=== pwm_motor_ctrl ===
[config.mk]
export PLATFORM = sky130hd
export DESIGN_NAME = pwm_motor_ctrl
export DESIGN_NICKNAME = d
export VERILOG_FILES = /design/src/rtl/ihm_pkg.sv /design/src/rtl/btn_sync_edge.sv /design/src/rtl/pwm_motor_ctrl.sv
export SDC_FILE = /design/constraint.sdc
export NUM_CORES = 1
export LEC_CHECK = 0
export CAP_MARGIN = 15
export CORE_MARGIN = 4
export CORE_UTILIZATION = 25
export DETAILED_ROUTE_END_ITERATION = 16
export PLACE_DENSITY = 0.44
export SLEW_MARGIN = 20
export SYNTH_ARGS = -nofsm -noshare
export SYNTH_HDL_FRONTEND = slang
export SYNTH_HIERARCHICAL = 1
export SYNTH_SLANG_ARGS = --single-unit
export TNS_END_PERCENT = 20
[constraint.sdc]
create_clock -name clk -period 4.07 [get_ports clk]
set_clock_uncertainty 0.05 [all_clocks]
set_input_delay 0.6105 -clock clk [delete_from_list [all_inputs] [get_ports clk]]
set_output_delay 0.6105 -clock clk [all_outputs]
set_load 0.02 [all_outputs]
[src/rtl/ihm_pkg.sv]
// ihm_pkg: motor panel FSM state encoding and 7-segment (active-low, gfedcba) level decode
package ihm_pkg;

   typedef enum logic [1:0] {STANDBY, RUNNING, BRAKE} state_t;

   localparam logic [6:0] SEG_0    = 7'b1000000;
   localparam logic [6:0] SEG_1    = 7'b1111001;
   localparam logic [6:0] SEG_2    = 7'b0100100;
   localparam logic [6:0] SEG_3    = 7'b0110000;
   localparam logic [6:0] SEG_4    = 7'b0011001;
   localparam logic [6:0] SEG_5    = 7'b0010010;
   localparam logic [6:0] SEG_6    = 7'b0000010;
   localparam logic [6:0] SEG_7    = 7'b1111000;
   localparam logic [6:0] SEG_8    = 7'b0000000;
   localparam logic [6:0] SEG_9    = 7'b0011000;
   localparam logic [6:0] SEG_DASH = 7'b0111111;

   function automatic logic [6:0] seg_decode(input logic [7:0] lvl);
      logic [6:0] s;
      case (lvl)
         8'd0:    s = SEG_0;
         8'd1:    s = SEG_1;
         8'd2:    s = SEG_2;
         8'd3:    s = SEG_3;
         8'd4:    s = SEG_4;
         8'd5:    s = SEG_5;
         8'd6:    s = SEG_6;
         8'd7:    s = SEG_7;
         8'd8:    s = SEG_8;
         8'd9:    s = SEG_9;
         default: s = SEG_DASH;
      endcase
      return s;
   endfunction

endpackage

[src/rtl/btn_sync_edge.sv]
// btn_sync_edge: 2-FF synchroniser for an asynchronous panel input, plus rising-edge detect
module btn_sync_edge (
   input  logic clk,
   input  logic rst,
   input  logic pin,
   output logic level_s,
   output logic rise
);

   logic meta;
   logic prev;

   always_ff @(posedge clk or negedge rst) begin
      if (!rst) begin
         meta    <= 1'b0;
         level_s <= 1'b0;
         prev    <= 1'b0;
      end else begin
         meta    <= pin;
         level_s <= meta;
         prev    <= level_s;
      end
   end

   assign rise = level_s & ~prev;

endmodule

[src/rtl/pwm_motor_ctrl.sv]
// pwm_motor_ctrl: start/stop switch and inc/dec buttons to a counter-based PWM motor drive.
// Define IHM_SEVEN_SEG_EN to add the registered 7-segment level display output.
module pwm_motor_ctrl
   import ihm_pkg::*;
#(
   parameter int MAX_LEVEL   = 9,
   parameter int START_LEVEL = 5,
   parameter int STEP        = 16,
   parameter int LEVEL_W     = 4,
   parameter int CNT_W       = 8
) (
   input  logic               clk,
   input  logic               rst,
   input  logic               swt_start_stop,
   input  logic               swt_increase,
   input  logic               swt_decrease,
   output logic               motor_pwm,
   output logic               motor_running,
   output logic [LEVEL_W-1:0] level
`ifdef IHM_SEVEN_SEG_EN
   ,
   output logic [6:0]         display
`endif
);

   localparam logic [CNT_W-1:0]   LAST      = CNT_W'(MAX_LEVEL * STEP - 1);
   localparam logic [LEVEL_W-1:0] LVL_MAX   = LEVEL_W'(MAX_LEVEL);
   localparam logic [LEVEL_W-1:0] LVL_START = LEVEL_W'(START_LEVEL);

   state_t             state;
   logic [CNT_W-1:0]   cnt;
   logic [LEVEL_W-1:0] duty;
   logic               hold;
   logic               start_s, inc_s, dec_s;
   logic               inc_rise, dec_rise, start_rise_unused;
   logic [CNT_W:0]     thr;
   logic               high;
   logic               wrap;

   btn_sync_edge u_start (.clk(clk), .rst(rst), .pin(swt_start_stop), .level_s(start_s), .rise(start_rise_unused));
   btn_sync_edge u_inc   (.clk(clk), .rst(rst), .pin(swt_increase),   .level_s(inc_s),   .rise(inc_rise));
   btn_sync_edge u_dec   (.clk(clk), .rst(rst), .pin(swt_decrease),   .level_s(dec_s),   .rise(dec_rise));

   assign thr  = (CNT_W+1)'(duty) * (CNT_W+1)'(STEP);
   assign high = {1'b0, cnt} < thr;
   assign wrap = cnt == LAST;

   // duty only follows level on the wrap edge; hold blanks the rest of a period after a brake release
   always_ff @(posedge clk or negedge rst) begin
      if (!rst) begin
         state         <= STANDBY;
         level         <= '0;
         duty          <= '0;
         cnt           <= '0;
         hold          <= 1'b0;
         motor_pwm     <= 1'b0;
         motor_running <= 1'b0;
      end else begin
         case (state)
            STANDBY: begin
               if (start_s) begin
                  state         <= RUNNING;
                  level         <= LVL_START;
                  duty          <= LVL_START;
                  cnt           <= '0;
                  hold          <= 1'b0;
                  motor_running <= 1'b1;
               end
            end
            default: begin
               if (!start_s) begin
                  state         <= STANDBY;
                  level         <= '0;
                  cnt           <= '0;
                  motor_pwm     <= 1'b0;
                  motor_running <= 1'b0;
               end else begin
                  cnt <= wrap ? '0 : cnt + CNT_W'(1);
                  if (wrap) duty <= level;
                  if (state == BRAKE) begin
                     motor_pwm <= 1'b0;
                     if (!inc_s && !dec_s) begin
                        state <= RUNNING;
                        hold  <= !wrap;
                     end
                  end else if (inc_s && dec_s) begin
                     state     <= BRAKE;
                     motor_pwm <= 1'b0;
                  end else begin
                     motor_pwm <= high && !hold;
                     if (wrap) hold <= 1'b0;
                     if (inc_rise && level < LVL_MAX) level <= level + LEVEL_W'(1);
                     else if (dec_rise && level != '0) level <= level - LEVEL_W'(1);
                  end
               end
            end
         endcase
      end
   end

`ifdef IHM_SEVEN_SEG_EN
   always_ff @(posedge clk or negedge rst) begin
      if (!rst) display <= SEG_0;
      else display <= seg_decode(8'(level));
   end
`endif

endmodule

=== keyboard_arbiter ===
===== config.mk =====
export PLATFORM = sky130hd
export DESIGN_NAME = keyboard_arbiter
export DESIGN_NICKNAME = d
export VERILOG_FILES = /design/src/rtl/keyboard_arbiter_pkg.sv /design/src/rtl/keyboard_arbiter_debounce.sv /design/src/rtl/keyboard_arbiter.sv
export SDC_FILE = /design/constraint.sdc
export NUM_CORES = 1
export LEC_CHECK = 0
export ABC_CLOCK_PERIOD_IN_PS = 4150
export CAP_MARGIN = 0
export CORE_AREA = 2 2 96 98
export DETAILED_ROUTE_END_ITERATION = 7
export DIE_AREA = 0 0 98 100
export PLACE_DENSITY = 0.76
export SLEW_MARGIN = 0
export SYNTH_ARGS = -nofsm -noshare
export SYNTH_HDL_FRONTEND = slang
export SYNTH_SLANG_ARGS = --single-unit
export TNS_END_PERCENT = 5

===== constraint.sdc =====
create_clock -name clockIn -period 4.15 [get_ports clockIn]
set_clock_uncertainty 0.05 [all_clocks]
set_input_delay 0.6225 -clock clockIn [delete_from_list [all_inputs] [get_ports clockIn]]
set_output_delay 0.6225 -clock clockIn [all_outputs]
set_load 0.02 [all_outputs]

===== src/rtl/keyboard_arbiter_pkg.sv =====
// -----------------------------------------------------------------------------
// keyboard_arbiter_pkg
// Shared definitions for the keyboard arbiter:
//   - state_t      : arbiter FSM state encoding (IDLE / PLAY / GAP)
//   - KEY_IDX_W    : width of a note index
//   - HALFPER_W    : width of a half-period value in clock cycles
//   - NOTE_HALFPER : base half-period per note (C4..C5 at a 25 kHz clock)
//   - note_halfper : table lookup helper
// -----------------------------------------------------------------------------
package keyboard_arbiter_pkg;

    localparam int KEY_IDX_W = 3;
    localparam int HALFPER_W = 8;

    typedef enum logic [1:0] {
        ST_IDLE = 2'd0,
        ST_PLAY = 2'd1,
        ST_GAP  = 2'd2
    } state_t;

    // C4, D4, E4, F4, G4, A4, B4, C5
    localparam logic [HALFPER_W-1:0] NOTE_HALFPER [8] = '{
        8'd47, 8'd42, 8'd37, 8'd35, 8'd31, 8'd28, 8'd25, 8'd23
    };

    function automatic logic [HALFPER_W-1:0] note_halfper(input logic [KEY_IDX_W-1:0] idx);
        return NOTE_HALFPER[idx];
    endfunction

endpackage


===== src/rtl/keyboard_arbiter_debounce.sv =====
// -----------------------------------------------------------------------------
// key_debounce
// One pushbutton: 2-flop synchronizer followed by a consecutive-cycle debounce
// counter. The raw input is active low (pull-up); the output is active high.
// Ports:
//   clk     : clock
//   rst     : synchronous active-high reset
//   key_n   : raw pushbutton, active low, asynchronous to clk
//   pressed : debounced level, 1 = key held down
// -----------------------------------------------------------------------------
module key_debounce #(
    parameter int DEB_CYCLES = 250
) (
    input  logic clk,
    input  logic rst,
    input  logic key_n,
    output logic pressed
);

    localparam int CNT_W = (DEB_CYCLES < 2) ? 1 : $clog2(DEB_CYCLES + 1);
    localparam logic [CNT_W-1:0] CNT_LAST = CNT_W'(DEB_CYCLES - 1);

    logic             sync_p0;
    logic             sync_p1;
    logic [CNT_W-1:0] deb_cnt;
    logic             level_now;

    assign level_now = ~sync_p1;

    always_ff @(posedge clk) begin
        if (rst) begin
            sync_p0 <= 1'b1;
            sync_p1 <= 1'b1;
            pressed <= 1'b0;
            deb_cnt <= '0;
        end else begin
            sync_p0 <= key_n;
            sync_p1 <= sync_p0;
            // Any cycle where the synchronized level agrees with the accepted
            // level restarts the count, so a glitch costs a full new window.
            if (level_now != pressed) begin
                if (deb_cnt == CNT_LAST) begin
                    pressed <= level_now;
                    deb_cnt <= '0;
                end else begin
                    deb_cnt <= deb_cnt + 1'b1;
                end
            end else begin
                deb_cnt <= '0;
            end
        end
    end

endmodule


===== src/rtl/keyboard_arbiter.sv =====
// -----------------------------------------------------------------------------
// keyboard_arbiter
// Debounces NUM_KEYS note pushbuttons and lets one note at a time own a shared
// square-wave generator. The lowest pressed key wins from IDLE; the owner keeps
// the generator until it is released (no preemption), then a forced silent GAP
// separates it from the next note.
// Ports:
//   clockIn    : clock (25 kHz nominal)
//   reset      : synchronous active-high reset
//   pulsadores : raw pushbuttons, active low, bit i = note i
//   modulador  : unsigned offset added to the selected note's half-period
//   ondaOut    : square-wave output
//   noteActive : high while a note is playing
//   noteIdx    : index of the note owning the generator (held outside PLAY)
// -----------------------------------------------------------------------------
module keyboard_arbiter
    import keyboard_arbiter_pkg::*;
#(
    parameter int FrecIn     = 25000,
    parameter int NUM_KEYS   = 8,
    parameter int DEB_CYCLES = 250,
    parameter int GAP_CYCLES = 125
) (
    input  logic                 clockIn,
    input  logic                 reset,
    input  logic [NUM_KEYS-1:0]  pulsadores,
    input  logic [6:0]           modulador,
    output logic                 ondaOut,
    output logic                 noteActive,
    output logic [KEY_IDX_W-1:0] noteIdx
);

    localparam int GAP_W = (GAP_CYCLES < 2) ? 1 : $clog2(GAP_CYCLES + 1);
    localparam logic [GAP_W-1:0] GAP_LAST = GAP_W'(GAP_CYCLES - 1);

    if (FrecIn < 1 || DEB_CYCLES < 1 || GAP_CYCLES < 1) begin : g_param_check
        $error("keyboard_arbiter: FrecIn, DEB_CYCLES and GAP_CYCLES must be positive");
    end

    state_t                 state;
    logic [NUM_KEYS-1:0]    deb;
    logic [HALFPER_W-1:0]   tone_cnt;
    logic [GAP_W-1:0]       gap_cnt;
    logic [HALFPER_W-1:0]   half_per;
    logic [KEY_IDX_W-1:0]   first_idx;
    logic                   any_key;
    logic                   owner_held;

    for (genvar k = 0; k < NUM_KEYS; k++) begin : g_key
        key_debounce #(
            .DEB_CYCLES (DEB_CYCLES)
        ) u_deb (
            .clk     (clockIn),
            .rst     (reset),
            .key_n   (pulsadores[k]),
            .pressed (deb[k])
        );
    end

    // Lowest pressed index: scan downward so the smallest index is written last.
    always_comb begin
        first_idx = '0;
        for (int i = NUM_KEYS - 1; i >= 0; i--) begin
            if (deb[i]) begin
                first_idx = KEY_IDX_W'(i);
            end
        end
    end

    assign any_key    = |deb;
    assign owner_held = deb[noteIdx];

    // Max 47 + 127 = 174, fits in 8 bits. modulador is used live, so a change
    // affects the comparison in the same cycle.
    assign half_per = note_halfper(noteIdx) + HALFPER_W'(modulador);

    always_ff @(posedge clockIn) begin
        if (reset) begin
            state      <= ST_IDLE;
            ondaOut    <= 1'b0;
            noteActive <= 1'b0;
            noteIdx    <= '0;
            tone_cnt   <= '0;
            gap_cnt    <= '0;
        end else begin
            case (state)
                ST_IDLE: begin
                    ondaOut <= 1'b0;
                    if (any_key) begin
                        noteIdx    <= first_idx;
                        tone_cnt   <= '0;
                        state      <= ST_PLAY;
                        noteActive <= 1'b1;
                    end
                end

                ST_PLAY: begin
                    if (!owner_held) begin
                        ondaOut    <= 1'b0;
                        tone_cnt   <= '0;
                        gap_cnt    <= '0;
                        state      <= ST_GAP;
                        noteActive <= 1'b0;
                    end else if (tone_cnt == half_per - 1'b1) begin
                        ondaOut  <= ~ondaOut;
                        tone_cnt <= '0;
                    end else begin
                        tone_cnt <= tone_cnt + 1'b1;
                    end
                end

                ST_GAP: begin
                    ondaOut <= 1'b0;
                    if (gap_cnt == GAP_LAST) begin
                        gap_cnt <= '0;
                        state   <= ST_IDLE;
                    end else begin
                        gap_cnt <= gap_cnt + 1'b1;
                    end
                end

                default: begin
                    state      <= ST_IDLE;
                    ondaOut    <= 1'b0;
                    noteActive <= 1'b0;
                end
            endcase
        end
    end

endmodule


=== exp_golomb_engine ===
## config.mk

```make
export PLATFORM = sky130hd
export DESIGN_NAME = exp_golomb_engine
export DESIGN_NICKNAME = d
export VERILOG_FILES = /design/src/rtl/exp_golomb_engine.sv
export SDC_FILE = /design/constraint.sdc
export NUM_CORES = 1
export LEC_CHECK = 0
export CAP_MARGIN = 30
export CELL_PAD_IN_SITES_DETAIL_PLACEMENT = 1
export CELL_PAD_IN_SITES_GLOBAL_PLACEMENT = 1
export CORE_MARGIN = 2
export CORE_UTILIZATION = 45
export CTS_CLUSTER_SIZE = 40
export DETAILED_ROUTE_END_ITERATION = 10
export GPL_ROUTABILITY_DRIVEN = 0
export GPL_TIMING_DRIVEN = 0
export PLACE_DENSITY = 0.83
export SYNTH_ARGS = -nofsm -noshare
export SYNTH_HDL_FRONTEND = slang
export SYNTH_SLANG_ARGS = --single-unit
```

## constraint.sdc

```tcl
create_clock -name clk -period 16.3 [get_ports clk]
set_input_delay 2.445 -clock clk [delete_from_list [all_inputs] [get_ports clk]]
set_output_delay 2.445 -clock clk [all_outputs]
set_load 0.02 [all_outputs]
```

## src/rtl/exp_golomb_engine.sv

```systemverilog
`default_nettype none
// ============================================================================
// Module   : exp_golomb_engine
// Brief    : Reads one u(n), ue(v) or se(v) syntax element per request from a
//            peek-window bitstream reader and returns it on a result pulse.
// Revision : 1.0 - initial release
// ============================================================================
module exp_golomb_engine #(
    parameter int WIN    = 8,
    parameter int OUT_W  = 32,
    parameter int MAX_LZ = 31,
    parameter int LEN_W  = 6
) (
    input  logic                    clk,
    input  logic                    rst,
    input  logic [WIN-1:0]          i_rbsp_in,
    input  logic [LEN_W-1:0]        i_num_zero_bits,
    output logic [LEN_W-1:0]        o_forward_len,
    input  logic                    req_valid,
    output logic                    req_ready,
    input  logic [1:0]              req_mode,
    input  logic [LEN_W-1:0]        req_len,
    output logic                    res_valid,
    output logic signed [OUT_W-1:0] res_value,
    output logic                    res_error
);

    // Accumulator must hold a full-length u(n) as well as the 2^lz prefix.
    localparam int c_ACC_W = (MAX_LZ + 1 > OUT_W) ? MAX_LZ + 1 : OUT_W;
    localparam int c_LZ_W  = $clog2(MAX_LZ + WIN + 1);

    localparam logic [2:0] c_S_IDLE   = 3'd0;
    localparam logic [2:0] c_S_COUNT  = 3'd1;
    localparam logic [2:0] c_S_SUFFIX = 3'd2;
    localparam logic [2:0] c_S_WAIT   = 3'd3;
    localparam logic [2:0] c_S_RESULT = 3'd4;

    localparam logic [1:0] c_MODE_U  = 2'b00;
    localparam logic [1:0] c_MODE_UE = 2'b01;
    localparam logic [1:0] c_MODE_SE = 2'b10;

    logic [2:0]         r_state, w_next;
    logic [2:0]         r_ret, w_ret;
    logic [1:0]         r_mode, w_mode;
    logic [c_LZ_W-1:0]  r_lz, w_lz;
    logic [LEN_W-1:0]   r_left, w_left;
    logic [c_ACC_W-1:0] r_acc, w_acc;
    logic               r_err, w_err;
    logic [LEN_W-1:0]   w_fwd;

    logic [c_LZ_W-1:0]  w_lz_sum;
    logic               w_all_zero;
    logic [LEN_W-1:0]   w_n;
    logic [c_ACC_W-1:0] w_bits;
    logic [c_ACC_W-1:0] w_k;
    logic [c_ACC_W-1:0] w_half;
    logic [OUT_W-1:0]   w_val;

    assign w_lz_sum   = r_lz + c_LZ_W'(i_num_zero_bits);
    assign w_all_zero = (i_num_zero_bits == LEN_W'(WIN));
    assign w_n        = (r_left < LEN_W'(WIN)) ? r_left : LEN_W'(WIN);
    // Top w_n bits of the window, right-aligned.
    assign w_bits     = c_ACC_W'(i_rbsp_in >> (LEN_W'(WIN) - w_n));

    assign o_forward_len = w_fwd;

    always_comb begin
        w_next = r_state;
        w_ret  = r_ret;
        w_mode = r_mode;
        w_lz   = r_lz;
        w_left = r_left;
        w_acc  = r_acc;
        w_err  = r_err;
        w_fwd  = '0;
        case (r_state)
            c_S_IDLE: begin
                if (req_valid) begin
                    w_mode = req_mode;
                    w_lz   = '0;
                    w_acc  = '0;
                    w_left = '0;
                    w_err  = 1'b0;
                    case (req_mode)
                        c_MODE_U: begin
                            if (req_len == '0) begin
                                w_next = c_S_RESULT;
                            end else if (req_len > LEN_W'(OUT_W)) begin
                                w_err  = 1'b1;
                                w_next = c_S_RESULT;
                            end else begin
                                w_left = req_len;
                                w_next = c_S_SUFFIX;
                            end
                        end
                        c_MODE_UE, c_MODE_SE: w_next = c_S_COUNT;
                        default: begin
                            w_err  = 1'b1;
                            w_next = c_S_RESULT;
                        end
                    endcase
                end
            end
            c_S_COUNT: begin
                w_lz = w_lz_sum;
                if (w_all_zero) begin
                    w_fwd = LEN_W'(WIN);
                    if (w_lz_sum > c_LZ_W'(MAX_LZ)) begin
                        w_err  = 1'b1;
                        w_next = c_S_RESULT;
                    end else begin
                        w_next = c_S_WAIT;
                        w_ret  = c_S_COUNT;
                    end
                end else begin
                    // Consume the zeros plus the terminating one; acc seeds the 2^lz term.
                    w_fwd = i_num_zero_bits + LEN_W'(1);
                    w_acc = c_ACC_W'(1);
                    if (w_lz_sum > c_LZ_W'(MAX_LZ)) begin
                        w_err  = 1'b1;
                        w_next = c_S_RESULT;
                    end else if (w_lz_sum == '0) begin
                        w_next = c_S_WAIT;
                        w_ret  = c_S_RESULT;
                    end else begin
                        w_left = LEN_W'(w_lz_sum);
                        w_next = c_S_WAIT;
                        w_ret  = c_S_SUFFIX;
                    end
                end
            end
            c_S_SUFFIX: begin
                w_fwd  = w_n;
                w_acc  = (r_acc << w_n) | w_bits;
                w_left = r_left - w_n;
                w_next = c_S_WAIT;
                w_ret  = (r_left != w_n) ? c_S_SUFFIX : c_S_RESULT;
            end
            c_S_WAIT:   w_next = r_ret;
            c_S_RESULT: w_next = c_S_IDLE;
            default:    w_next = c_S_IDLE;
        endcase
    end

    // Result formed from the next-state view so it can be registered on entry to RESULT.
    always_comb begin
        w_k    = w_acc - c_ACC_W'(1);
        w_half = (w_k >> 1) + c_ACC_W'(1);
        case (w_mode)
            c_MODE_UE: w_val = OUT_W'(w_k);
            c_MODE_SE: w_val = w_k[0] ? OUT_W'(w_half) : -(OUT_W'(w_k >> 1));
            default:   w_val = OUT_W'(w_acc);
        endcase
        if (w_err) begin
            w_val = '0;
        end
    end

    always_ff @(posedge clk) begin
        if (rst) begin
            r_state   <= c_S_IDLE;
            r_ret     <= c_S_IDLE;
            r_mode    <= '0;
            r_lz      <= '0;
            r_left    <= '0;
            r_acc     <= '0;
            r_err     <= 1'b0;
            req_ready <= 1'b1;
            res_valid <= 1'b0;
            res_value <= '0;
            res_error <= 1'b0;
        end else begin
            r_state   <= w_next;
            r_ret     <= w_ret;
            r_mode    <= w_mode;
            r_lz      <= w_lz;
            r_left    <= w_left;
            r_acc     <= w_acc;
            r_err     <= w_err;
            req_ready <= (w_next == c_S_IDLE);
            res_valid <= (w_next == c_S_RESULT);
            res_error <= (w_next == c_S_RESULT) && w_err;
            if (w_next == c_S_RESULT) begin
                res_value <= w_val;
            end
        end
    end

endmodule
`default_nettype wire

```

=== e_bus_cycle_ctrl ===
`config.mk`:
```
export PLATFORM = sky130hd
export DESIGN_NAME = e_bus_cycle_ctrl
export DESIGN_NICKNAME = d
export VERILOG_FILES = /design/src/rtl/e_bus_cycle_ctrl.sv
export SDC_FILE = /design/constraint.sdc
export NUM_CORES = 1
export LEC_CHECK = 0
export CORE_MARGIN = 5
export CORE_UTILIZATION = 58
export DETAILED_ROUTE_END_ITERATION = 8
export MAX_ROUTING_LAYER = met4
export PLACE_DENSITY = 0.85
export RECOVER_POWER = 50
export SLEW_MARGIN = 20
export SYNTH_ARGS = -nofsm -noshare
export SYNTH_HDL_FRONTEND = slang
export SYNTH_SLANG_ARGS = --single-unit
```
`constraint.sdc`:
```
create_clock -name i_clk -period 4.45 [get_ports i_clk]
set_input_delay 0.445 -clock i_clk [delete_from_list [all_inputs] [get_ports i_clk]]
set_output_delay 0.445 -clock i_clk [all_outputs]
set_load 0.05 [all_outputs]
```
`src/rtl/e_bus_cycle_ctrl.sv`:
```
// Turns the delayed 6809 E clocks into per-cycle memory strobes for an address window,
// with an E-clock stall watchdog that parks the strobes inactive.
module e_bus_cycle_ctrl #(
  parameter logic [15:0] ADDR_BASE = 16'hE000,
  parameter logic [15:0] ADDR_MASK = 16'hE000,
  parameter int unsigned SETUP_CYC = 2,
  parameter int unsigned TIMEOUT   = 200
) (
  input  logic        i_clk,
  input  logic        i_rst_n,
  input  logic        i_e_short,
  input  logic        i_e_long,
  input  logic [15:0] i_addr,
  input  logic        i_rw,
  output logic        o_mem_cs_n,
  output logic        o_mem_oe_n,
  output logic        o_mem_we_n,
  output logic        o_data_oe,
  output logic        o_cycle_done,
  output logic        o_abort,
  output logic        o_e_stuck
);

  localparam int unsigned CNT_W = 4;
  localparam int unsigned WD_W  = 16;

  typedef enum logic [1:0] {IDLE, SETUP, ACCESS, HOLD} state_t;

  state_t           state_q, state_d;
  logic [CNT_W-1:0] cnt_q, cnt_d;
  logic [WD_W-1:0]  wd_q, wd_d;
  logic             es_q, el_q, arm_q;
  logic             rw_q, rw_d;
  logic             ab_q, ab_d;
  logic             cs_n_q, cs_n_d, oe_n_q, oe_n_d, we_n_q, we_n_d;
  logic             doe_q, doe_d, done_q, done_d, abort_q, abort_d, stuck_q, stuck_d;

  logic rise_s, fall_s, fall_l, hit, trip;

  // arm_q masks the first cycle after reset so a level already high is not taken as a rise
  assign rise_s = arm_q &  i_e_short & ~es_q;
  assign fall_s = arm_q & ~i_e_short &  es_q;
  assign fall_l = arm_q & ~i_e_long  &  el_q;
  assign hit    = (i_addr & ADDR_MASK) == ADDR_BASE;

  always_ff @(posedge i_clk or negedge i_rst_n) begin
    if (!i_rst_n) begin
      state_q <= IDLE;
      cnt_q   <= '0;
      wd_q    <= '0;
      es_q    <= 1'b0;
      el_q    <= 1'b0;
      arm_q   <= 1'b0;
      rw_q    <= 1'b0;
      ab_q    <= 1'b0;
      cs_n_q  <= 1'b1;
      oe_n_q  <= 1'b1;
      we_n_q  <= 1'b1;
      doe_q   <= 1'b0;
      done_q  <= 1'b0;
      abort_q <= 1'b0;
      stuck_q <= 1'b0;
    end else begin
      state_q <= state_d;
      cnt_q   <= cnt_d;
      wd_q    <= wd_d;
      es_q    <= i_e_short;
      el_q    <= i_e_long;
      arm_q   <= 1'b1;
      rw_q    <= rw_d;
      ab_q    <= ab_d;
      cs_n_q  <= cs_n_d;
      oe_n_q  <= oe_n_d;
      we_n_q  <= we_n_d;
      doe_q   <= doe_d;
      done_q  <= done_d;
      abort_q <= abort_d;
      stuck_q <= stuck_d;
    end
  end

  always_comb begin
    state_d = state_q;
    cnt_d   = cnt_q;
    rw_d    = rw_q;
    ab_d    = ab_q;
    cs_n_d  = cs_n_q;
    oe_n_d  = oe_n_q;
    we_n_d  = we_n_q;
    doe_d   = doe_q;
    done_d  = 1'b0;
    abort_d = 1'b0;

    // Watchdog: any short-E edge restarts it; saturates at TIMEOUT
    if (rise_s || fall_s)          wd_d = '0;
    else if (wd_q == WD_W'(TIMEOUT)) wd_d = wd_q;
    else                           wd_d = wd_q + WD_W'(1);
    trip    = ~(rise_s | fall_s) & (wd_d == WD_W'(TIMEOUT));
    stuck_d = trip;

    case (state_q)
      IDLE: begin
        if (rise_s && hit) begin
          rw_d    = i_rw;
          ab_d    = 1'b0;
          cnt_d   = CNT_W'(SETUP_CYC);
          cs_n_d  = 1'b0;
          state_d = SETUP;
        end
      end
      SETUP: begin
        // fall_l wins over both fall_s and the counter expiring
        if (fall_l) begin
          state_d = IDLE;
          cs_n_d  = 1'b1;
          oe_n_d  = 1'b1;
          we_n_d  = 1'b1;
          doe_d   = 1'b0;
          done_d  = 1'b1;
          abort_d = 1'b1;
        end else if (fall_s) begin
          ab_d    = 1'b1;
          state_d = HOLD;
        end else if (cnt_q == '0) begin
          state_d = ACCESS;
          if (rw_q) begin
            oe_n_d = 1'b0;
            doe_d  = 1'b1;
          end else begin
            we_n_d = 1'b0;
          end
        end else begin
          cnt_d = cnt_q - CNT_W'(1);
        end
      end
      ACCESS: begin
        if (fall_l) begin
          state_d = IDLE;
          cs_n_d  = 1'b1;
          oe_n_d  = 1'b1;
          we_n_d  = 1'b1;
          doe_d   = 1'b0;
          done_d  = 1'b1;
        end else if (fall_s) begin
          we_n_d  = 1'b1;
          state_d = HOLD;
        end
      end
      HOLD: begin
        if (fall_l) begin
          state_d = IDLE;
          cs_n_d  = 1'b1;
          oe_n_d  = 1'b1;
          we_n_d  = 1'b1;
          doe_d   = 1'b0;
          done_d  = 1'b1;
          abort_d = ab_q;
        end
      end
      default: state_d = IDLE;
    endcase

    if (trip) begin
      state_d = IDLE;
      cs_n_d  = 1'b1;
      oe_n_d  = 1'b1;
      we_n_d  = 1'b1;
      doe_d   = 1'b0;
      done_d  = 1'b0;
      abort_d = 1'b0;
    end
  end

  assign o_mem_cs_n   = cs_n_q;
  assign o_mem_oe_n   = oe_n_q;
  assign o_mem_we_n   = we_n_q;
  assign o_data_oe    = doe_q;
  assign o_cycle_done = done_q;
  assign o_abort      = abort_q;
  assign o_e_stuck    = stuck_q;

endmodule

```

## Gallery

Routed clock nets over the placement.
image #1
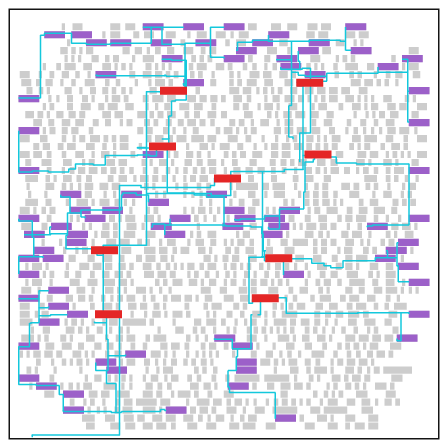
image #2
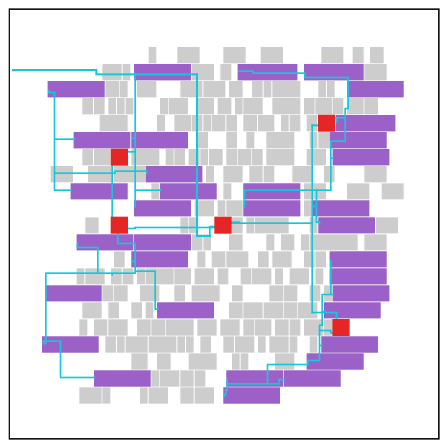
image #3
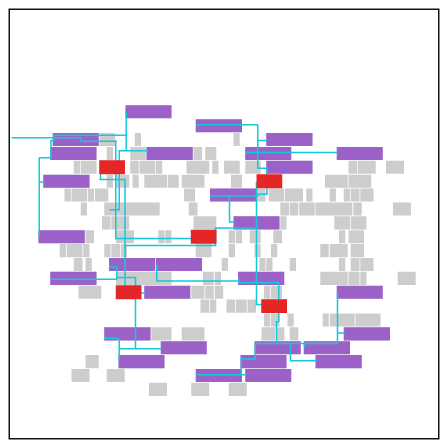
image #4
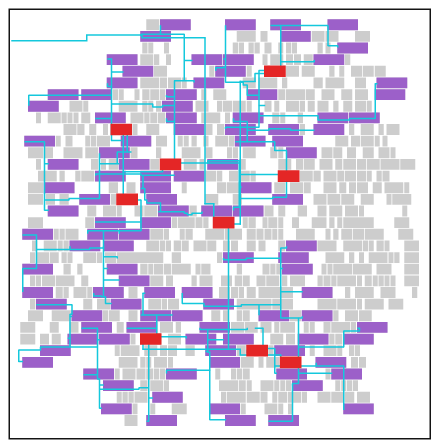
Image #1 is exp_golomb_engine.
Image #4 is keyboard_arbiter.
Image #3 is pwm_motor_ctrl.
Image #2 is e_bus_cycle_ctrl.
Of these, most sequential cells: image #4

Fig. 1: keyboard_arbiter, wire density map
The die is cut into 20 by 20 equal tiles; black is low, pale yellow is high, scaled to the fullest tile. Values are wire area over tile area, all layers added.
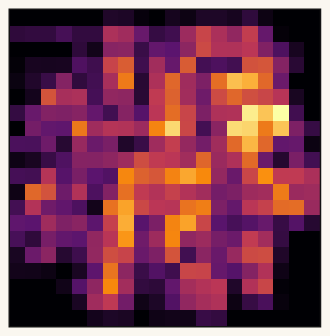
densest ninth of the die: centre
mean over tiles: 0.13
tiles over half the peak: 21%
fullest tile: 0.43
nearly empty tiles: 14%
Avg WL per Cell: 11.8 um
GRT Total Usage: 0.186
WL final: 8460 um
DR vias: 3,800

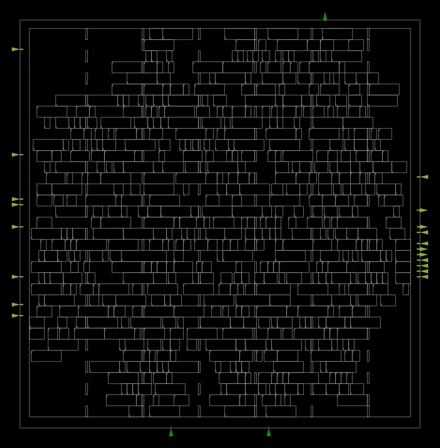
Fig. 2. Placed standard cells (keyboard_arbiter).
filler instances: 751
tally of non-filler cells in the final layout: 717
core area: 8890 um^2
Tap Cells: 111
Seq area share: 0.394

==> impl_metrics.ini, keyboard_arbiter <==
; implementation run metrics
[power_and_ir_drop]
power_switching_share = 0.219
clock_power_w = 0.000645
p_int_w = 0.00140
p_total_w = 0.00179
power.largest_group = registers
seq_power_share = 0.596
switching_power_w = 0.000393
pwr-share-comb = 0.045
p_per_area_nw_per_um2 = 321

[yosys]
top_cell_area_share = 0.433
synth.area.mux_share = 0.0130
synthAdderAreaFrac = 0.0876
ys.flops = 110
synth_xor_xnor_area_share = 0.119
syn_nets = 635
synth.distinct_cells = 45
synth_area_leader_cell = dfxtp_1
ys_chip_area_um2 = 5090

[sta]
fin_crit_ns = 3.83
setup_violations = 0
finalHoldViolCount = 0
setup-tns-final_ns = 0
tightest_slew_ns = 0.806
final_min_period_over_clock_period = 0.923
rsz0062_at_grt = no
hold_ws_ns = 0.369

[drt]
wl_met2_um = 4070
met1_length_um = 4020
wl_met3_um = 253

[worst_setup_path]
worst-path-stages = 14
critical_path_class = flip-flop to flip-flop
cpLargestDelayFamily = simple AND/OR/NAND/NOR gates
crit_path_end = ondaOut
crit_path_start_kind = flip-flop
arrival_ns = 4.08
cp_max_fo = 7
crit_required_ns = 4.40
worst_path_max_delay_cell = or4_1
crit_path_start = noteIdx[0]
end_kind = flip-flop

[finish]
top_register = g_key.u_deb.deb_cnt
n_clock_buffer = 11
buf_share = 0.0416
largest_class = logic gates
layout_top_cell = dfxtp_1
lay_top_cells = 110 x dfxtp_1, 104 x nor2_1, 46 x nand2_1, 37 x inv_1, 35 x xnor2_1
stdcell_area_um2 = 5590
comb_area_share = 0.479

[floorplanning]
rows = 35
initial_core_util = 0.572
io_pins = 22

[hold_path]
hold_class = flip-flop to flip-flop
worstHoldStart = g_key[0].u_deb.sync_p0

[placed_design]
placedCellCount = 701
port-buffer-count = 21
placed_cell_area_um2 = 5390

[clocking]
cts.sinks = 110
postCtsHoldBufs = 0
clkLatencyLatePin_ns = 0.36
clk_pin_slew_ns = 0.10

[run]
openroad.warnings = 37

[global_routing]
grt_util_met2 = 0.318
grt_pass1_wl_um = 15400

[run_status]
status = finished clean
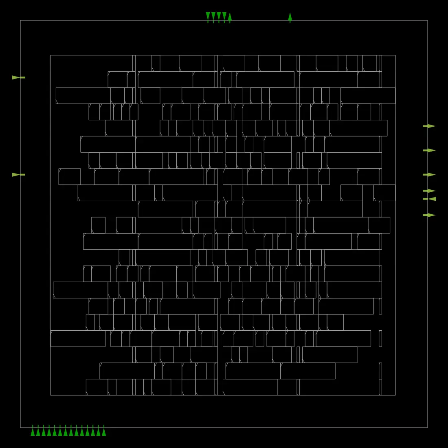
Fig. 3. Placed standard cells (e_bus_cycle_ctrl).
filler instances: 286
flip-flop and latch count: 34

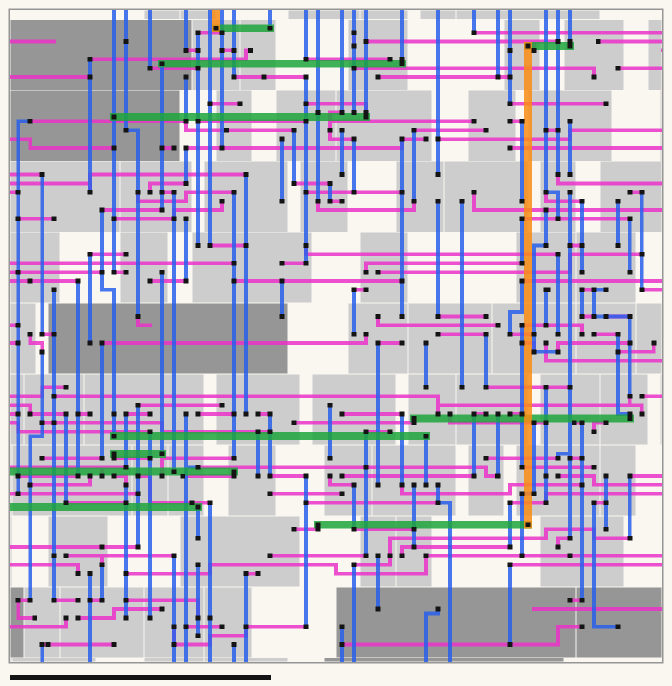
Fig. 4. Zoomed window (e_bus_cycle_ctrl).
Scale bar: 10 um. Window x 22 to 47, y 8 to 33 um. Cells in grey, sequential cells in the stronger grey; small squares are vias.
legend:
  blue:
    layer: met2
  magenta:
    layer: met1
  orange:
    layer: met4
  green:
    layer: met3
netlist names of flops here include: `wd_q` (4)
sequential cells in the window: 4
cells with their middle in the window: 59

==> impl_metrics.ini, e_bus_cycle_ctrl <==
; implementation run metrics
[power_and_ir_drop]
ir_drop_mv = 0.270
comb-power_w = 0.000462
power.largest_group = combinational cells
p_per_area_nw_per_um2 = 490
leakage_nw = 0.993
seq-power_w = 0.000450

[clocking]
cts_buffers = 5
root_buffer = clkbuf_4
postCtsHoldBufs = 0
cts.sinks = 34
ctsResizeCount = 0

[run_status]
failed_checks = max-capacitance violations, max-slew violations
status = finished with violations

[yosys]
synth.distinct_cells = 49
postSynth.asyncResetShare = 1.00
top_cell_area_share = 0.392
yosys_warnings = 0
ys_chip_area_um2 = 1980
synthAdderAreaFrac = 0.0506
synth_xor_xnor_area_share = 0.0708
ys.flops = 34
synth_area_leader_cell = dfrtp_1
edf_count = 0
postSynthAreaPerCell_um2 = 9.29
ys_cells = 213

[floorplanning]
rows = 21

[finish]
top_register = wd_q
largestRegisters = wd_q: 16 flops, cnt_q: 4 flops, state_q: 2 flops
layout_top_cell = dfrtp_1

[placed_design]
port-buffer-count = 14
dp_hpwl_um = 2820

[sta]
fin_crit_ns = 2.63
drv_slew = 35
timing.final.ws_setup_ns = 1.82
hold_ws_ns = 0.534

[drt]
drc_errors = 0
postRouteAntennaNets = 0
drt-total-wl_um = 3840
highest_layer = met4

[worst_setup_path]
end_kind = flip-flop
r2r_end = o_cycle_done
reg2regPathDepth = 9
worst-path-buf-inv = 1

[global_routing]
overflow = 0

[run]
maxCapViolations = 1
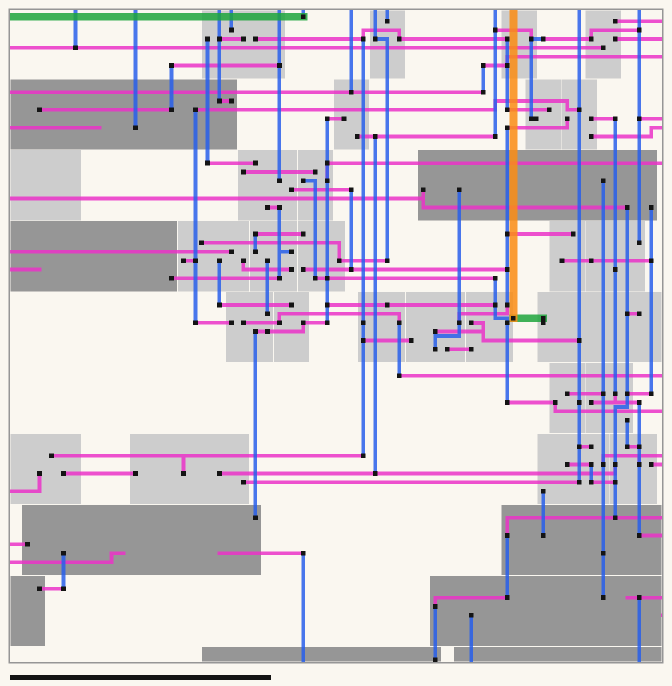
Fig. 5. Zoomed window (pwm_motor_ctrl).
Scale bar: 10 um. Window x 29 to 54, y 13 to 38 um. Cells in grey, sequential cells in the stronger grey; small squares are vias.
legend:
  orange:
    layer: met4
  green:
    layer: met3
  blue:
    layer: met2
  magenta:
    layer: met1
most frequent: dfrtp_1 (6), nand2_1 (4), a21oi_1 (4)
netlist names of flops here include: `state` (2)
cells with their middle in the window: 32
sequential cells in the window: 6

==> impl_metrics.ini, pwm_motor_ctrl <==
; implementation run metrics
[worst_setup_path]
reg2regPathDepth = 8
crit_required_ns = 4.25
cp_max_fo = 6
end_kind = flip-flop
critical_path_class = flip-flop to flip-flop
cpLargestDelayFamily = simple AND/OR/NAND/NOR gates
r2r_end = level[3]
worstReg2RegStart = level[0]
crit_path_end = level[3]
r2r_slack_ns = 1.64
worst-path-stages = 8
worst_path_max_delay_cell = dfrtp_1

[clocking]
clkLatencyLatePin_ns = 0.29
postCtsHoldBufs = 0
root_buffer = clkbuf_8
cts_max_path_buffers = 2
cts_tree = built
cts_buffers = 5
cts_setup_buffers = 0

[finish]
top_register = cnt
num-multi-input-gates = 99
n_clock_buffer = 5
mi_logic_area_um2 = 663
largestRegisters = cnt: 8 flops, duty: 4 flops, level: 4 flops
fin_util = 0.317
fillers = 586
clk_share = 0.0762
lay_top_cells = 29 x dfrtp_1, 20 x nor2_1
n_all_inverters = 10
area.share.sequential = 0.413
largest_class = flip-flops and latches
comb_area_share = 0.377

[run_status]
status = finished clean

[sta]
setup_violations = 0
timing.final.ws_setup_ns = 1.64
tightest_slew_ns = 0.537
fin_crit_ns = 2.43
slew_headroom = 0.639
final_min_period_over_clock_period = 0.596

[placed_design]
pre_cts_ws_ns = 1.63

[global_routing]
grt_pass1_vias = 1069
grt_use_met1 = 0.116
gr-usage-met3 = 0.0336
overflow = 0
grt_util_met2 = 0.132
grt_usage = 0.0898

[drt]
wl_per_cell_um = 12.5
avgViaCountPerCell = 4.46
num_vias = 1021
met1_length_um = 1480
highest_layer = met4
wl_met3_um = 118
first_iter_violations = 51

[floorplanning]
io_pins = 11
initial_core_util = 0.260
die-area_um2 = 7030
core_um2 = 5540

[power_and_ir_drop]
seq_power_share = 0.348
p_int_w = 0.000748
power.largest_group = registers
leakage_nw = 0.773
clockPowerShare = 0.319
p_total_w = 0.00112
pwr-share-comb = 0.333

[yosys]
yosys_warnings = 6
syn-cell-area_um2 = 1440
syn_nets = 154
postSynthAreaPerCell_um2 = 10.2

[hold_path]
whs_path_depth = 0
worstHoldStart = u_start/meta
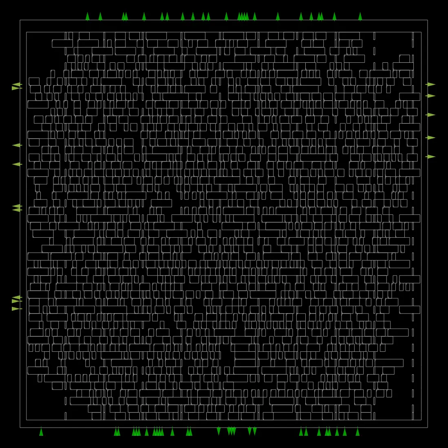
Fig. 6. Placed standard cells (exp_golomb_engine).
filler instances: 2,592
core area: 19,600 um^2
Tap Cells: 265
Seq area share: 0.171
flip-flop and latch count: 88

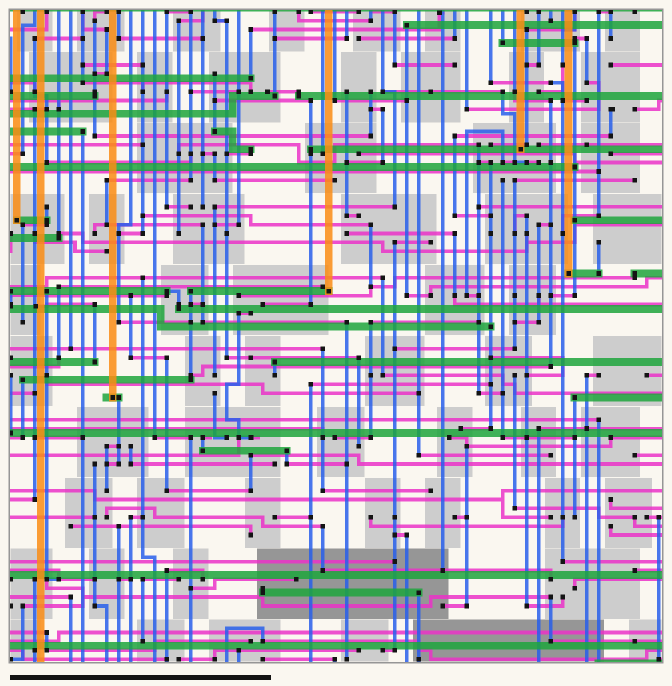
Fig. 7. Zoomed window (exp_golomb_engine).
Scale bar: 10 um. Window x 60 to 85, y 31 to 56 um. Cells in grey, sequential cells in the stronger grey; small squares are vias.
legend:
  magenta:
    layer: met1
  orange:
    layer: met4
  blue:
    layer: met2
  green:
    layer: met3
most frequent: nor2_1 (7), a21oi_1 (7), o21ai_0 (6)
netlist names of flops here include: `r_left` (2)
cells with their middle in the window: 59
sequential cells in the window: 2

==> impl_metrics.ini, exp_golomb_engine <==
; implementation run metrics
[placed_design]
placedCellCount = 1587
dp_hpwl_um = 29600
placed_cell_area_um2 = 10000

[finish]
largest_class = logic gates
largestRegisters = r_acc: 32 flops, res_value: 32 flops
fin_cells = 1606
num-multi-input-gates = 1037
diodes = 0
seq_area_um2 = 1760

[drt]
postRouteAntennaNets = 0
num_vias = 11042
met1_length_um = 16700
drt_pass1_iterations = 6
wl_per_cell_um = 24.4
highest_layer = met4
first_iter_violations = 1318

[worst_setup_path]
end_kind = flip-flop
r2r_slack_ns = 6.36
cpLargestDelayFamily = simple AND/OR/NAND/NOR gates
worst-path-buf-inv = 6
arrival_ns = 10.71
r2r_end = res_value[28]

[floorplanning]
initial_core_util = 0.462
rows = 51

[run]
maxCapViolations = 0
openroad.warnings = 30

[yosys]
synth_xor_xnor_area_share = 0.0687
synth.area.mux_share = 0.0539
edf_count = 0
syn-cell-area_um2 = 9050
synth_area_leader_cell = dfxtp_1
ys_cells = 1255
postSynthAreaPerCell_um2 = 7.21

[clocking]
root_buffer = clkbuf_16
cts_setup_buffers = 0
cts_tree = built

[global_routing]
top_usage_layer = met2
grt_use_met1 = 0.481
grt_util_met2 = 0.565
grt_pass1_wl_um = 60400
grt_usage = 0.356

[power_and_ir_drop]
power_switching_share = 0.528
power.largest_group = combinational cells
switching_power_w = 0.000760
comb-power_w = 0.000982
p_per_area_nw_per_um2 = 139
seq-power_w = 0.000244
p_total_w = 0.00144
clockPowerShare = 0.149

[sta]
slew_headroom = 0.307
setup_violations = 0
rsz0062_at_grt = no

[hold_path]
min_to = res_value[17]

[run_status]
status = finished clean

=== mem_control_p ===
Fig. 8: mem_control_p, placed standard cells
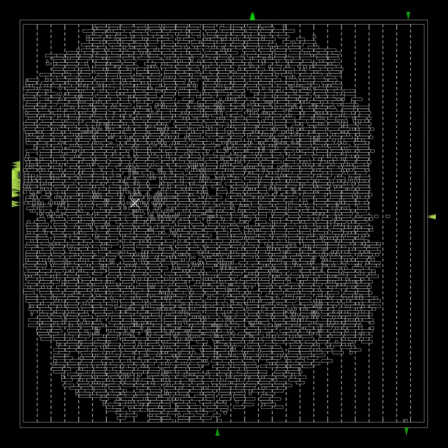

`src/rtl/mem_control_pkg.sv`:
```
// Shared types and default sizing for the zero-initialising memory controller.
package mem_control_pkg;

    typedef enum logic {
        INIT = 1'b0,
        RUN  = 1'b1
    } state_t;

    localparam int DEF_ADDR_W = 8;
    localparam int DEF_DATA_W = 8;
    localparam int DEF_RD_LAT = 1;

endpackage

```
`src/rtl/mem_rd_pipe.sv`:
```
// Read-response delay line: carries valid, error and data flags RD_LAT stages.
// in_data is the RAM output register, so it already sits one stage along.
module mem_rd_pipe #(
    parameter int DATA_W = 8,
    parameter int RD_LAT = 1
) (
    input  logic              clk,
    input  logic              rst_n,
    input  logic              in_valid,
    input  logic              in_err,
    input  logic [DATA_W-1:0] in_data,
    output logic              out_valid,
    output logic              out_err,
    output logic [DATA_W-1:0] out_data
);

    logic [RD_LAT-1:0] valid_reg;
    logic [RD_LAT-1:0] err_reg;

    always_ff @(posedge clk) begin
        if (!rst_n) begin
            valid_reg <= '0;
            err_reg   <= '0;
        end else begin
            valid_reg[0] <= in_valid;
            err_reg[0]   <= in_err;
            for (int i = 1; i < RD_LAT; i++) begin
                valid_reg[i] <= valid_reg[i-1];
                err_reg[i]   <= err_reg[i-1];
            end
        end
    end

    assign out_valid = valid_reg[RD_LAT-1];
    assign out_err   = err_reg[RD_LAT-1];

    generate
        if (RD_LAT == 1) begin : g_direct
            assign out_data = in_data;
        end else begin : g_delay
            logic [DATA_W-1:0] data_reg [RD_LAT-1];

            // Data needs no reset: it is masked by valid at the top level.
            always_ff @(posedge clk) begin
                data_reg[0] <= in_data;
                for (int i = 1; i < RD_LAT - 1; i++) begin
                    data_reg[i] <= data_reg[i-1];
                end
            end

            assign out_data = data_reg[RD_LAT-2];
        end
    endgenerate

endmodule

```
`src/rtl/mem_control_p.sv`:
```
// Single-port memory controller: clears every word after reset, then serves
// read-before-write accesses with a fixed read latency and range checking.
module mem_control_p
    import mem_control_pkg::*;
#(
    parameter int ADDR_W = DEF_ADDR_W,
    parameter int DATA_W = DEF_DATA_W,
    parameter int DEPTH  = 2**ADDR_W,
    parameter int RD_LAT = DEF_RD_LAT
) (
    input  logic              clk,
    input  logic              rst_n,
    input  logic              read_en,
    input  logic              write_en,
    input  logic [ADDR_W-1:0] addr,
    input  logic [DATA_W-1:0] wdata,
    output logic              ready,
    output logic [DATA_W-1:0] rdata,
    output logic              rd_valid,
    output logic              addr_err
);

    localparam logic [ADDR_W:0]   DEPTH_EXT = (ADDR_W+1)'(DEPTH);
    localparam logic [ADDR_W-1:0] LAST_ADDR = ADDR_W'(DEPTH - 1);

    state_t            state_reg, state_next;
    logic [ADDR_W-1:0] init_ptr_reg, init_ptr_next;
    logic              wr_err_reg;

    logic [DATA_W-1:0] mem [DEPTH];
    logic [DATA_W-1:0] mem_q;

    logic              in_range;
    logic              rd_acc;
    logic              wr_acc;
    logic              mem_we;
    logic [ADDR_W-1:0] mem_wa;
    logic [DATA_W-1:0] mem_wd;
    logic [ADDR_W-1:0] rd_idx;

    logic              pipe_valid;
    logic              pipe_err;
    logic [DATA_W-1:0] pipe_data;

    assign in_range = {1'b0, addr} < DEPTH_EXT;
    assign ready    = (state_reg == RUN);
    assign rd_acc   = ready && read_en;
    assign wr_acc   = ready && write_en;
    // Out-of-range reads still need a legal RAM index; the result is masked.
    assign rd_idx   = in_range ? addr : '0;

    always_comb begin
        state_next    = state_reg;
        init_ptr_next = init_ptr_reg;
        mem_we        = 1'b0;
        mem_wa        = addr;
        mem_wd        = wdata;
        case (state_reg)
            INIT: begin
                mem_we        = 1'b1;
                mem_wa        = init_ptr_reg;
                mem_wd        = '0;
                init_ptr_next = init_ptr_reg + ADDR_W'(1);
                if (init_ptr_reg == LAST_ADDR) begin
                    state_next = RUN;
                end
            end
            RUN: begin
                mem_we = wr_acc && in_range;
            end
            default: begin
                state_next = INIT;
            end
        endcase
    end

    always_ff @(posedge clk) begin
        if (!rst_n) begin
            state_reg    <= INIT;
            init_ptr_reg <= '0;
            wr_err_reg   <= 1'b0;
        end else begin
            state_reg    <= state_next;
            init_ptr_reg <= init_ptr_next;
            wr_err_reg   <= wr_acc && !in_range;
        end
    end

    // Read-first RAM: the registered read sees the word before this edge's write.
    always_ff @(posedge clk) begin
        if (mem_we && rst_n) begin
            mem[mem_wa] <= mem_wd;
        end
        mem_q <= mem[rd_idx];
    end

    mem_rd_pipe #(
        .DATA_W (DATA_W),
        .RD_LAT (RD_LAT)
    ) u_rd_pipe (
        .clk       (clk),
        .rst_n     (rst_n),
        .in_valid  (rd_acc),
        .in_err    (rd_acc && !in_range),
        .in_data   (mem_q),
        .out_valid (pipe_valid),
        .out_err   (pipe_err),
        .out_data  (pipe_data)
    );

    assign rd_valid = pipe_valid;
    assign rdata    = (pipe_valid && !pipe_err) ? pipe_data : '0;
    assign addr_err = (pipe_valid && pipe_err) || wr_err_reg;

endmodule

```
`config.mk`:
```
export PLATFORM = sky130hd
export DESIGN_NAME = mem_control_p
export DESIGN_NICKNAME = d
export VERILOG_FILES = /design/src/rtl/mem_control_pkg.sv /design/src/rtl/mem_rd_pipe.sv /design/src/rtl/mem_control_p.sv
export SDC_FILE = /design/constraint.sdc
export NUM_CORES = 2
export LEC_CHECK = 0
export ABC_AREA = 0
export CORE_MARGIN = 3
export CORE_UTILIZATION = 50
export CTS_BUF_LIST = sky130_fd_sc_hd__clkbuf_4
export CTS_CLUSTER_DIAMETER = 30
export DETAILED_ROUTE_END_ITERATION = 7
export GPL_TIMING_DRIVEN = 0
export PLACE_DENSITY = 0.7
export SETUP_SLACK_MARGIN = 0.05
export SYNTH_ARGS = -nofsm -noshare
export SYNTH_HDL_FRONTEND = slang
export SYNTH_SLANG_ARGS = --single-unit
```
`constraint.sdc`:
```
create_clock -name clk -period 10.3 [get_ports clk]
set_input_delay 2.06 -clock clk [delete_from_list [all_inputs] [get_ports clk]]
set_output_delay 2.06 -clock clk [all_outputs]
set_load 0.03 [all_outputs]
```
=== uart_imem_loader ===
<file path="config.mk">
export PLATFORM = sky130hd
export DESIGN_NAME = uart_imem_loader
export DESIGN_NICKNAME = d
export VERILOG_FILES = /design/src/rtl/uart_imem_loader.sv
export SDC_FILE = /design/constraint.sdc
export NUM_CORES = 1
export LEC_CHECK = 0
export CORE_AREA = 2 2 132 134
export DETAILED_ROUTE_END_ITERATION = 8
export DIE_AREA = 0 0 134 136
export GPL_TIMING_DRIVEN = 1
export PLACE_DENSITY_LB_ADDON = 0.2
export SETUP_SLACK_MARGIN = 0.1
export SYNTH_ARGS = -nofsm -noshare
export SYNTH_HDL_FRONTEND = slang
export SYNTH_SLANG_ARGS = --single-unit
export TNS_END_PERCENT = 30
</file>
<file path="constraint.sdc">
create_clock -name clk -period 7.8 [get_ports clk]
set_input_delay 1.56 -clock clk [delete_from_list [all_inputs] [get_ports clk]]
set_output_delay 1.56 -clock clk [all_outputs]
set_load 0.05 [all_outputs]
</file>
<file path="src/rtl/uart_imem_loader.sv">
// UART-driven instruction-memory loader: length header, little-endian words, checksum reply.
// Optional byte echo on TX is enabled by defining UART_LOADER_ECHO_EN.
module uart_imem_loader #(
    parameter int          IMEM_WORDS = 4096,
    parameter logic [31:0] BASE_ADDR  = 32'h0000_0000
) (
    input  logic        clk,
    input  logic        Rst,
    input  logic        prog,
    input  logic        rx_data_present,
    input  logic [7:0]  uart_dout,
    output logic        rx_ren,
    input  logic        tx_full,
    output logic        tx_wen,
    output logic [7:0]  uart_din,
    output logic        imem_prog_ena,
    output logic        imem_en,
    output logic [31:0] imem_addr,
    output logic [31:0] imem_din,
    output logic        busy,
    output logic        done,
    output logic        err
);

    localparam logic [2:0] S_IDLE  = 3'd0;
    localparam logic [2:0] S_LEN0  = 3'd1;
    localparam logic [2:0] S_LEN1  = 3'd2;
    localparam logic [2:0] S_DATA  = 3'd3;
    localparam logic [2:0] S_WRITE = 3'd4;
    localparam logic [2:0] S_ACK   = 3'd5;
    localparam logic [2:0] S_DONE  = 3'd6;

    localparam logic [31:0] MAX_WORDS = IMEM_WORDS;
    localparam logic [7:0]  ERR_BYTE  = 8'hEE;

    logic [2:0]  state;
    logic        rx_ren_q;
    logic [7:0]  len_lo;
    logic [15:0] len;
    logic [15:0] words_done;
    logic [1:0]  byte_idx;
    logic [7:0]  checksum;
    logic [15:0] len_rx;
    logic        receiving;
    logic        aborting;
    logic        pop;
    logic        ack_push;

`ifdef UART_LOADER_ECHO_EN
    logic        echo_pend;
    logic [7:0]  echo_byte;
    logic        word_ready;
    logic        echo_push;
`endif

    always_comb begin
        len_rx    = {uart_dout, len_lo};
        receiving = (state == S_LEN0) || (state == S_LEN1) || (state == S_DATA);
        aborting  = !prog && (state != S_IDLE) && (state != S_DONE);
        busy      = (state != S_IDLE) && (state != S_DONE);
        done      = (state == S_DONE);
        imem_en   = (state != S_IDLE);
        imem_prog_ena = (state == S_WRITE) && prog;
`ifdef UART_LOADER_ECHO_EN
        // Pops and the word write wait for the pending echo, so TX/RX/imem strobes never overlap.
        pop       = receiving && prog && rx_data_present && !rx_ren_q && !echo_pend && !word_ready;
        echo_push = echo_pend && prog && !tx_full;
        ack_push  = (state == S_ACK) && prog && !tx_full && !echo_pend;
        tx_wen    = echo_push || ack_push;
        uart_din  = echo_pend ? echo_byte : (err ? ERR_BYTE : checksum);
`else
        pop       = receiving && prog && rx_data_present && !rx_ren_q;
        ack_push  = (state == S_ACK) && prog && !tx_full;
        tx_wen    = ack_push;
        uart_din  = err ? ERR_BYTE : checksum;
`endif
        rx_ren    = pop;
    end

    always_ff @(posedge clk) begin
        if (Rst) begin
            state      <= S_IDLE;
            rx_ren_q   <= 1'b0;
            len_lo     <= '0;
            len        <= '0;
            words_done <= '0;
            byte_idx   <= '0;
            checksum   <= '0;
            imem_addr  <= BASE_ADDR;
            imem_din   <= '0;
            err        <= 1'b0;
`ifdef UART_LOADER_ECHO_EN
            echo_pend  <= 1'b0;
            echo_byte  <= '0;
            word_ready <= 1'b0;
`endif
        end else begin
            rx_ren_q <= pop;
`ifdef UART_LOADER_ECHO_EN
            if (pop) begin
                echo_pend <= 1'b1;
                echo_byte <= uart_dout;
            end else if (echo_push) begin
                echo_pend <= 1'b0;
            end
`endif
            if (aborting) begin
                state     <= S_IDLE;
                err       <= 1'b1;
                imem_addr <= BASE_ADDR;
`ifdef UART_LOADER_ECHO_EN
                echo_pend  <= 1'b0;
                word_ready <= 1'b0;
`endif
            end else begin
                case (state)
                    S_IDLE: begin
                        if (prog) begin
                            err        <= 1'b0;
                            checksum   <= '0;
                            byte_idx   <= '0;
                            words_done <= '0;
                            imem_addr  <= BASE_ADDR;
                            state      <= S_LEN0;
                        end
                    end
                    S_LEN0: begin
                        if (pop) begin
                            len_lo <= uart_dout;
                            state  <= S_LEN1;
                        end
                    end
                    S_LEN1: begin
                        if (pop) begin
                            len <= len_rx;
                            if (len_rx == 16'd0) begin
                                state <= S_ACK;
                            end else if ({16'd0, len_rx} > MAX_WORDS) begin
                                err   <= 1'b1;
                                state <= S_ACK;
                            end else begin
                                state <= S_DATA;
                            end
                        end
                    end
                    S_DATA: begin
                        if (pop) begin
                            imem_din[{byte_idx, 3'b000} +: 8] <= uart_dout;
                            checksum <= checksum + uart_dout;
                            byte_idx <= byte_idx + 2'd1;
                            if (byte_idx == 2'd3) begin
`ifdef UART_LOADER_ECHO_EN
                                word_ready <= 1'b1;
`else
                                state <= S_WRITE;
`endif
                            end
                        end
`ifdef UART_LOADER_ECHO_EN
                        if (word_ready && echo_push) begin
                            word_ready <= 1'b0;
                            state      <= S_WRITE;
                        end
`endif
                    end
                    S_WRITE: begin
                        imem_addr  <= imem_addr + 32'd4;
                        words_done <= words_done + 16'd1;
                        state      <= (words_done + 16'd1 < len) ? S_DATA : S_ACK;
                    end
                    S_ACK: begin
                        if (ack_push) state <= S_DONE;
                    end
                    S_DONE: begin
                        if (!prog) begin
                            state     <= S_IDLE;
                            imem_addr <= BASE_ADDR;
                        end
                    end
                    default: state <= S_IDLE;
                endcase
            end
        end
    end

endmodule

</file>
=== axi4_lite_regbank ===
`config.mk`:
```
export PLATFORM = sky130hd
export DESIGN_NAME = axi4_lite_regbank
export DESIGN_NICKNAME = d
export VERILOG_FILES = /design/src/rtl/axi4_lite_regbank.sv
export SDC_FILE = /design/constraint.sdc
export NUM_CORES = 1
export LEC_CHECK = 0
export ABC_AREA = 1
export CAP_MARGIN = 20
export CORE_AREA = 5 5 264 266
export DETAILED_ROUTE_END_ITERATION = 16
export DIE_AREA = 0 0 269 271
export MAX_ROUTING_LAYER = met4
export PLACE_DENSITY_LB_ADDON = 0.25
export SYNTH_ARGS = -nofsm -noshare
export SYNTH_HDL_FRONTEND = slang
export SYNTH_SLANG_ARGS = --single-unit
```
`constraint.sdc`:
```
create_clock -name ACLK -period 6 [get_ports ACLK]
set_input_delay 1.2 -clock ACLK [delete_from_list [all_inputs] [get_ports ACLK]]
set_output_delay 1.2 -clock ACLK [all_outputs]
set_load 0.005 [all_outputs]
```
`src/rtl/axi4_lite_regbank.sv`:
```
// AXI4-Lite slave with a parametrised register bank. Status registers are read-only
// from the bus. Hardware can load any register through i_hw_we/i_hw_wdata.
module axi4_lite_regbank #(
    parameter int                DATA_W  = 32,
    parameter int                ADDR_W  = 32,
    parameter int                N_REGS  = 8,
    parameter logic [N_REGS-1:0] RO_MASK = 'hC0
) (
    input  logic                       ACLK,
    input  logic                       ARSTn,
    input  logic                       AWVALID,
    output logic                       AWREADY,
    input  logic [ADDR_W-1:0]          AWADDR,
    input  logic [2:0]                 AWPROT,
    input  logic                       WVALID,
    output logic                       WREADY,
    input  logic [DATA_W-1:0]          WDATA,
    input  logic [DATA_W/8-1:0]        WSTRB,
    output logic                       BVALID,
    input  logic                       BREADY,
    output logic [1:0]                 BRESP,
    input  logic                       ARVALID,
    output logic                       ARREADY,
    input  logic [ADDR_W-1:0]          ARADDR,
    input  logic [2:0]                 ARPROT,
    output logic                       RVALID,
    input  logic                       RREADY,
    output logic [DATA_W-1:0]          RDATA,
    output logic [1:0]                 RRESP,
    input  logic                       i_is_busy,
    input  logic [N_REGS-1:0]          i_hw_we,
    input  logic [N_REGS*DATA_W-1:0]   i_hw_wdata,
    output logic [N_REGS*DATA_W-1:0]   o_regs,
    output logic [N_REGS-1:0]          o_wr_pulse
);

    localparam int         STRB_W      = DATA_W / 8;
    localparam int         WORD_OFF    = $clog2(STRB_W);
    localparam logic [1:0] RESP_OKAY   = 2'd0;
    localparam logic [1:0] RESP_SLVERR = 2'd2;
    localparam logic [1:0] RESP_DECERR = 2'd3;

    logic                aw_held_reg;
    logic [ADDR_W-1:0]   awaddr_reg;
    logic                w_held_reg;
    logic [DATA_W-1:0]   wdata_reg;
    logic [STRB_W-1:0]   wstrb_reg;
    logic                bvalid_reg;
    logic [1:0]          bresp_reg;
    logic [N_REGS-1:0]   wr_pulse_reg;
    logic                rvalid_reg;
    logic [1:0]          rresp_reg;
    logic [DATA_W-1:0]   rdata_reg;

    logic                aw_hs;
    logic                w_hs;
    logic                ar_hs;
    logic                commit;
    logic                wr_ok;
    logic [ADDR_W-1:0]   wr_addr;
    logic [DATA_W-1:0]   wr_data;
    logic [STRB_W-1:0]   wr_strb;
    logic [ADDR_W-1:0]   wr_idx;
    logic [ADDR_W-1:0]   rd_idx;
    logic [N_REGS-1:0]   wr_sel;
    logic [N_REGS-1:0]   rd_sel;
    logic [1:0]          wr_resp;
    logic [DATA_W-1:0]   rd_word;

    // Protection attributes carry no meaning for this bank.
    logic unused_prot;
    assign unused_prot = ^{AWPROT, ARPROT};

    assign AWREADY    = !aw_held_reg && !bvalid_reg;
    assign WREADY     = !w_held_reg && !bvalid_reg;
    assign ARREADY    = !rvalid_reg;
    assign BVALID     = bvalid_reg;
    assign BRESP      = bresp_reg;
    assign RVALID     = rvalid_reg;
    assign RRESP      = rresp_reg;
    assign RDATA      = rdata_reg;
    assign o_wr_pulse = wr_pulse_reg;

    assign aw_hs = AWVALID && AWREADY;
    assign w_hs  = WVALID && WREADY;
    assign ar_hs = ARVALID && ARREADY;

    // A channel is available if already held or handshaking this very cycle.
    assign commit  = (aw_held_reg || aw_hs) && (w_held_reg || w_hs);
    assign wr_addr = aw_held_reg ? awaddr_reg : AWADDR;
    assign wr_data = w_held_reg ? wdata_reg : WDATA;
    assign wr_strb = w_held_reg ? wstrb_reg : WSTRB;
    assign wr_idx  = wr_addr >> WORD_OFF;
    assign rd_idx  = ARADDR >> WORD_OFF;

    generate
        for (genvar gi = 0; gi < N_REGS; gi++) begin : g_sel
            assign wr_sel[gi] = (wr_idx == ADDR_W'(gi));
            assign rd_sel[gi] = (rd_idx == ADDR_W'(gi));
        end
    endgenerate

    always_comb begin
        wr_resp = RESP_OKAY;
        if (wr_sel == '0) begin
            wr_resp = RESP_DECERR;
        end else if (|(wr_sel & RO_MASK) || i_is_busy) begin
            wr_resp = RESP_SLVERR;
        end
    end

    assign wr_ok = commit && (wr_resp == RESP_OKAY);

    always_comb begin
        rd_word = '0;
        for (int i = 0; i < N_REGS; i++) begin
            if (rd_sel[i]) begin
                rd_word = o_regs[i*DATA_W +: DATA_W];
            end
        end
    end

    always_ff @(posedge ACLK or negedge ARSTn) begin
        if (!ARSTn) begin
            aw_held_reg  <= 1'b0;
            awaddr_reg   <= '0;
            w_held_reg   <= 1'b0;
            wdata_reg    <= '0;
            wstrb_reg    <= '0;
            bvalid_reg   <= 1'b0;
            bresp_reg    <= RESP_OKAY;
            wr_pulse_reg <= '0;
        end else begin
            if (commit) begin
                aw_held_reg <= 1'b0;
                w_held_reg  <= 1'b0;
                bvalid_reg  <= 1'b1;
                bresp_reg   <= wr_resp;
            end else begin
                if (aw_hs) begin
                    aw_held_reg <= 1'b1;
                    awaddr_reg  <= AWADDR;
                end
                if (w_hs) begin
                    w_held_reg <= 1'b1;
                    wdata_reg  <= WDATA;
                    wstrb_reg  <= WSTRB;
                end
                if (bvalid_reg && BREADY) begin
                    bvalid_reg <= 1'b0;
                end
            end
            wr_pulse_reg <= wr_ok ? wr_sel : '0;
        end
    end

    // Bus write takes precedence over a simultaneous hardware load.
    generate
        for (genvar gi = 0; gi < N_REGS; gi++) begin : g_reg
            logic [DATA_W-1:0] value_reg;

            always_ff @(posedge ACLK or negedge ARSTn) begin
                if (!ARSTn) begin
                    value_reg <= '0;
                end else if (wr_ok && wr_sel[gi]) begin
                    for (int b = 0; b < STRB_W; b++) begin
                        if (wr_strb[b]) begin
                            value_reg[b*8 +: 8] <= wr_data[b*8 +: 8];
                        end
                    end
                end else if (i_hw_we[gi]) begin
                    value_reg <= i_hw_wdata[gi*DATA_W +: DATA_W];
                end
            end

            assign o_regs[gi*DATA_W +: DATA_W] = value_reg;
        end
    endgenerate

    always_ff @(posedge ACLK or negedge ARSTn) begin
        if (!ARSTn) begin
            rvalid_reg <= 1'b0;
            rresp_reg  <= RESP_OKAY;
            rdata_reg  <= '0;
        end else if (ar_hs) begin
            rvalid_reg <= 1'b1;
            rresp_reg  <= (rd_sel == '0) ? RESP_DECERR : RESP_OKAY;
            rdata_reg  <= rd_word;
        end else if (rvalid_reg && RREADY) begin
            rvalid_reg <= 1'b0;
        end
    end

endmodule

```
=== regfile_wb_sched ===
**src/rtl/regfile_wb_sched.sv**
```systemverilog
// Write-port scheduler and busy-bit scoreboard for the 32-entry integer register file.
// Optional checker: define WB_SCHED_CHECK_EN to add the sticky err output and the grant assertion.
module regfile_wb_sched #(
  parameter int NREQ = 3,
  parameter int XLEN = 64
) (
  input  logic                 clk,
  input  logic                 rst,
  input  logic                 iss_valid,
  input  logic [4:0]           iss_rs1,
  input  logic [4:0]           iss_rs2,
  input  logic [4:0]           iss_rd,
  input  logic                 iss_wen,
  output logic                 iss_stall,
  input  logic [NREQ-1:0]      wb_valid,
  input  logic [NREQ*5-1:0]    wb_rd,
  input  logic [NREQ*XLEN-1:0] wb_data,
  output logic [NREQ-1:0]      wb_ready,
  output logic                 rf_we,
  output logic [4:0]           rf_waddr,
  output logic [XLEN-1:0]      rf_wdata,
  output logic [31:0]          busy
`ifdef WB_SCHED_CHECK_EN
  ,
  output logic                 err
`endif
);

  localparam int PW = (NREQ > 1) ? $clog2(NREQ) : 1;

  // Handshake: a requester raises wb_valid[i] and holds wb_rd/wb_data stable; the
  // transfer happens in the cycle where wb_valid[i] & wb_ready[i], and only then may
  // the requester change its payload or drop valid. wb_ready never depends on the
  // requester seeing its own grant first.

  logic [PW-1:0]   r_rr_ptr;
  logic [31:0]     r_busy;
  logic            r_we;
  logic [4:0]      r_waddr;
  logic [XLEN-1:0] r_wdata;

  logic [NREQ-1:0] w_grant;
  logic [PW-1:0]   w_gidx;
  logic            w_found;
  logic            w_xfer;
  logic [4:0]      w_sel_rd;
  logic [XLEN-1:0] w_sel_data;
  logic            w_stall;
  logic            w_alloc;
  logic [31:0]     w_busy_nxt;

  function automatic logic [PW-1:0] wrap_idx(input int v);
    return PW'(v % NREQ);
  endfunction

  // Round-robin search: first valid requester at or after r_rr_ptr.
  always_comb begin
    w_found = 1'b0;
    w_gidx  = '0;
    w_grant = '0;
    for (int k = 0; k < NREQ; k++) begin
      if (!w_found && wb_valid[wrap_idx(int'(r_rr_ptr) + k)]) begin
        w_found = 1'b1;
        w_gidx  = wrap_idx(int'(r_rr_ptr) + k);
      end
    end
    if (w_found && !rst) begin
      w_grant[w_gidx] = 1'b1;
    end
  end

  assign wb_ready   = w_grant;
  assign w_xfer     = w_found & ~rst;
  assign w_sel_rd   = wb_rd[5*int'(w_gidx) +: 5];
  assign w_sel_data = wb_data[XLEN*int'(w_gidx) +: XLEN];

  assign w_stall   = iss_valid & (r_busy[iss_rs1] | r_busy[iss_rs2] | (iss_wen & r_busy[iss_rd]));
  assign iss_stall = w_stall;
  assign w_alloc   = iss_valid & ~w_stall & iss_wen & (iss_rd != 5'd0);

  // The clear tracks the write that is on the regfile port this cycle; a same-edge set wins.
  always_comb begin
    w_busy_nxt = r_busy;
    if (r_we) begin
      w_busy_nxt[r_waddr] = 1'b0;
    end
    if (w_alloc) begin
      w_busy_nxt[iss_rd] = 1'b1;
    end
    w_busy_nxt[0] = 1'b0;
  end

  always_ff @(posedge clk or posedge rst) begin
    if (rst) begin
      r_rr_ptr <= '0;
      r_busy   <= '0;
      r_we     <= 1'b0;
      r_waddr  <= '0;
      r_wdata  <= '0;
    end else begin
      r_busy <= w_busy_nxt;
      if (w_xfer) begin
        r_rr_ptr <= wrap_idx(int'(w_gidx) + 1);
        r_we     <= (w_sel_rd != 5'd0);
        r_waddr  <= w_sel_rd;
        r_wdata  <= w_sel_data;
      end else begin
        r_we <= 1'b0;
      end
    end
  end

  assign rf_we    = r_we;
  assign rf_waddr = r_waddr;
  assign rf_wdata = r_wdata;
  assign busy     = r_busy;

`ifdef WB_SCHED_CHECK_EN
  logic r_err;
  logic w_err_set;

  // A landing write must match an outstanding allocation; a fresh allocation must not overlap one.
  assign w_err_set = (w_xfer & (w_sel_rd != 5'd0) & ~r_busy[w_sel_rd]) |
                     (w_alloc & r_busy[iss_rd]);

  always_ff @(posedge clk or posedge rst) begin
    if (rst) begin
      r_err <= 1'b0;
    end else if (w_err_set) begin
      r_err <= 1'b1;
    end
  end

  assign err = r_err;

  a_grant_onehot0: assert property (@(posedge clk) disable iff (rst) $onehot0(wb_ready));
`endif

endmodule

```
**config.mk**
```make
export PLATFORM = sky130hd
export DESIGN_NAME = regfile_wb_sched
export DESIGN_NICKNAME = d
export VERILOG_FILES = /design/src/rtl/regfile_wb_sched.sv
export SDC_FILE = /design/constraint.sdc
export NUM_CORES = 1
export LEC_CHECK = 0
export ABC_AREA = 1
export ABC_CLOCK_PERIOD_IN_PS = 11900
export CAP_MARGIN = 25
export CORE_AREA = 2 2 128 130
export DETAILED_ROUTE_END_ITERATION = 12
export DIE_AREA = 0 0 130 132
export PLACE_DENSITY = 0.82
export SETUP_SLACK_MARGIN = 0.3
export SYNTH_ARGS = -nofsm -noshare
export SYNTH_HDL_FRONTEND = slang
export SYNTH_SLANG_ARGS = --single-unit
```
**constraint.sdc**
```tcl
create_clock -name clk -period 11.9 [get_ports clk]
set_clock_uncertainty 0.05 [all_clocks]
set_input_delay 2.38 -clock clk [delete_from_list [all_inputs] [get_ports clk]]
set_output_delay 2.38 -clock clk [all_outputs]
set_load 0.01 [all_outputs]
```

==> gallery <==
Wire density map.
panel A
The die is cut into 26 by 26 equal tiles; black is low, pale yellow is high, scaled to the fullest tile. Values are wire area over tile area, all layers added.
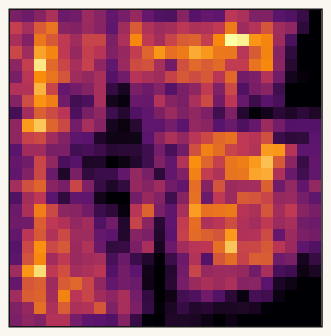
panel B
The die is cut into 27 by 27 equal tiles; black is low, pale yellow is high, scaled to the fullest tile. Values are wire area over tile area, all layers added.
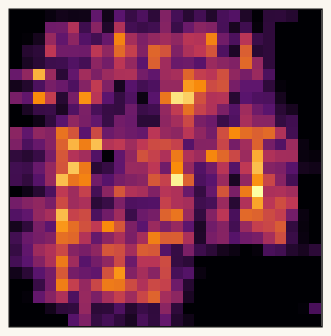
panel C
The die is cut into 20 by 20 equal tiles; black is low, pale yellow is high, scaled to the fullest tile. Values are wire area over tile area, all layers added.
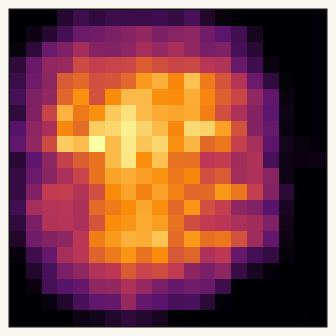
panel D
The die is cut into 27 by 27 equal tiles; black is low, pale yellow is high, scaled to the fullest tile. Values are wire area over tile area, all layers added.
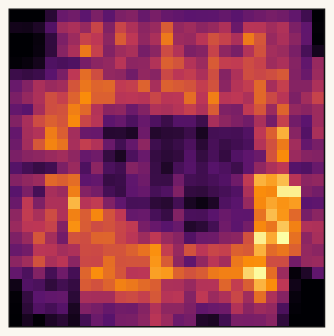
- panel B = uart_imem_loader
- panel C = mem_control_p
- panel A = regfile_wb_sched
- panel D = axi4_lite_regbank

Fig. 9: axi4_lite_regbank, routed clock nets over the placement
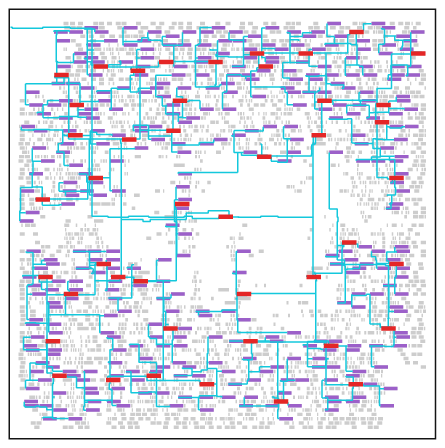
legend:
  cyan:
    item: clock wires
    length: 6,000 um
  red:
    item: cells driving clock nets
    count: 45
  purple:
    item: flip-flops
    count: 369
flops lie: all over the die
Clk pwr share: 0.328
Clk. pwr: 0.00269 W
Clock Skews: 0.0116 ns
clk ins delay skew pair: 0.58 ns

==> impl_metrics.ini, axi4_lite_regbank <==
; implementation run metrics
[run_status]
status = finished clean

[yosys]
ys_chip_area_um2 = 21000
synth_xor_xnor_area_share = 0
ys_cells = 2881
netlist_instances = 2881
postSynthAreaPerCell_um2 = 7.29
synth.area.mux_share = 0.0273
ys_sh_simple = 0.424

[finish]
fillers = 6782
diodes = 28
fin_util = 0.451
mi_logic_area_um2 = 10400
num-multi-input-gates = 2178
clk_share = 0.0467
largest_reg_flops = 256

[floorplanning]
die_width_um = 269
io_pins = 683
dieHeight_um = 271
initial_core_util = 0.314

[global_routing]
grt_pass1_wl_um = 153000
grt_usage = 0.292
grt_pass1_vias = 21688
top_usage_layer = met2

[power_and_ir_drop]
pwr-share-comb = 0.284
ir_drop_mv = 0.247
p_int_w = 0.00536
p_per_area_nw_per_um2 = 273
p_total_w = 0.00822
switching_power_w = 0.00286

[drt]
drt-total-wl_um = 109000
met1_length_um = 43700
first_iter_violations = 2386
avgViaCountPerCell = 5.27
wl_met2_um = 52000

[clocking]
cts.sinks = 369
cts_max_path_buffers = 3
cts.htree.levels = 2
postCtsHoldBufs = 0

[sta]
drv_slew = 0
slew_headroom = 0.204
fin_crit_ns = 4.20
hold_ws_ns = 0.474
tightest_slew_ns = 1.19
final_min_period_over_clock_period = 0.701
setup-tns-final_ns = 0

[worst_setup_path]
crit_path_start = WVALID
cp_max_fo = 37
cpMostUsedCell = nand2_1
r2r_end = g_reg[4].value_reg[17]
r2r_slack_ns = 1.91
critical_path_class = input pin to flip-flop

[hold_path]
worstHoldStart = RDATA[14]

[placed_design]
placedCellCount = 4322
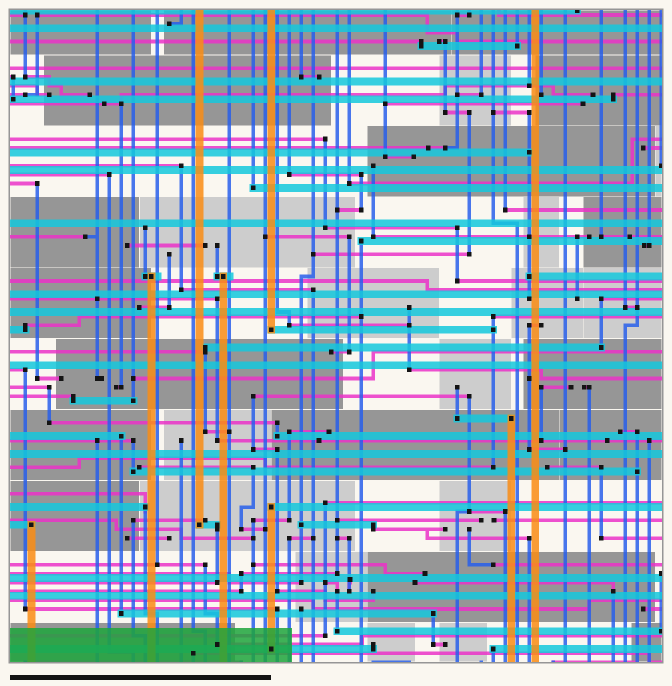
Fig. 10. Zoomed window (mem_control_p).
Scale bar: 10 um. Window x 191 to 216, y 110 to 135 um. Cells in grey, sequential cells in the stronger grey; small squares are vias.
legend:
  green:
    layer: met5
  cyan:
    layer: met3
  orange:
    layer: met4
  magenta:
    layer: met1
  blue:
    layer: met2
cells with their middle in the window: 21
netlist names of flops here include: `mem` (8)
sequential cells in the window: 8
most frequent: edfxtp_1 (8), clkbuf_4 (3)

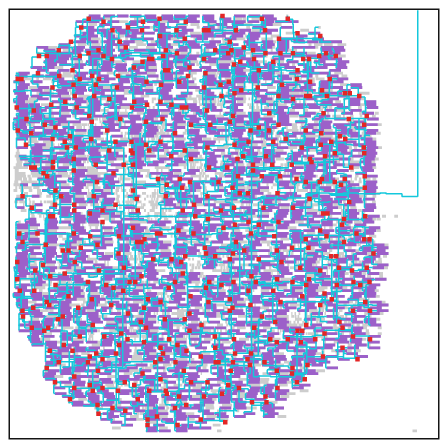
Fig. 11. Routed clock nets over the placement (mem_control_p).
legend:
  purple:
    item: flip-flops
    count: 2,066
  cyan:
    item: clock wires
    length: 24.9 mm
  red:
    item: cells driving clock nets
    count: 497
flops lie: all over the die
routed clock nets: 498
clk ins delay skew pair: 1.48 ns
Clk. pwr: 0.00652 W
Clock Skews: 0.179 ns
Clk pwr share: 0.397

Notes on Fig. 8 above:
std cell rows: 146
flip-flop and latch count: 2,066
final design utilization: 0.566
Seq area share: 0.688

==> impl_metrics.ini, mem_control_p <==
; implementation run metrics
[run_status]
status = finished with violations
failed_checks = design-rule violations, max-capacitance violations, max-slew violations

[yosys]
ys_sh_aoi = 0.0385
netlist_instances = 3849
synthTopLogicFamily = multiplexers
top_cell = edfxtp_1
synthAdderAreaFrac = 0.000156
edf_count = 2048
top_cell_area_share = 0.765
synth.distinct_cells = 68

[drt]
drt-total-wl_um = 261000
postRouteAntennaNets = 0
drc_errors = 3
highest_layer = met5

[placed_design]
placed_cell_area_um2 = 83800
dp_hpwl_um = 170000
pre_cts_ws_ns = 2.98
gp_congestion = 1.01

[sta]
hold_ws_ns = 0.653
timing.final.ws_setup_ns = 3.78
drv_slew = 7
rsz0062_at_grt = no
tightest_slew_ns = 1.76
fmax_ghz = 0.153
setup-tns-final_ns = 0

[finish]
fin_nets = 4423
layout_top_cell = edfxtp_1
n_clock_buffer = 717
mi_logic_area_um2 = 16900
largest_reg_flops = 2048
num-multi-input-gates = 1536
fillers = 11829

[global_routing]
grt_max_degree = 96
grt_use_met1 = 0.414
antenna_found_initial = 20
overflow = 0
grt_pass1_vias = 44116
grt_pass1_wl_um = 353000

[worst_setup_path]
worst-path-stages = 10
crit_path_end = mem_q[0]
path_cells = clkdlybuf4s50_1 -> buf_4 -> clkbuf_8 -> nand2_1 -> buf_2 -> o221ai_1 -> o21ai_0 -> o31ai_1 -> o22ai_1 -> nor3_1
worst-path-buf-inv = 4
reg2regPathDepth = 8
cpLargestDelayFamily = AND-OR/OR-AND gates
worstReg2RegStart = ready
crit_required_ns = 11.48

[power_and_ir_drop]
pwr-share-comb = 0.048
power.largest_group = registers
switching_power_w = 0.00379
ir_drop_mv = 0.132
p_per_area_nw_per_um2 = 182
p_total_w = 0.0164
seq_power_share = 0.555

[clocking]
postCtsHoldBufs = 0
clk_pin_slew_ns = 0.07
cts_setup_buffers = 0

[run]
maxCapViolations = 5

[hold_path]
whs_path_depth = 2
hold_class = flip-flop to flip-flop
min_to = init_ptr_reg[2]

[floorplanning]
io_pins = 31
core_um2 = 159000
initial_core_util = 0.506
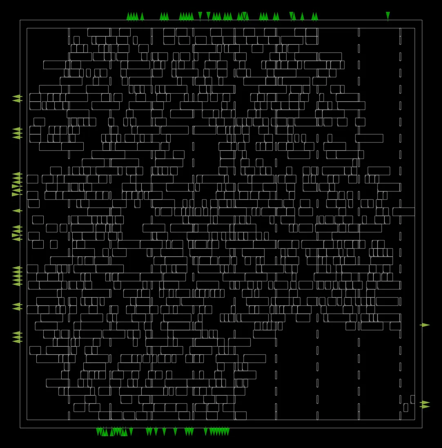
Fig. 12. Placed standard cells (uart_imem_loader).
core area: 16,900 um^2
Seq area share: 0.309
final design utilization: 0.449
std cell rows: 48

==> impl_metrics.ini, uart_imem_loader <==
; implementation run metrics
[worst_setup_path]
crit_path_start = prog
cp_max_fo = 15
r2r_slack_ns = 4.16
worst_path_max_delay_cell = clkdlybuf4s50_1
cpLargestDelayFamily = buffers and inverters
reg2regPathDepth = 10
crit_path_end = imem_prog_ena
arrival_ns = 3.80
crit_path_start_kind = input pin
cpPeakStageDelay_ns = 0.82
critical_path_class = input pin to output port

[power_and_ir_drop]
power_switching_share = 0.294
comb-power_w = 0.000218
clock_power_w = 0.000753

[yosys]
syn-cell-area_um2 = 5960
ys_cells = 746
synth_area_leader_cell = dfxtp_1
ys.flops = 117
synthTopCellsByArea = dfxtp_1 39%, a21oi_1 6.9%, ha_1 6.3%, nand2_1 6.2%, xnor2_1 4.4%
synthTopLogicFamily = simple AND/OR/NAND/NOR gates
top_cell = dfxtp_1
postSynthAreaPerCell_um2 = 8.00
top_cell_area_share = 0.393
yosys-top-cells-count = 117 x dfxtp_1, 98 x nand2_1, 82 x a21oi_1, 60 x nor2_1, 42 x clkbuf_1
synth_xor_xnor_area_share = 0.0558

[run]
openroad.warnings = 31

[clocking]
clkLatencyLatePin_ns = 0.43
postCtsHoldBufs = 0

[sta]
setup_violations = 0
drv_slew = 0
hold_ws_ns = 0.453
final_min_period_over_clock_period = 0.687
skew_ns = 0.0107
fin_crit_ns = 5.36
slew_headroom = 0.271
finalHoldViolCount = 0

[hold_path]
hold_class = flip-flop to flip-flop
min_to = len[8]
whs_path_depth = 2

[finish]
drive_gt1_frac = 0.0616
top_register = imem_din
lay_top_cells = 117 x dfxtp_1, 98 x nand2_1, 88 x clkdlybuf4s50_1, 82 x a21oi_1, 60 x nor2_1
n_all_inverters = 36
stdcell_area_um2 = 7580
num-multi-input-gates = 548
syn2layout_area_growth_pct = 27.0
seq_area_um2 = 2340
largestRegisters = imem_din: 32 flops, imem_addr: 30 flops

[drt]
num_vias = 5360
drt-total-wl_um = 15600
first_iter_violations = 277
drc_errors = 0
wl_per_cell_um = 14.8
highest_layer = met4
met1_length_um = 7830

[global_routing]
grt_use_met1 = 0.240
grt_pass1_vias = 4974
grt_usage = 0.177
top_usage_layer = met2
overflow = 0
grt_max_degree = 86

[floorplanning]
dieHeight_um = 136
n_tap_cell = 225
die_width_um = 134
initial_core_util = 0.353

[run_status]
status = finished clean

[placed_design]
dp_hpwl_um = 10300
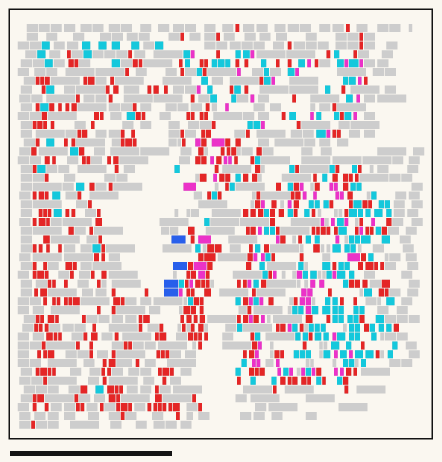
Fig. 13. Gate-type map (regfile_wb_sched).
Scale bar: 50 um.
legend:
  blue:
    family: adder and majority cells
    cells: 4
    most_used: ha_1
  cyan:
    family: inverting AOI/OAI gates
    cells: 174
    most_used: o21ai_0
  magenta:
    family: NOR gates
    cells: 79
    most_used: nor2_1
  red:
    family: NAND gates
    cells: 411
    most_used: nand2_1
    where: all over the die
dominant logic cell type in the layout: clkdlybuf4s50_1
tally of non-filler cells in the final layout: 1,410
combinational share of cell area: 0.320

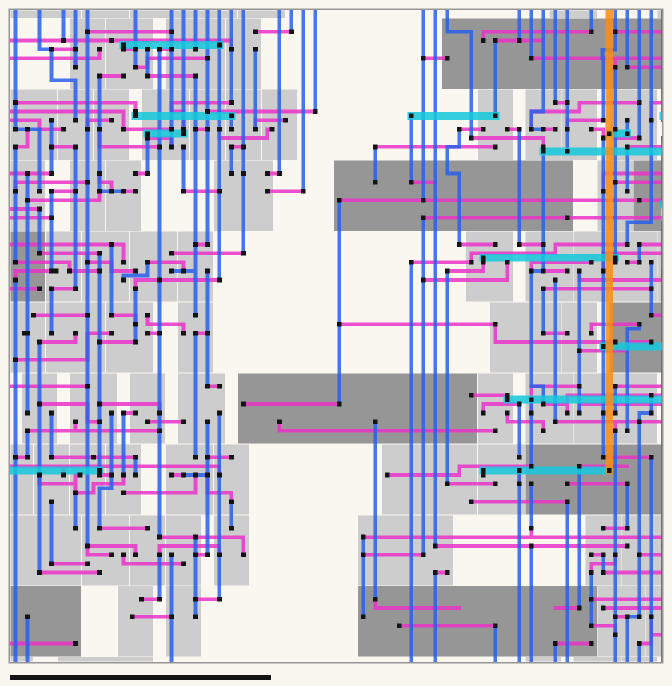
Fig. 14. Zoomed window (regfile_wb_sched).
Scale bar: 10 um. Window x 52 to 77, y 27 to 52 um. Cells in grey, sequential cells in the stronger grey; small squares are vias.
legend:
  orange:
    layer: met4
  magenta:
    layer: met1
  blue:
    layer: met2
  cyan:
    layer: met3
cells with their middle in the window: 66
sequential cells in the window: 5
netlist names of flops here include: `busy` (5)
most frequent: nand2_1 (23), nand3_1 (12), o21ai_0 (6)

==> impl_metrics.ini, regfile_wb_sched <==
; implementation run metrics
[run_status]
status = finished clean

[finish]
largest_class = non-clock buffers
fin_nets = 1420
largest_reg_flops = 64

[placed_design]
placedCellCount = 1392

[worst_setup_path]
crit_path_start_kind = input pin
cpLargestDelayFamily = buffers and inverters
path_cells = clkdlybuf4s50_1 -> inv_1 -> o21ai_1 -> nand2_2 -> nand3_1 -> nand2_1 -> nor2_4 -> clkinv_2 -> nor2_4 -> nand2_1 -> inv_2 -> buf_4 -> clkdlybuf4s50_1

[drt]
num_vias = 7504

[sta]
timing.final.ws_setup_ns = 3.42
setup-tns-final_ns = 0

[yosys]
ys.flop_type = dfrtp_1

[clocking]
cts_max_path_buffers = 2

[floorplanning]
core_um2 = 15700

[run]
maxCapViolations = 0

=== xc_sha3_idx_decode ===
[src/rtl/xc_sha3_idx_decode.sv]
// xc.sha3 lane-index decoder: shifted lane offset back to Keccak (x,y),
// with optional inverse-pi. Multi-cycle, valid/ready on both sides.
module xc_sha3_idx_decode #(
    parameter int IDXW   = 32,
    parameter bit INV_EN = 1'b1
) (
    input  logic            clock,
    input  logic            reset,
    input  logic            req_valid,
    output logic            req_ready,
    input  logic [IDXW-1:0] req_idx,
    input  logic [1:0]      req_shamt,
    input  logic            req_inv,
    output logic            rsp_valid,
    input  logic            rsp_ready,
    output logic [2:0]      rsp_x,
    output logic [2:0]      rsp_y,
    output logic            rsp_err
);

    localparam logic [1:0] S_IDLE = 2'd0;
    localparam logic [1:0] S_DIV  = 2'd1;
    localparam logic [1:0] S_PI   = 2'd2;
    localparam logic [1:0] S_RSP  = 2'd3;

    logic [1:0]      state_q, state_d;
    logic [4:0]      rem_q, rem_d;
    logic [2:0]      q_q, q_d;
    logic            inv_q, inv_d;
    logic [2:0]      x_q, x_d;
    logic [2:0]      y_q, y_d;
    logic            err_q, err_d;

    logic [IDXW-1:0] lane;
    logic [IDXW-1:0] mask;
    logic            bad;
    logic [4:0]      pi_sum;

    function automatic logic [2:0] mod5(input logic [4:0] s);
        logic [4:0] r;
        r = s;
        if (r >= 5'd10) r = r - 5'd10;
        if (r >= 5'd5)  r = r - 5'd5;
        return 3'(r);
    endfunction

    // Range check runs on the full-width lane so high bits cannot alias.
    assign lane   = req_idx >> req_shamt;
    assign mask   = (IDXW'(1) << req_shamt) - IDXW'(1);
    assign bad    = (|(req_idx & mask)) || (lane > IDXW'(24));
    assign pi_sum = {2'b00, rem_q[2:0]} + {1'b0, q_q, 1'b0} + {2'b00, q_q};

    assign req_ready = (state_q == S_IDLE);
    assign rsp_valid = (state_q == S_RSP);
    assign rsp_x     = x_q;
    assign rsp_y     = y_q;
    assign rsp_err   = err_q;

    always_comb begin
        state_d = state_q;
        rem_d   = rem_q;
        q_d     = q_q;
        inv_d   = inv_q;
        x_d     = x_q;
        y_d     = y_q;
        err_d   = err_q;
        case (state_q)
            S_IDLE: begin
                if (req_valid) begin
                    inv_d = req_inv & INV_EN;
                    if (bad) begin
                        x_d     = 3'd0;
                        y_d     = 3'd0;
                        err_d   = 1'b1;
                        state_d = S_RSP;
                    end else begin
                        rem_d   = lane[4:0];
                        q_d     = 3'd0;
                        state_d = S_DIV;
                    end
                end
            end
            S_DIV: begin
                if (rem_q >= 5'd5) begin
                    rem_d = rem_q - 5'd5;
                    q_d   = q_q + 3'd1;
                end else if (inv_q) begin
                    state_d = S_PI;
                end else begin
                    x_d     = rem_q[2:0];
                    y_d     = q_q;
                    err_d   = 1'b0;
                    state_d = S_RSP;
                end
            end
            S_PI: begin
                x_d     = mod5(pi_sum);
                y_d     = rem_q[2:0];
                err_d   = 1'b0;
                state_d = S_RSP;
            end
            default: begin
                if (rsp_ready) state_d = S_IDLE;
            end
        endcase
    end

    always_ff @(posedge clock) begin
        if (reset) begin
            state_q <= S_IDLE;
            rem_q   <= 5'd0;
            q_q     <= 3'd0;
            inv_q   <= 1'b0;
            x_q     <= 3'd0;
            y_q     <= 3'd0;
            err_q   <= 1'b0;
        end else begin
            state_q <= state_d;
            rem_q   <= rem_d;
            q_q     <= q_d;
            inv_q   <= inv_d;
            x_q     <= x_d;
            y_q     <= y_d;
            err_q   <= err_d;
        end
    end

endmodule

[config.mk]
export PLATFORM = sky130hd
export DESIGN_NAME = xc_sha3_idx_decode
export DESIGN_NICKNAME = d
export VERILOG_FILES = /design/src/rtl/xc_sha3_idx_decode.sv
export SDC_FILE = /design/constraint.sdc
export NUM_CORES = 1
export LEC_CHECK = 0
export CAP_MARGIN = 20
export CORE_MARGIN = 1.5
export CORE_UTILIZATION = 52
export DETAILED_ROUTE_END_ITERATION = 10
export HOLD_SLACK_MARGIN = 0.12
export PLACE_DENSITY = 0.85
export SYNTH_ARGS = -nofsm -noshare
export SYNTH_HDL_FRONTEND = slang
export SYNTH_SLANG_ARGS = --single-unit
[constraint.sdc]
create_clock -name clock -period 9.73 [get_ports clock]
set_input_delay 2.4325 -clock clock [delete_from_list [all_inputs] [get_ports clock]]
set_output_delay 2.4325 -clock clock [all_outputs]
set_load 0.05 [all_outputs]
=== bcd_serial_add_ctrl_flat ===
$ cat config.mk
export PLATFORM = sky130hd
export DESIGN_NAME = bcd_serial_add_ctrl_flat
export DESIGN_NICKNAME = d
export VERILOG_FILES = /design/src/rtl/bcd_pkg.sv /design/src/rtl/bcd_serial_add_ctrl_if.sv /design/src/rtl/bcd_digit_pair_add.sv /design/src/rtl/bcd_serial_add_ctrl.sv /design/src/flat_wrapper.sv
export SDC_FILE = /design/constraint.sdc
export NUM_CORES = 1
export LEC_CHECK = 0
export CAP_MARGIN = 20
export CORE_ASPECT_RATIO = 1.5
export CORE_MARGIN = 10
export CORE_UTILIZATION = 51
export DETAILED_ROUTE_END_ITERATION = 7
export GPL_TIMING_DRIVEN = 0
export PLACE_DENSITY_LB_ADDON = 0.2
export SKIP_CTS_REPAIR_TIMING = 1
export SYNTH_ARGS = -nofsm -noshare
export SYNTH_HDL_FRONTEND = slang
export SYNTH_SLANG_ARGS = --single-unit
$ cat constraint.sdc
create_clock -name clk -period 7.5 [get_ports clk]
set_input_delay 0.75 -clock clk [delete_from_list [all_inputs] [get_ports clk]]
set_output_delay 0.75 -clock clk [all_outputs]
set_load 0.01 [all_outputs]
$ cat src/rtl/bcd_pkg.sv
// Shared definitions for the serial packed-BCD adder: state encoding, digit constants
// and the nine's-complement helper.
package bcd_pkg;

  typedef enum logic [1:0] {
    ST_IDLE = 2'd0,
    ST_RUN  = 2'd1,
    ST_DONE = 2'd2
  } state_t;

  localparam logic [3:0] BCD_DIGIT_MAX = 4'd9;
  localparam logic [3:0] BCD_ADJ       = 4'd6;

  // Invalid digits stay invalid after complementing, so err detection is unaffected.
  function automatic logic [3:0] nines_comp(input logic [3:0] d);
    return 4'(BCD_DIGIT_MAX - d);
  endfunction

endpackage

$ cat src/rtl/bcd_serial_add_ctrl_if.sv
// Operand request / result handshake bundle for bcd_serial_add_ctrl.
interface bcd_serial_add_ctrl_if #(
  parameter int unsigned DIGITS = 8
);
  localparam int unsigned W = 4 * DIGITS;

  logic         in_valid;
  logic         in_ready;
  logic [W-1:0] A;
  logic [W-1:0] B;
  logic         Cin;
  logic         sub;
  logic         out_valid;
  logic         out_ready;
  logic [W-1:0] S;
  logic         Cout;
  logic         err;
  logic         busy;

  modport master (
    output in_valid, A, B, Cin, sub, out_ready,
    input  in_ready, out_valid, S, Cout, err, busy
  );

  modport slave (
    input  in_valid, A, B, Cin, sub, out_ready,
    output in_ready, out_valid, S, Cout, err, busy
  );

endinterface

$ cat src/rtl/bcd_digit_pair_add.sv
// Combinational two-digit packed-BCD add slice with decimal carry and invalid-digit flag.
module bcd_digit_pair_add
  import bcd_pkg::*;
(
  input  logic [7:0] a,
  input  logic [7:0] b,
  input  logic       cin,
  output logic [7:0] s,
  output logic       cout,
  output logic       bad
);

  logic [4:0] t;
  logic       c;

  always_comb begin
    s   = '0;
    bad = 1'b0;
    t   = '0;
    c   = cin;
    for (int i = 0; i < 2; i++) begin
      t = 5'(a[4*i +: 4]) + 5'(b[4*i +: 4]) + 5'(c);
      // t > 9 also covers the 4-bit carry-out case (t >= 16)
      if (t > 5'(BCD_DIGIT_MAX)) begin
        s[4*i +: 4] = t[3:0] + BCD_ADJ;
        c           = 1'b1;
      end else begin
        s[4*i +: 4] = t[3:0];
        c           = 1'b0;
      end
      bad = bad | (a[4*i +: 4] > BCD_DIGIT_MAX) | (b[4*i +: 4] > BCD_DIGIT_MAX);
    end
    cout = c;
  end

endmodule

$ cat src/rtl/bcd_serial_add_ctrl.sv
// Multi-digit packed-BCD adder that walks one shared 2-digit slice over the operands, LSB pair first.
// Optional subtract mode (nine's complement of B, forced carry-in) is enabled by defining BCD_SUB_EN.
module bcd_serial_add_ctrl
  import bcd_pkg::*;
#(
  parameter int unsigned DIGITS = 8
) (
  input logic                  clk,
  input logic                  rst,
  bcd_serial_add_ctrl_if.slave bus
);

  localparam int unsigned PAIRS = DIGITS / 2;
  localparam int unsigned W     = 4 * DIGITS;
  localparam int unsigned IDX_W = (PAIRS > 1) ? $clog2(PAIRS) : 1;
  localparam logic [IDX_W-1:0] IDX_LAST = IDX_W'(PAIRS - 1);

  state_t           state;
  logic [W-1:0]     a_q;
  logic [W-1:0]     b_q;
  logic [W-1:0]     s_q;
  logic             carry;
  logic             cout_q;
  logic             err_q;
  logic             in_ready_q;
  logic             out_valid_q;
  logic             busy_q;
  logic [IDX_W-1:0] idx;

  logic [W-1:0]     b_eff;
  logic             cin_eff;
  logic [7:0]       pair_s;
  logic             pair_cout;
  logic             pair_bad;

  // Operand B and carry-in as they will be latched at capture
  always_comb begin
    b_eff   = bus.B;
    cin_eff = bus.Cin;
`ifdef BCD_SUB_EN
    if (bus.sub) begin
      for (int i = 0; i < int'(DIGITS); i++) begin
        b_eff[4*i +: 4] = nines_comp(bus.B[4*i +: 4]);
      end
      cin_eff = 1'b1;
    end
`else
    // Add-only build: sub is accepted on the interface but has no effect.
`endif
  end

  bcd_digit_pair_add u_pair (
    .a    (a_q[8*idx +: 8]),
    .b    (b_q[8*idx +: 8]),
    .cin  (carry),
    .s    (pair_s),
    .cout (pair_cout),
    .bad  (pair_bad)
  );

  always_ff @(posedge clk) begin
    if (rst) begin
      state       <= ST_IDLE;
      a_q         <= '0;
      b_q         <= '0;
      s_q         <= '0;
      carry       <= 1'b0;
      cout_q      <= 1'b0;
      err_q       <= 1'b0;
      in_ready_q  <= 1'b1;
      out_valid_q <= 1'b0;
      busy_q      <= 1'b0;
      idx         <= '0;
    end else begin
      case (state)
        ST_IDLE: begin
          if (bus.in_valid) begin
            a_q        <= bus.A;
            b_q        <= b_eff;
            carry      <= cin_eff;
            idx        <= '0;
            err_q      <= 1'b0;
            in_ready_q <= 1'b0;
            busy_q     <= 1'b1;
            state      <= ST_RUN;
          end
        end
        ST_RUN: begin
          s_q[8*idx +: 8] <= pair_s;
          carry           <= pair_cout;
          err_q           <= err_q | pair_bad;
          if (idx == IDX_LAST) begin
            cout_q      <= pair_cout;
            out_valid_q <= 1'b1;
            state       <= ST_DONE;
          end else begin
            idx <= idx + IDX_W'(1);
          end
        end
        ST_DONE: begin
          if (bus.out_ready) begin
            out_valid_q <= 1'b0;
            busy_q      <= 1'b0;
            in_ready_q  <= 1'b1;
            state       <= ST_IDLE;
          end
        end
        default: state <= ST_IDLE;
      endcase
    end
  end

  assign bus.in_ready  = in_ready_q;
  assign bus.out_valid = out_valid_q;
  assign bus.S         = s_q;
  assign bus.Cout      = cout_q;
  assign bus.err       = err_q;
  assign bus.busy      = busy_q;

endmodule

$ cat src/flat_wrapper.sv
// flat-port wrapper written by rule: the top's interface ports become plain ports
module bcd_serial_add_ctrl_flat import bcd_pkg::*;
#(
  parameter int unsigned DIGITS = 8
)
  (clk, rst, bus_in_valid, bus_A, bus_B, bus_Cin, bus_sub, bus_out_ready, bus_in_ready, bus_out_valid, bus_S, bus_Cout, bus_err, bus_busy);
  bcd_serial_add_ctrl_if #(.DIGITS(DIGITS)) bus_i ();
  input logic clk;
  input logic rst;
  input wire logic [$bits(bus_i.in_valid)-1:0] bus_in_valid;
  input wire logic [$bits(bus_i.A)-1:0] bus_A;
  input wire logic [$bits(bus_i.B)-1:0] bus_B;
  input wire logic [$bits(bus_i.Cin)-1:0] bus_Cin;
  input wire logic [$bits(bus_i.sub)-1:0] bus_sub;
  input wire logic [$bits(bus_i.out_ready)-1:0] bus_out_ready;
  output wire logic [$bits(bus_i.in_ready)-1:0] bus_in_ready;
  output wire logic [$bits(bus_i.out_valid)-1:0] bus_out_valid;
  output wire logic [$bits(bus_i.S)-1:0] bus_S;
  output wire logic [$bits(bus_i.Cout)-1:0] bus_Cout;
  output wire logic [$bits(bus_i.err)-1:0] bus_err;
  output wire logic [$bits(bus_i.busy)-1:0] bus_busy;
  assign bus_i.in_valid = bus_in_valid;
  assign bus_i.A = bus_A;
  assign bus_i.B = bus_B;
  assign bus_i.Cin = bus_Cin;
  assign bus_i.sub = bus_sub;
  assign bus_i.out_ready = bus_out_ready;
  assign bus_in_ready = bus_i.in_ready;
  assign bus_out_valid = bus_i.out_valid;
  assign bus_S = bus_i.S;
  assign bus_Cout = bus_i.Cout;
  assign bus_err = bus_i.err;
  assign bus_busy = bus_i.busy;
  bcd_serial_add_ctrl #(.DIGITS(DIGITS)) u_core (.clk(clk), .rst(rst), .bus(bus_i));
endmodule
=== reg_write_arbiter ===
<file path="src/rtl/reg_write_arbiter.sv">
// Round-robin arbiter sharing one register-bank write port between the ALU writeback
// (requester 0) and the load unit (requester 1), plus a pending-write scoreboard.
module reg_write_arbiter #(
   parameter int NREG    = 16,
   parameter bit RR_INIT = 1'b0,
   localparam int AW     = (NREG > 1) ? $clog2(NREG) : 1
) (
   input  logic            C,
   input  logic            rst,
   input  logic            stall,
   input  logic            req0_valid,
   input  logic [AW-1:0]   req0_addr,
   input  logic [1:0]      req0_half,
   input  logic [15:0]     req0_data,
   output logic            req0_ready,
   input  logic            req1_valid,
   input  logic [AW-1:0]   req1_addr,
   input  logic [1:0]      req1_half,
   input  logic [15:0]     req1_data,
   output logic            req1_ready,
   input  logic            rsv_valid,
   input  logic [AW-1:0]   rsv_addr,
   input  logic [AW-1:0]   chk_addr,
   output logic            chk_pending,
   output logic [NREG-1:0] wr_en,
   output logic [1:0]      wr_half,
   output logic [15:0]     wr_data,
   output logic            wr_src
);

   // state | meaning
   // PRI0  | requester 0 wins when both are valid
   // PRI1  | requester 1 wins when both are valid
   typedef enum logic {PRI0 = 1'b0, PRI1 = 1'b1} ptr_t;

   ptr_t            ptr_q, ptr_d;
   logic            xfer;
   logic [AW-1:0]   win_addr;
   logic [NREG-1:0] win_dec, rsv_dec, chk_dec, pending;

   // Addresses with no matching register decode to all-zero, so an out-of-range
   // address neither enables a write nor touches the scoreboard.
   function automatic logic [NREG-1:0] dec(input logic [AW-1:0] a);
      logic [NREG-1:0] r;
      r = '0;
      for (int i = 0; i < NREG; i++)
         if (a == i[AW-1:0]) r[i] = 1'b1;
      return r;
   endfunction

   always_comb begin
      req0_ready = 1'b0;
      req1_ready = 1'b0;
      ptr_d      = ptr_q;
      if (!stall) begin
         req0_ready = req0_valid && (!req1_valid || ptr_q == PRI0);
         req1_ready = req1_valid && (!req0_valid || ptr_q == PRI1);
      end
      if (req0_ready)      ptr_d = PRI1;
      else if (req1_ready) ptr_d = PRI0;
   end

   always_comb begin
      xfer        = req0_ready | req1_ready;
      win_addr    = req1_ready ? req1_addr : req0_addr;
      win_dec     = xfer ? dec(win_addr) : '0;
      rsv_dec     = rsv_valid ? dec(rsv_addr) : '0;
      chk_dec     = dec(chk_addr);
      chk_pending = |(pending & chk_dec);
   end

   always_ff @(posedge C) begin
      if (rst) begin
         ptr_q   <= RR_INIT ? PRI1 : PRI0;
         pending <= '0;
         wr_en   <= '0;
         wr_half <= 2'b00;
         wr_data <= 16'h0000;
         wr_src  <= 1'b0;
      end else begin
         ptr_q   <= ptr_d;
         // Set is applied after clear so a same-cycle reserve keeps the bit high.
         pending <= (pending & ~win_dec) | rsv_dec;
         wr_en   <= win_dec;
         if (xfer) begin
            wr_half <= req1_ready ? req1_half : req0_half;
            wr_data <= req1_ready ? req1_data : req0_data;
            wr_src  <= req1_ready;
         end
      end
   end

endmodule

</file>
<file path="config.mk">
export PLATFORM = sky130hd
export DESIGN_NAME = reg_write_arbiter
export DESIGN_NICKNAME = d
export VERILOG_FILES = /design/src/rtl/reg_write_arbiter.sv
export SDC_FILE = /design/constraint.sdc
export NUM_CORES = 1
export LEC_CHECK = 0
export CORE_AREA = 8 8 86 88
export CTS_BUF_LIST = sky130_fd_sc_hd__clkbuf_16
export DETAILED_ROUTE_END_ITERATION = 7
export DIE_AREA = 0 0 94 96
export PLACE_DENSITY = 0.85
export SLEW_MARGIN = 40
export SYNTH_ARGS = -nofsm -noshare
export SYNTH_HDL_FRONTEND = slang
export SYNTH_SLANG_ARGS = --single-unit
</file>
<file path="constraint.sdc">
create_clock -name C -period 2.7 [get_ports C]
set_input_delay 0.675 -clock C [delete_from_list [all_inputs] [get_ports C]]
set_output_delay 0.675 -clock C [all_outputs]
set_load 0.005 [all_outputs]
</file>
Fig. 15: reg_write_arbiter, gate-type map
Scale bar: 20 um.
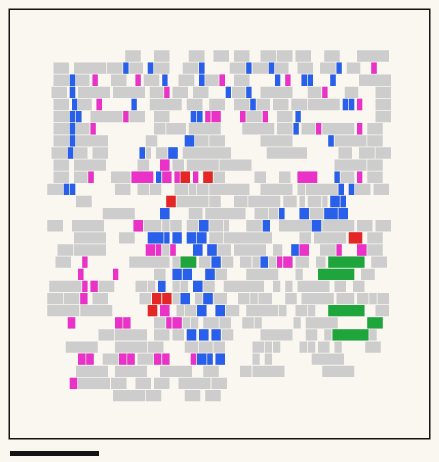
legend:
  blue:
    family: NAND gates
    cells: 75
    most_used: nand2_1
  red:
    family: AND and OR gates
    cells: 7
    most_used: and2_1
  magenta:
    family: NOR gates
    cells: 54
    most_used: nor2_1
  green:
    family: multiplexers
    cells: 6
    most_used: mux4_2
dominant logic cell type in the layout: clkdlybuf4s50_1
tally of non-filler cells in the final layout: 487
combinational share of cell area: 0.376

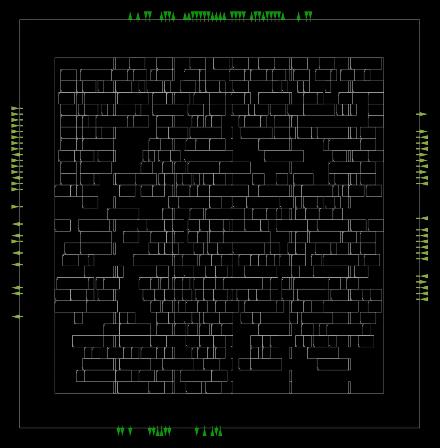
Fig. 16. Placed standard cells (reg_write_arbiter).
core area: 6100 um^2
filler instances: 508
std cell rows: 29
final design utilization: 0.633
flip-flop and latch count: 52

==> impl_metrics.ini, reg_write_arbiter <==
; implementation run metrics
[sta]
hold_ws_ns = 0.496
slew_headroom = 0.619
setup-tns-final_ns = 0
skew_ns = 0.00436

[placed_design]
placedCellCount = 480
dp_hpwl_um = 6310
gp_congestion = 0.930
placed_cell_area_um2 = 3670

[power_and_ir_drop]
clock_power_w = 0.000792
seq_power_share = 0.414
p_total_w = 0.00197
switching_power_w = 0.000459

[finish]
drive_gt1_frac = 0.0854
syn2layout_area_growth_pct = 46.0
n_all_inverters = 4
seq_area_um2 = 1040
n_clock_buffer = 5
diodes = 0

[hold_path]
hold_class = flip-flop to flip-flop
min_to = wr_data[12]

[drt]
drt_pass1_iterations = 5
wl_met3_um = 709
first_iter_violations = 187
wl_met2_um = 4290
drc_errors = 0
drt-total-wl_um = 8520
postRouteAntennaNets = 0

[yosys]
ys_chip_area_um2 = 2640
syn_nets = 376
synth.area.mux_share = 0.0417
yosysSeqAreaShare = 0.394
ys_sh_aoi = 0.252
ys.flop_type = dfxtp_1
synth_xor_xnor_area_share = 0
synthTopCellsByArea = dfxtp_1 39%, a311oi_1 7.0%, nand2_1 6.0%, a21oi_1 5.3%, nor2_1 4.4%

[clocking]
cts.htree.levels = 2
postCtsHoldBufs = 0
clk_pin_slew_ns = 0.06
cts_buffers = 5

[floorplanning]
initial_core_util = 0.433
io_pins = 96
n_tap_cell = 77

[worst_setup_path]
r2r_end = pending[14]
path_cells = clkdlybuf4s15_2 -> mux4_2 -> nor2b_1 -> a211oi_1 -> a21oi_1 -> dlygate4sd2_1
crit_path_start_kind = input pin
arrival_ns = 1.98
cpPeakStageDelay_ns = 0.48
r2r_slack_ns = 1.00
worst_path_max_delay_cell = mux4_2
cp_max_fo = 2
crit_required_ns = 2.03
cpLargestDelayFamily = multiplexers
critical_path_class = input pin to output port

[global_routing]
grt_use_met1 = 0.226
antenna_found_initial = 0
top_usage_layer = met2
grt_util_met2 = 0.324

[run]
maxCapViolations = 0

[run_status]
status = finished clean
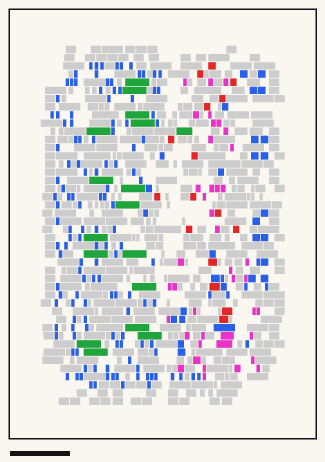
Fig. 17. Gate-type map (bcd_serial_add_ctrl_flat).
Scale bar: 20 um.
legend:
  blue:
    family: NAND gates
    cells: 168
    most_used: nand2_1
  magenta:
    family: NOR gates
    cells: 41
    most_used: nor2_1
  red:
    family: AND and OR gates
    cells: 16
    most_used: and2_1
  green:
    family: multiplexers
    cells: 17
    most_used: mux4_2
combinational share of cell area: 0.416
tally of non-filler cells in the final layout: 817
dominant logic cell type in the layout: nand2_1

==> impl_metrics.ini, bcd_serial_add_ctrl_flat <==
; implementation run metrics
[drt]
first_iter_violations = 184
postRouteAntennaNets = 0
avgViaCountPerCell = 5.92
drc_errors = 0
highest_layer = met4

[floorplanning]
initial_core_util = 0.522
die_width_um = 102
io_pins = 107
n_tap_cell = 115

[finish]
area.share.sequential = 0.323
num-multi-input-gates = 421
fin_util = 0.674
lay_top_cells = 139 x nand2_1, 106 x dfxtp_1, 104 x clkdlybuf4s50_1, 91 x a21oi_1, 36 x clkbuf_1
n_all_inverters = 11
clk_share = 0.0448
mi_logic_area_um2 = 2730
stdcell_area_um2 = 6570
buf_share = 0.188

[clocking]
cts_max_path_buffers = 2
clkLatencyLatePin_ns = 0.35
clk_pin_slew_ns = 0.07
cts_tree = built

[worst_setup_path]
crit_path_end = u_core.bus.S[31]
crit_path_start_kind = flip-flop
critical_path_class = flip-flop to flip-flop
worstReg2RegStart = u_core.idx[0]
r2r_slack_ns = 0.71
end_kind = flip-flop

[global_routing]
grt_pass1_vias = 4980
grt_pass1_wl_um = 24200
top_usage_layer = met2
grt_usage = 0.211

[yosys]
yosys_warnings = 0
netlist_instances = 584
postSynthAreaPerCell_um2 = 8.71
top_cell_area_share = 0.417
synthTopLogicFamily = simple AND/OR/NAND/NOR gates
ys.flop_type = dfxtp_1
synth.area.mux_share = 0.0738
synth_xor_xnor_area_share = 0.00344
synth_area_leader_cell = dfxtp_1
syn_nets = 672

[placed_design]
pre_cts_ws_ns = 0.768

[sta]
drv_slew = 0
timing.final.ws_setup_ns = 0.705

[power_and_ir_drop]
pwr-share-comb = 0.203
seq-power_w = 0.000602
power_switching_share = 0.280
comb-power_w = 0.000276
leakage_nw = 2.37
p_per_area_nw_per_um2 = 206

[run]
openroad.warnings = 32

[run_status]
status = finished clean
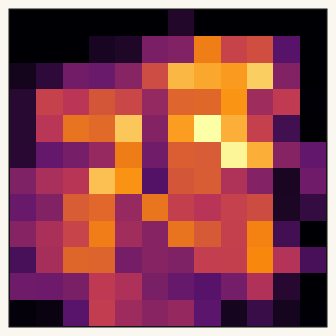
Fig. 18. Wire density map (xc_sha3_idx_decode).
The die is cut into 12 by 12 equal tiles; black is low, pale yellow is high, scaled to the fullest tile. Values are wire area over tile area, all layers added.
nearly empty tiles: 15%
emptiest ninth of the die: upper left
mean over tiles: 0.17
fullest tile: 0.45
WL final: 3990 um
DR vias: 1,764

==> impl_metrics.ini, xc_sha3_idx_decode <==
; implementation run metrics
[sta]
final_min_period_over_clock_period = 0.519

[yosys]
ys_sh_simple = 0.209
yosysSeqAreaShare = 0.205
ys.flop_type = dfxtp_1

[run]
openroad.warnings = 31

[placed_design]
placed_cell_area_um2 = 2240

[worst_setup_path]
crit_path_start = req_shamt[0]
crit_path_end = rsp_y[0]
critical_path_class = input pin to flip-flop
cpPeakStageDelay_ns = 0.76
cp_max_fo = 12
cpLargestDelayFamily = AND-OR/OR-AND gates

[power_and_ir_drop]
comb-power_w = 0.000383

[finish]
seq_cells = 18
fin_nets = 310

[drt]
avgViaCountPerCell = 5.96

[run_status]
status = finished clean

[clocking]
cts.htree.levels = 1


==> screenshots <==
Placed standard cells.
(a)
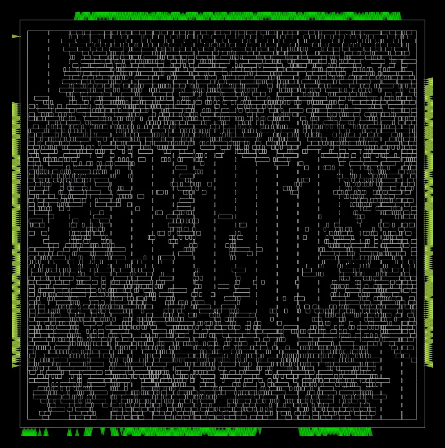
(b)
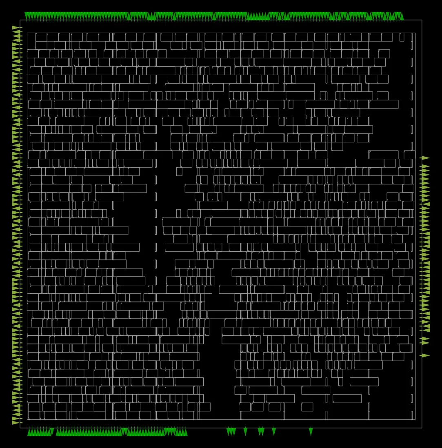
(c)
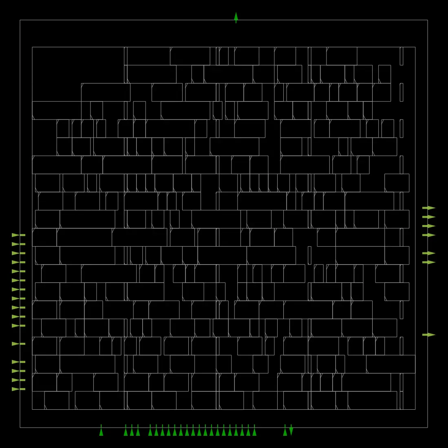
(d)
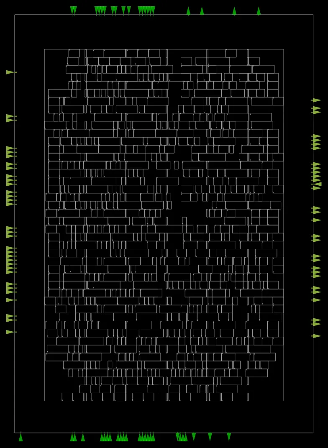
axi4_lite_regbank is (a).
regfile_wb_sched is (b).
xc_sha3_idx_decode is (c).
bcd_serial_add_ctrl_flat is (d).


==> layout pictures side by side <==
Gate-type map.
Plate I
Scale bar: 100 um.
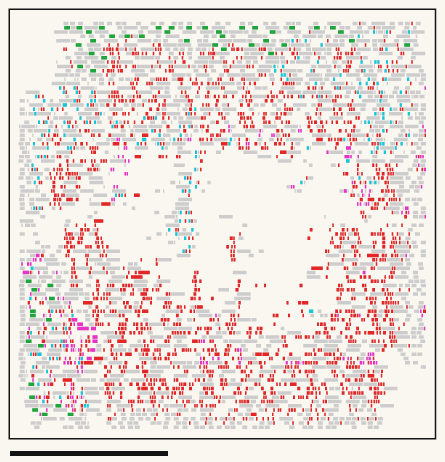
Plate II
Scale bar: 50 um.
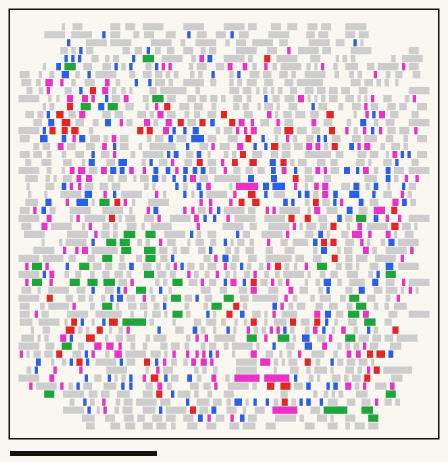
Plate III
Scale bar: 20 um.
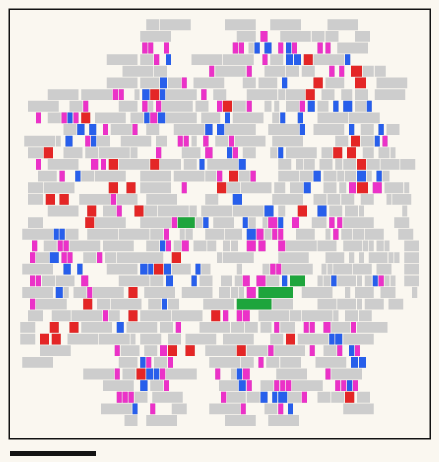
Plate IV
Scale bar: 20 um.
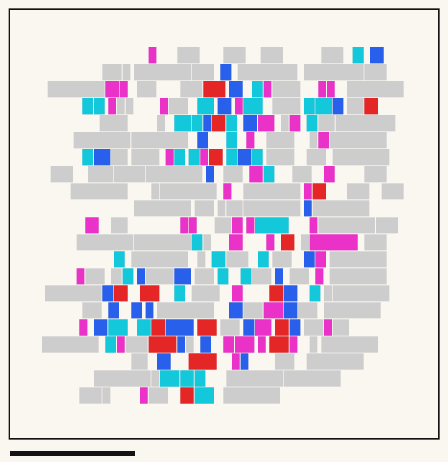
Plate V
Scale bar: 20 um.
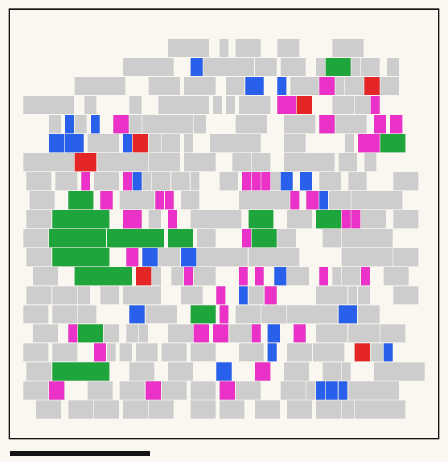
Plate VI
Scale bar: 50 um.
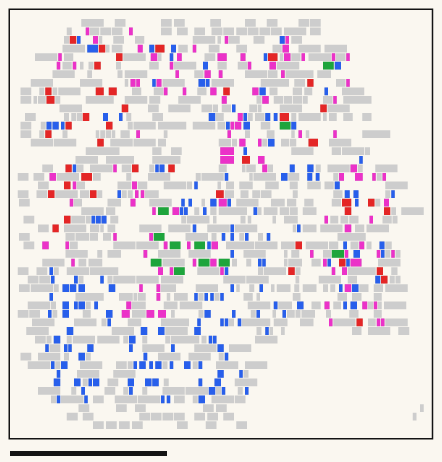
| from | picture |
|---|---|
| exp_golomb_engine | Plate II |
| e_bus_cycle_ctrl | Plate IV |
| keyboard_arbiter | Plate III |
| uart_imem_loader | Plate VI |
| axi4_lite_regbank | Plate I |
| xc_sha3_idx_decode | Plate V |

Key to Plate VI:
legend:
  green:
    family: multiplexers
    cells: 11
    most_used: mux2i_1
  red:
    family: AND and OR gates
    cells: 42
    most_used: or3_1
  magenta:
    family: NOR gates
    cells: 107
    most_used: nor2_1
  blue:
    family: NAND gates
    cells: 163
    most_used: nand2_1
    where: all over the die

Power figures rest on the tool's default switching activity, not on a simulated workload.
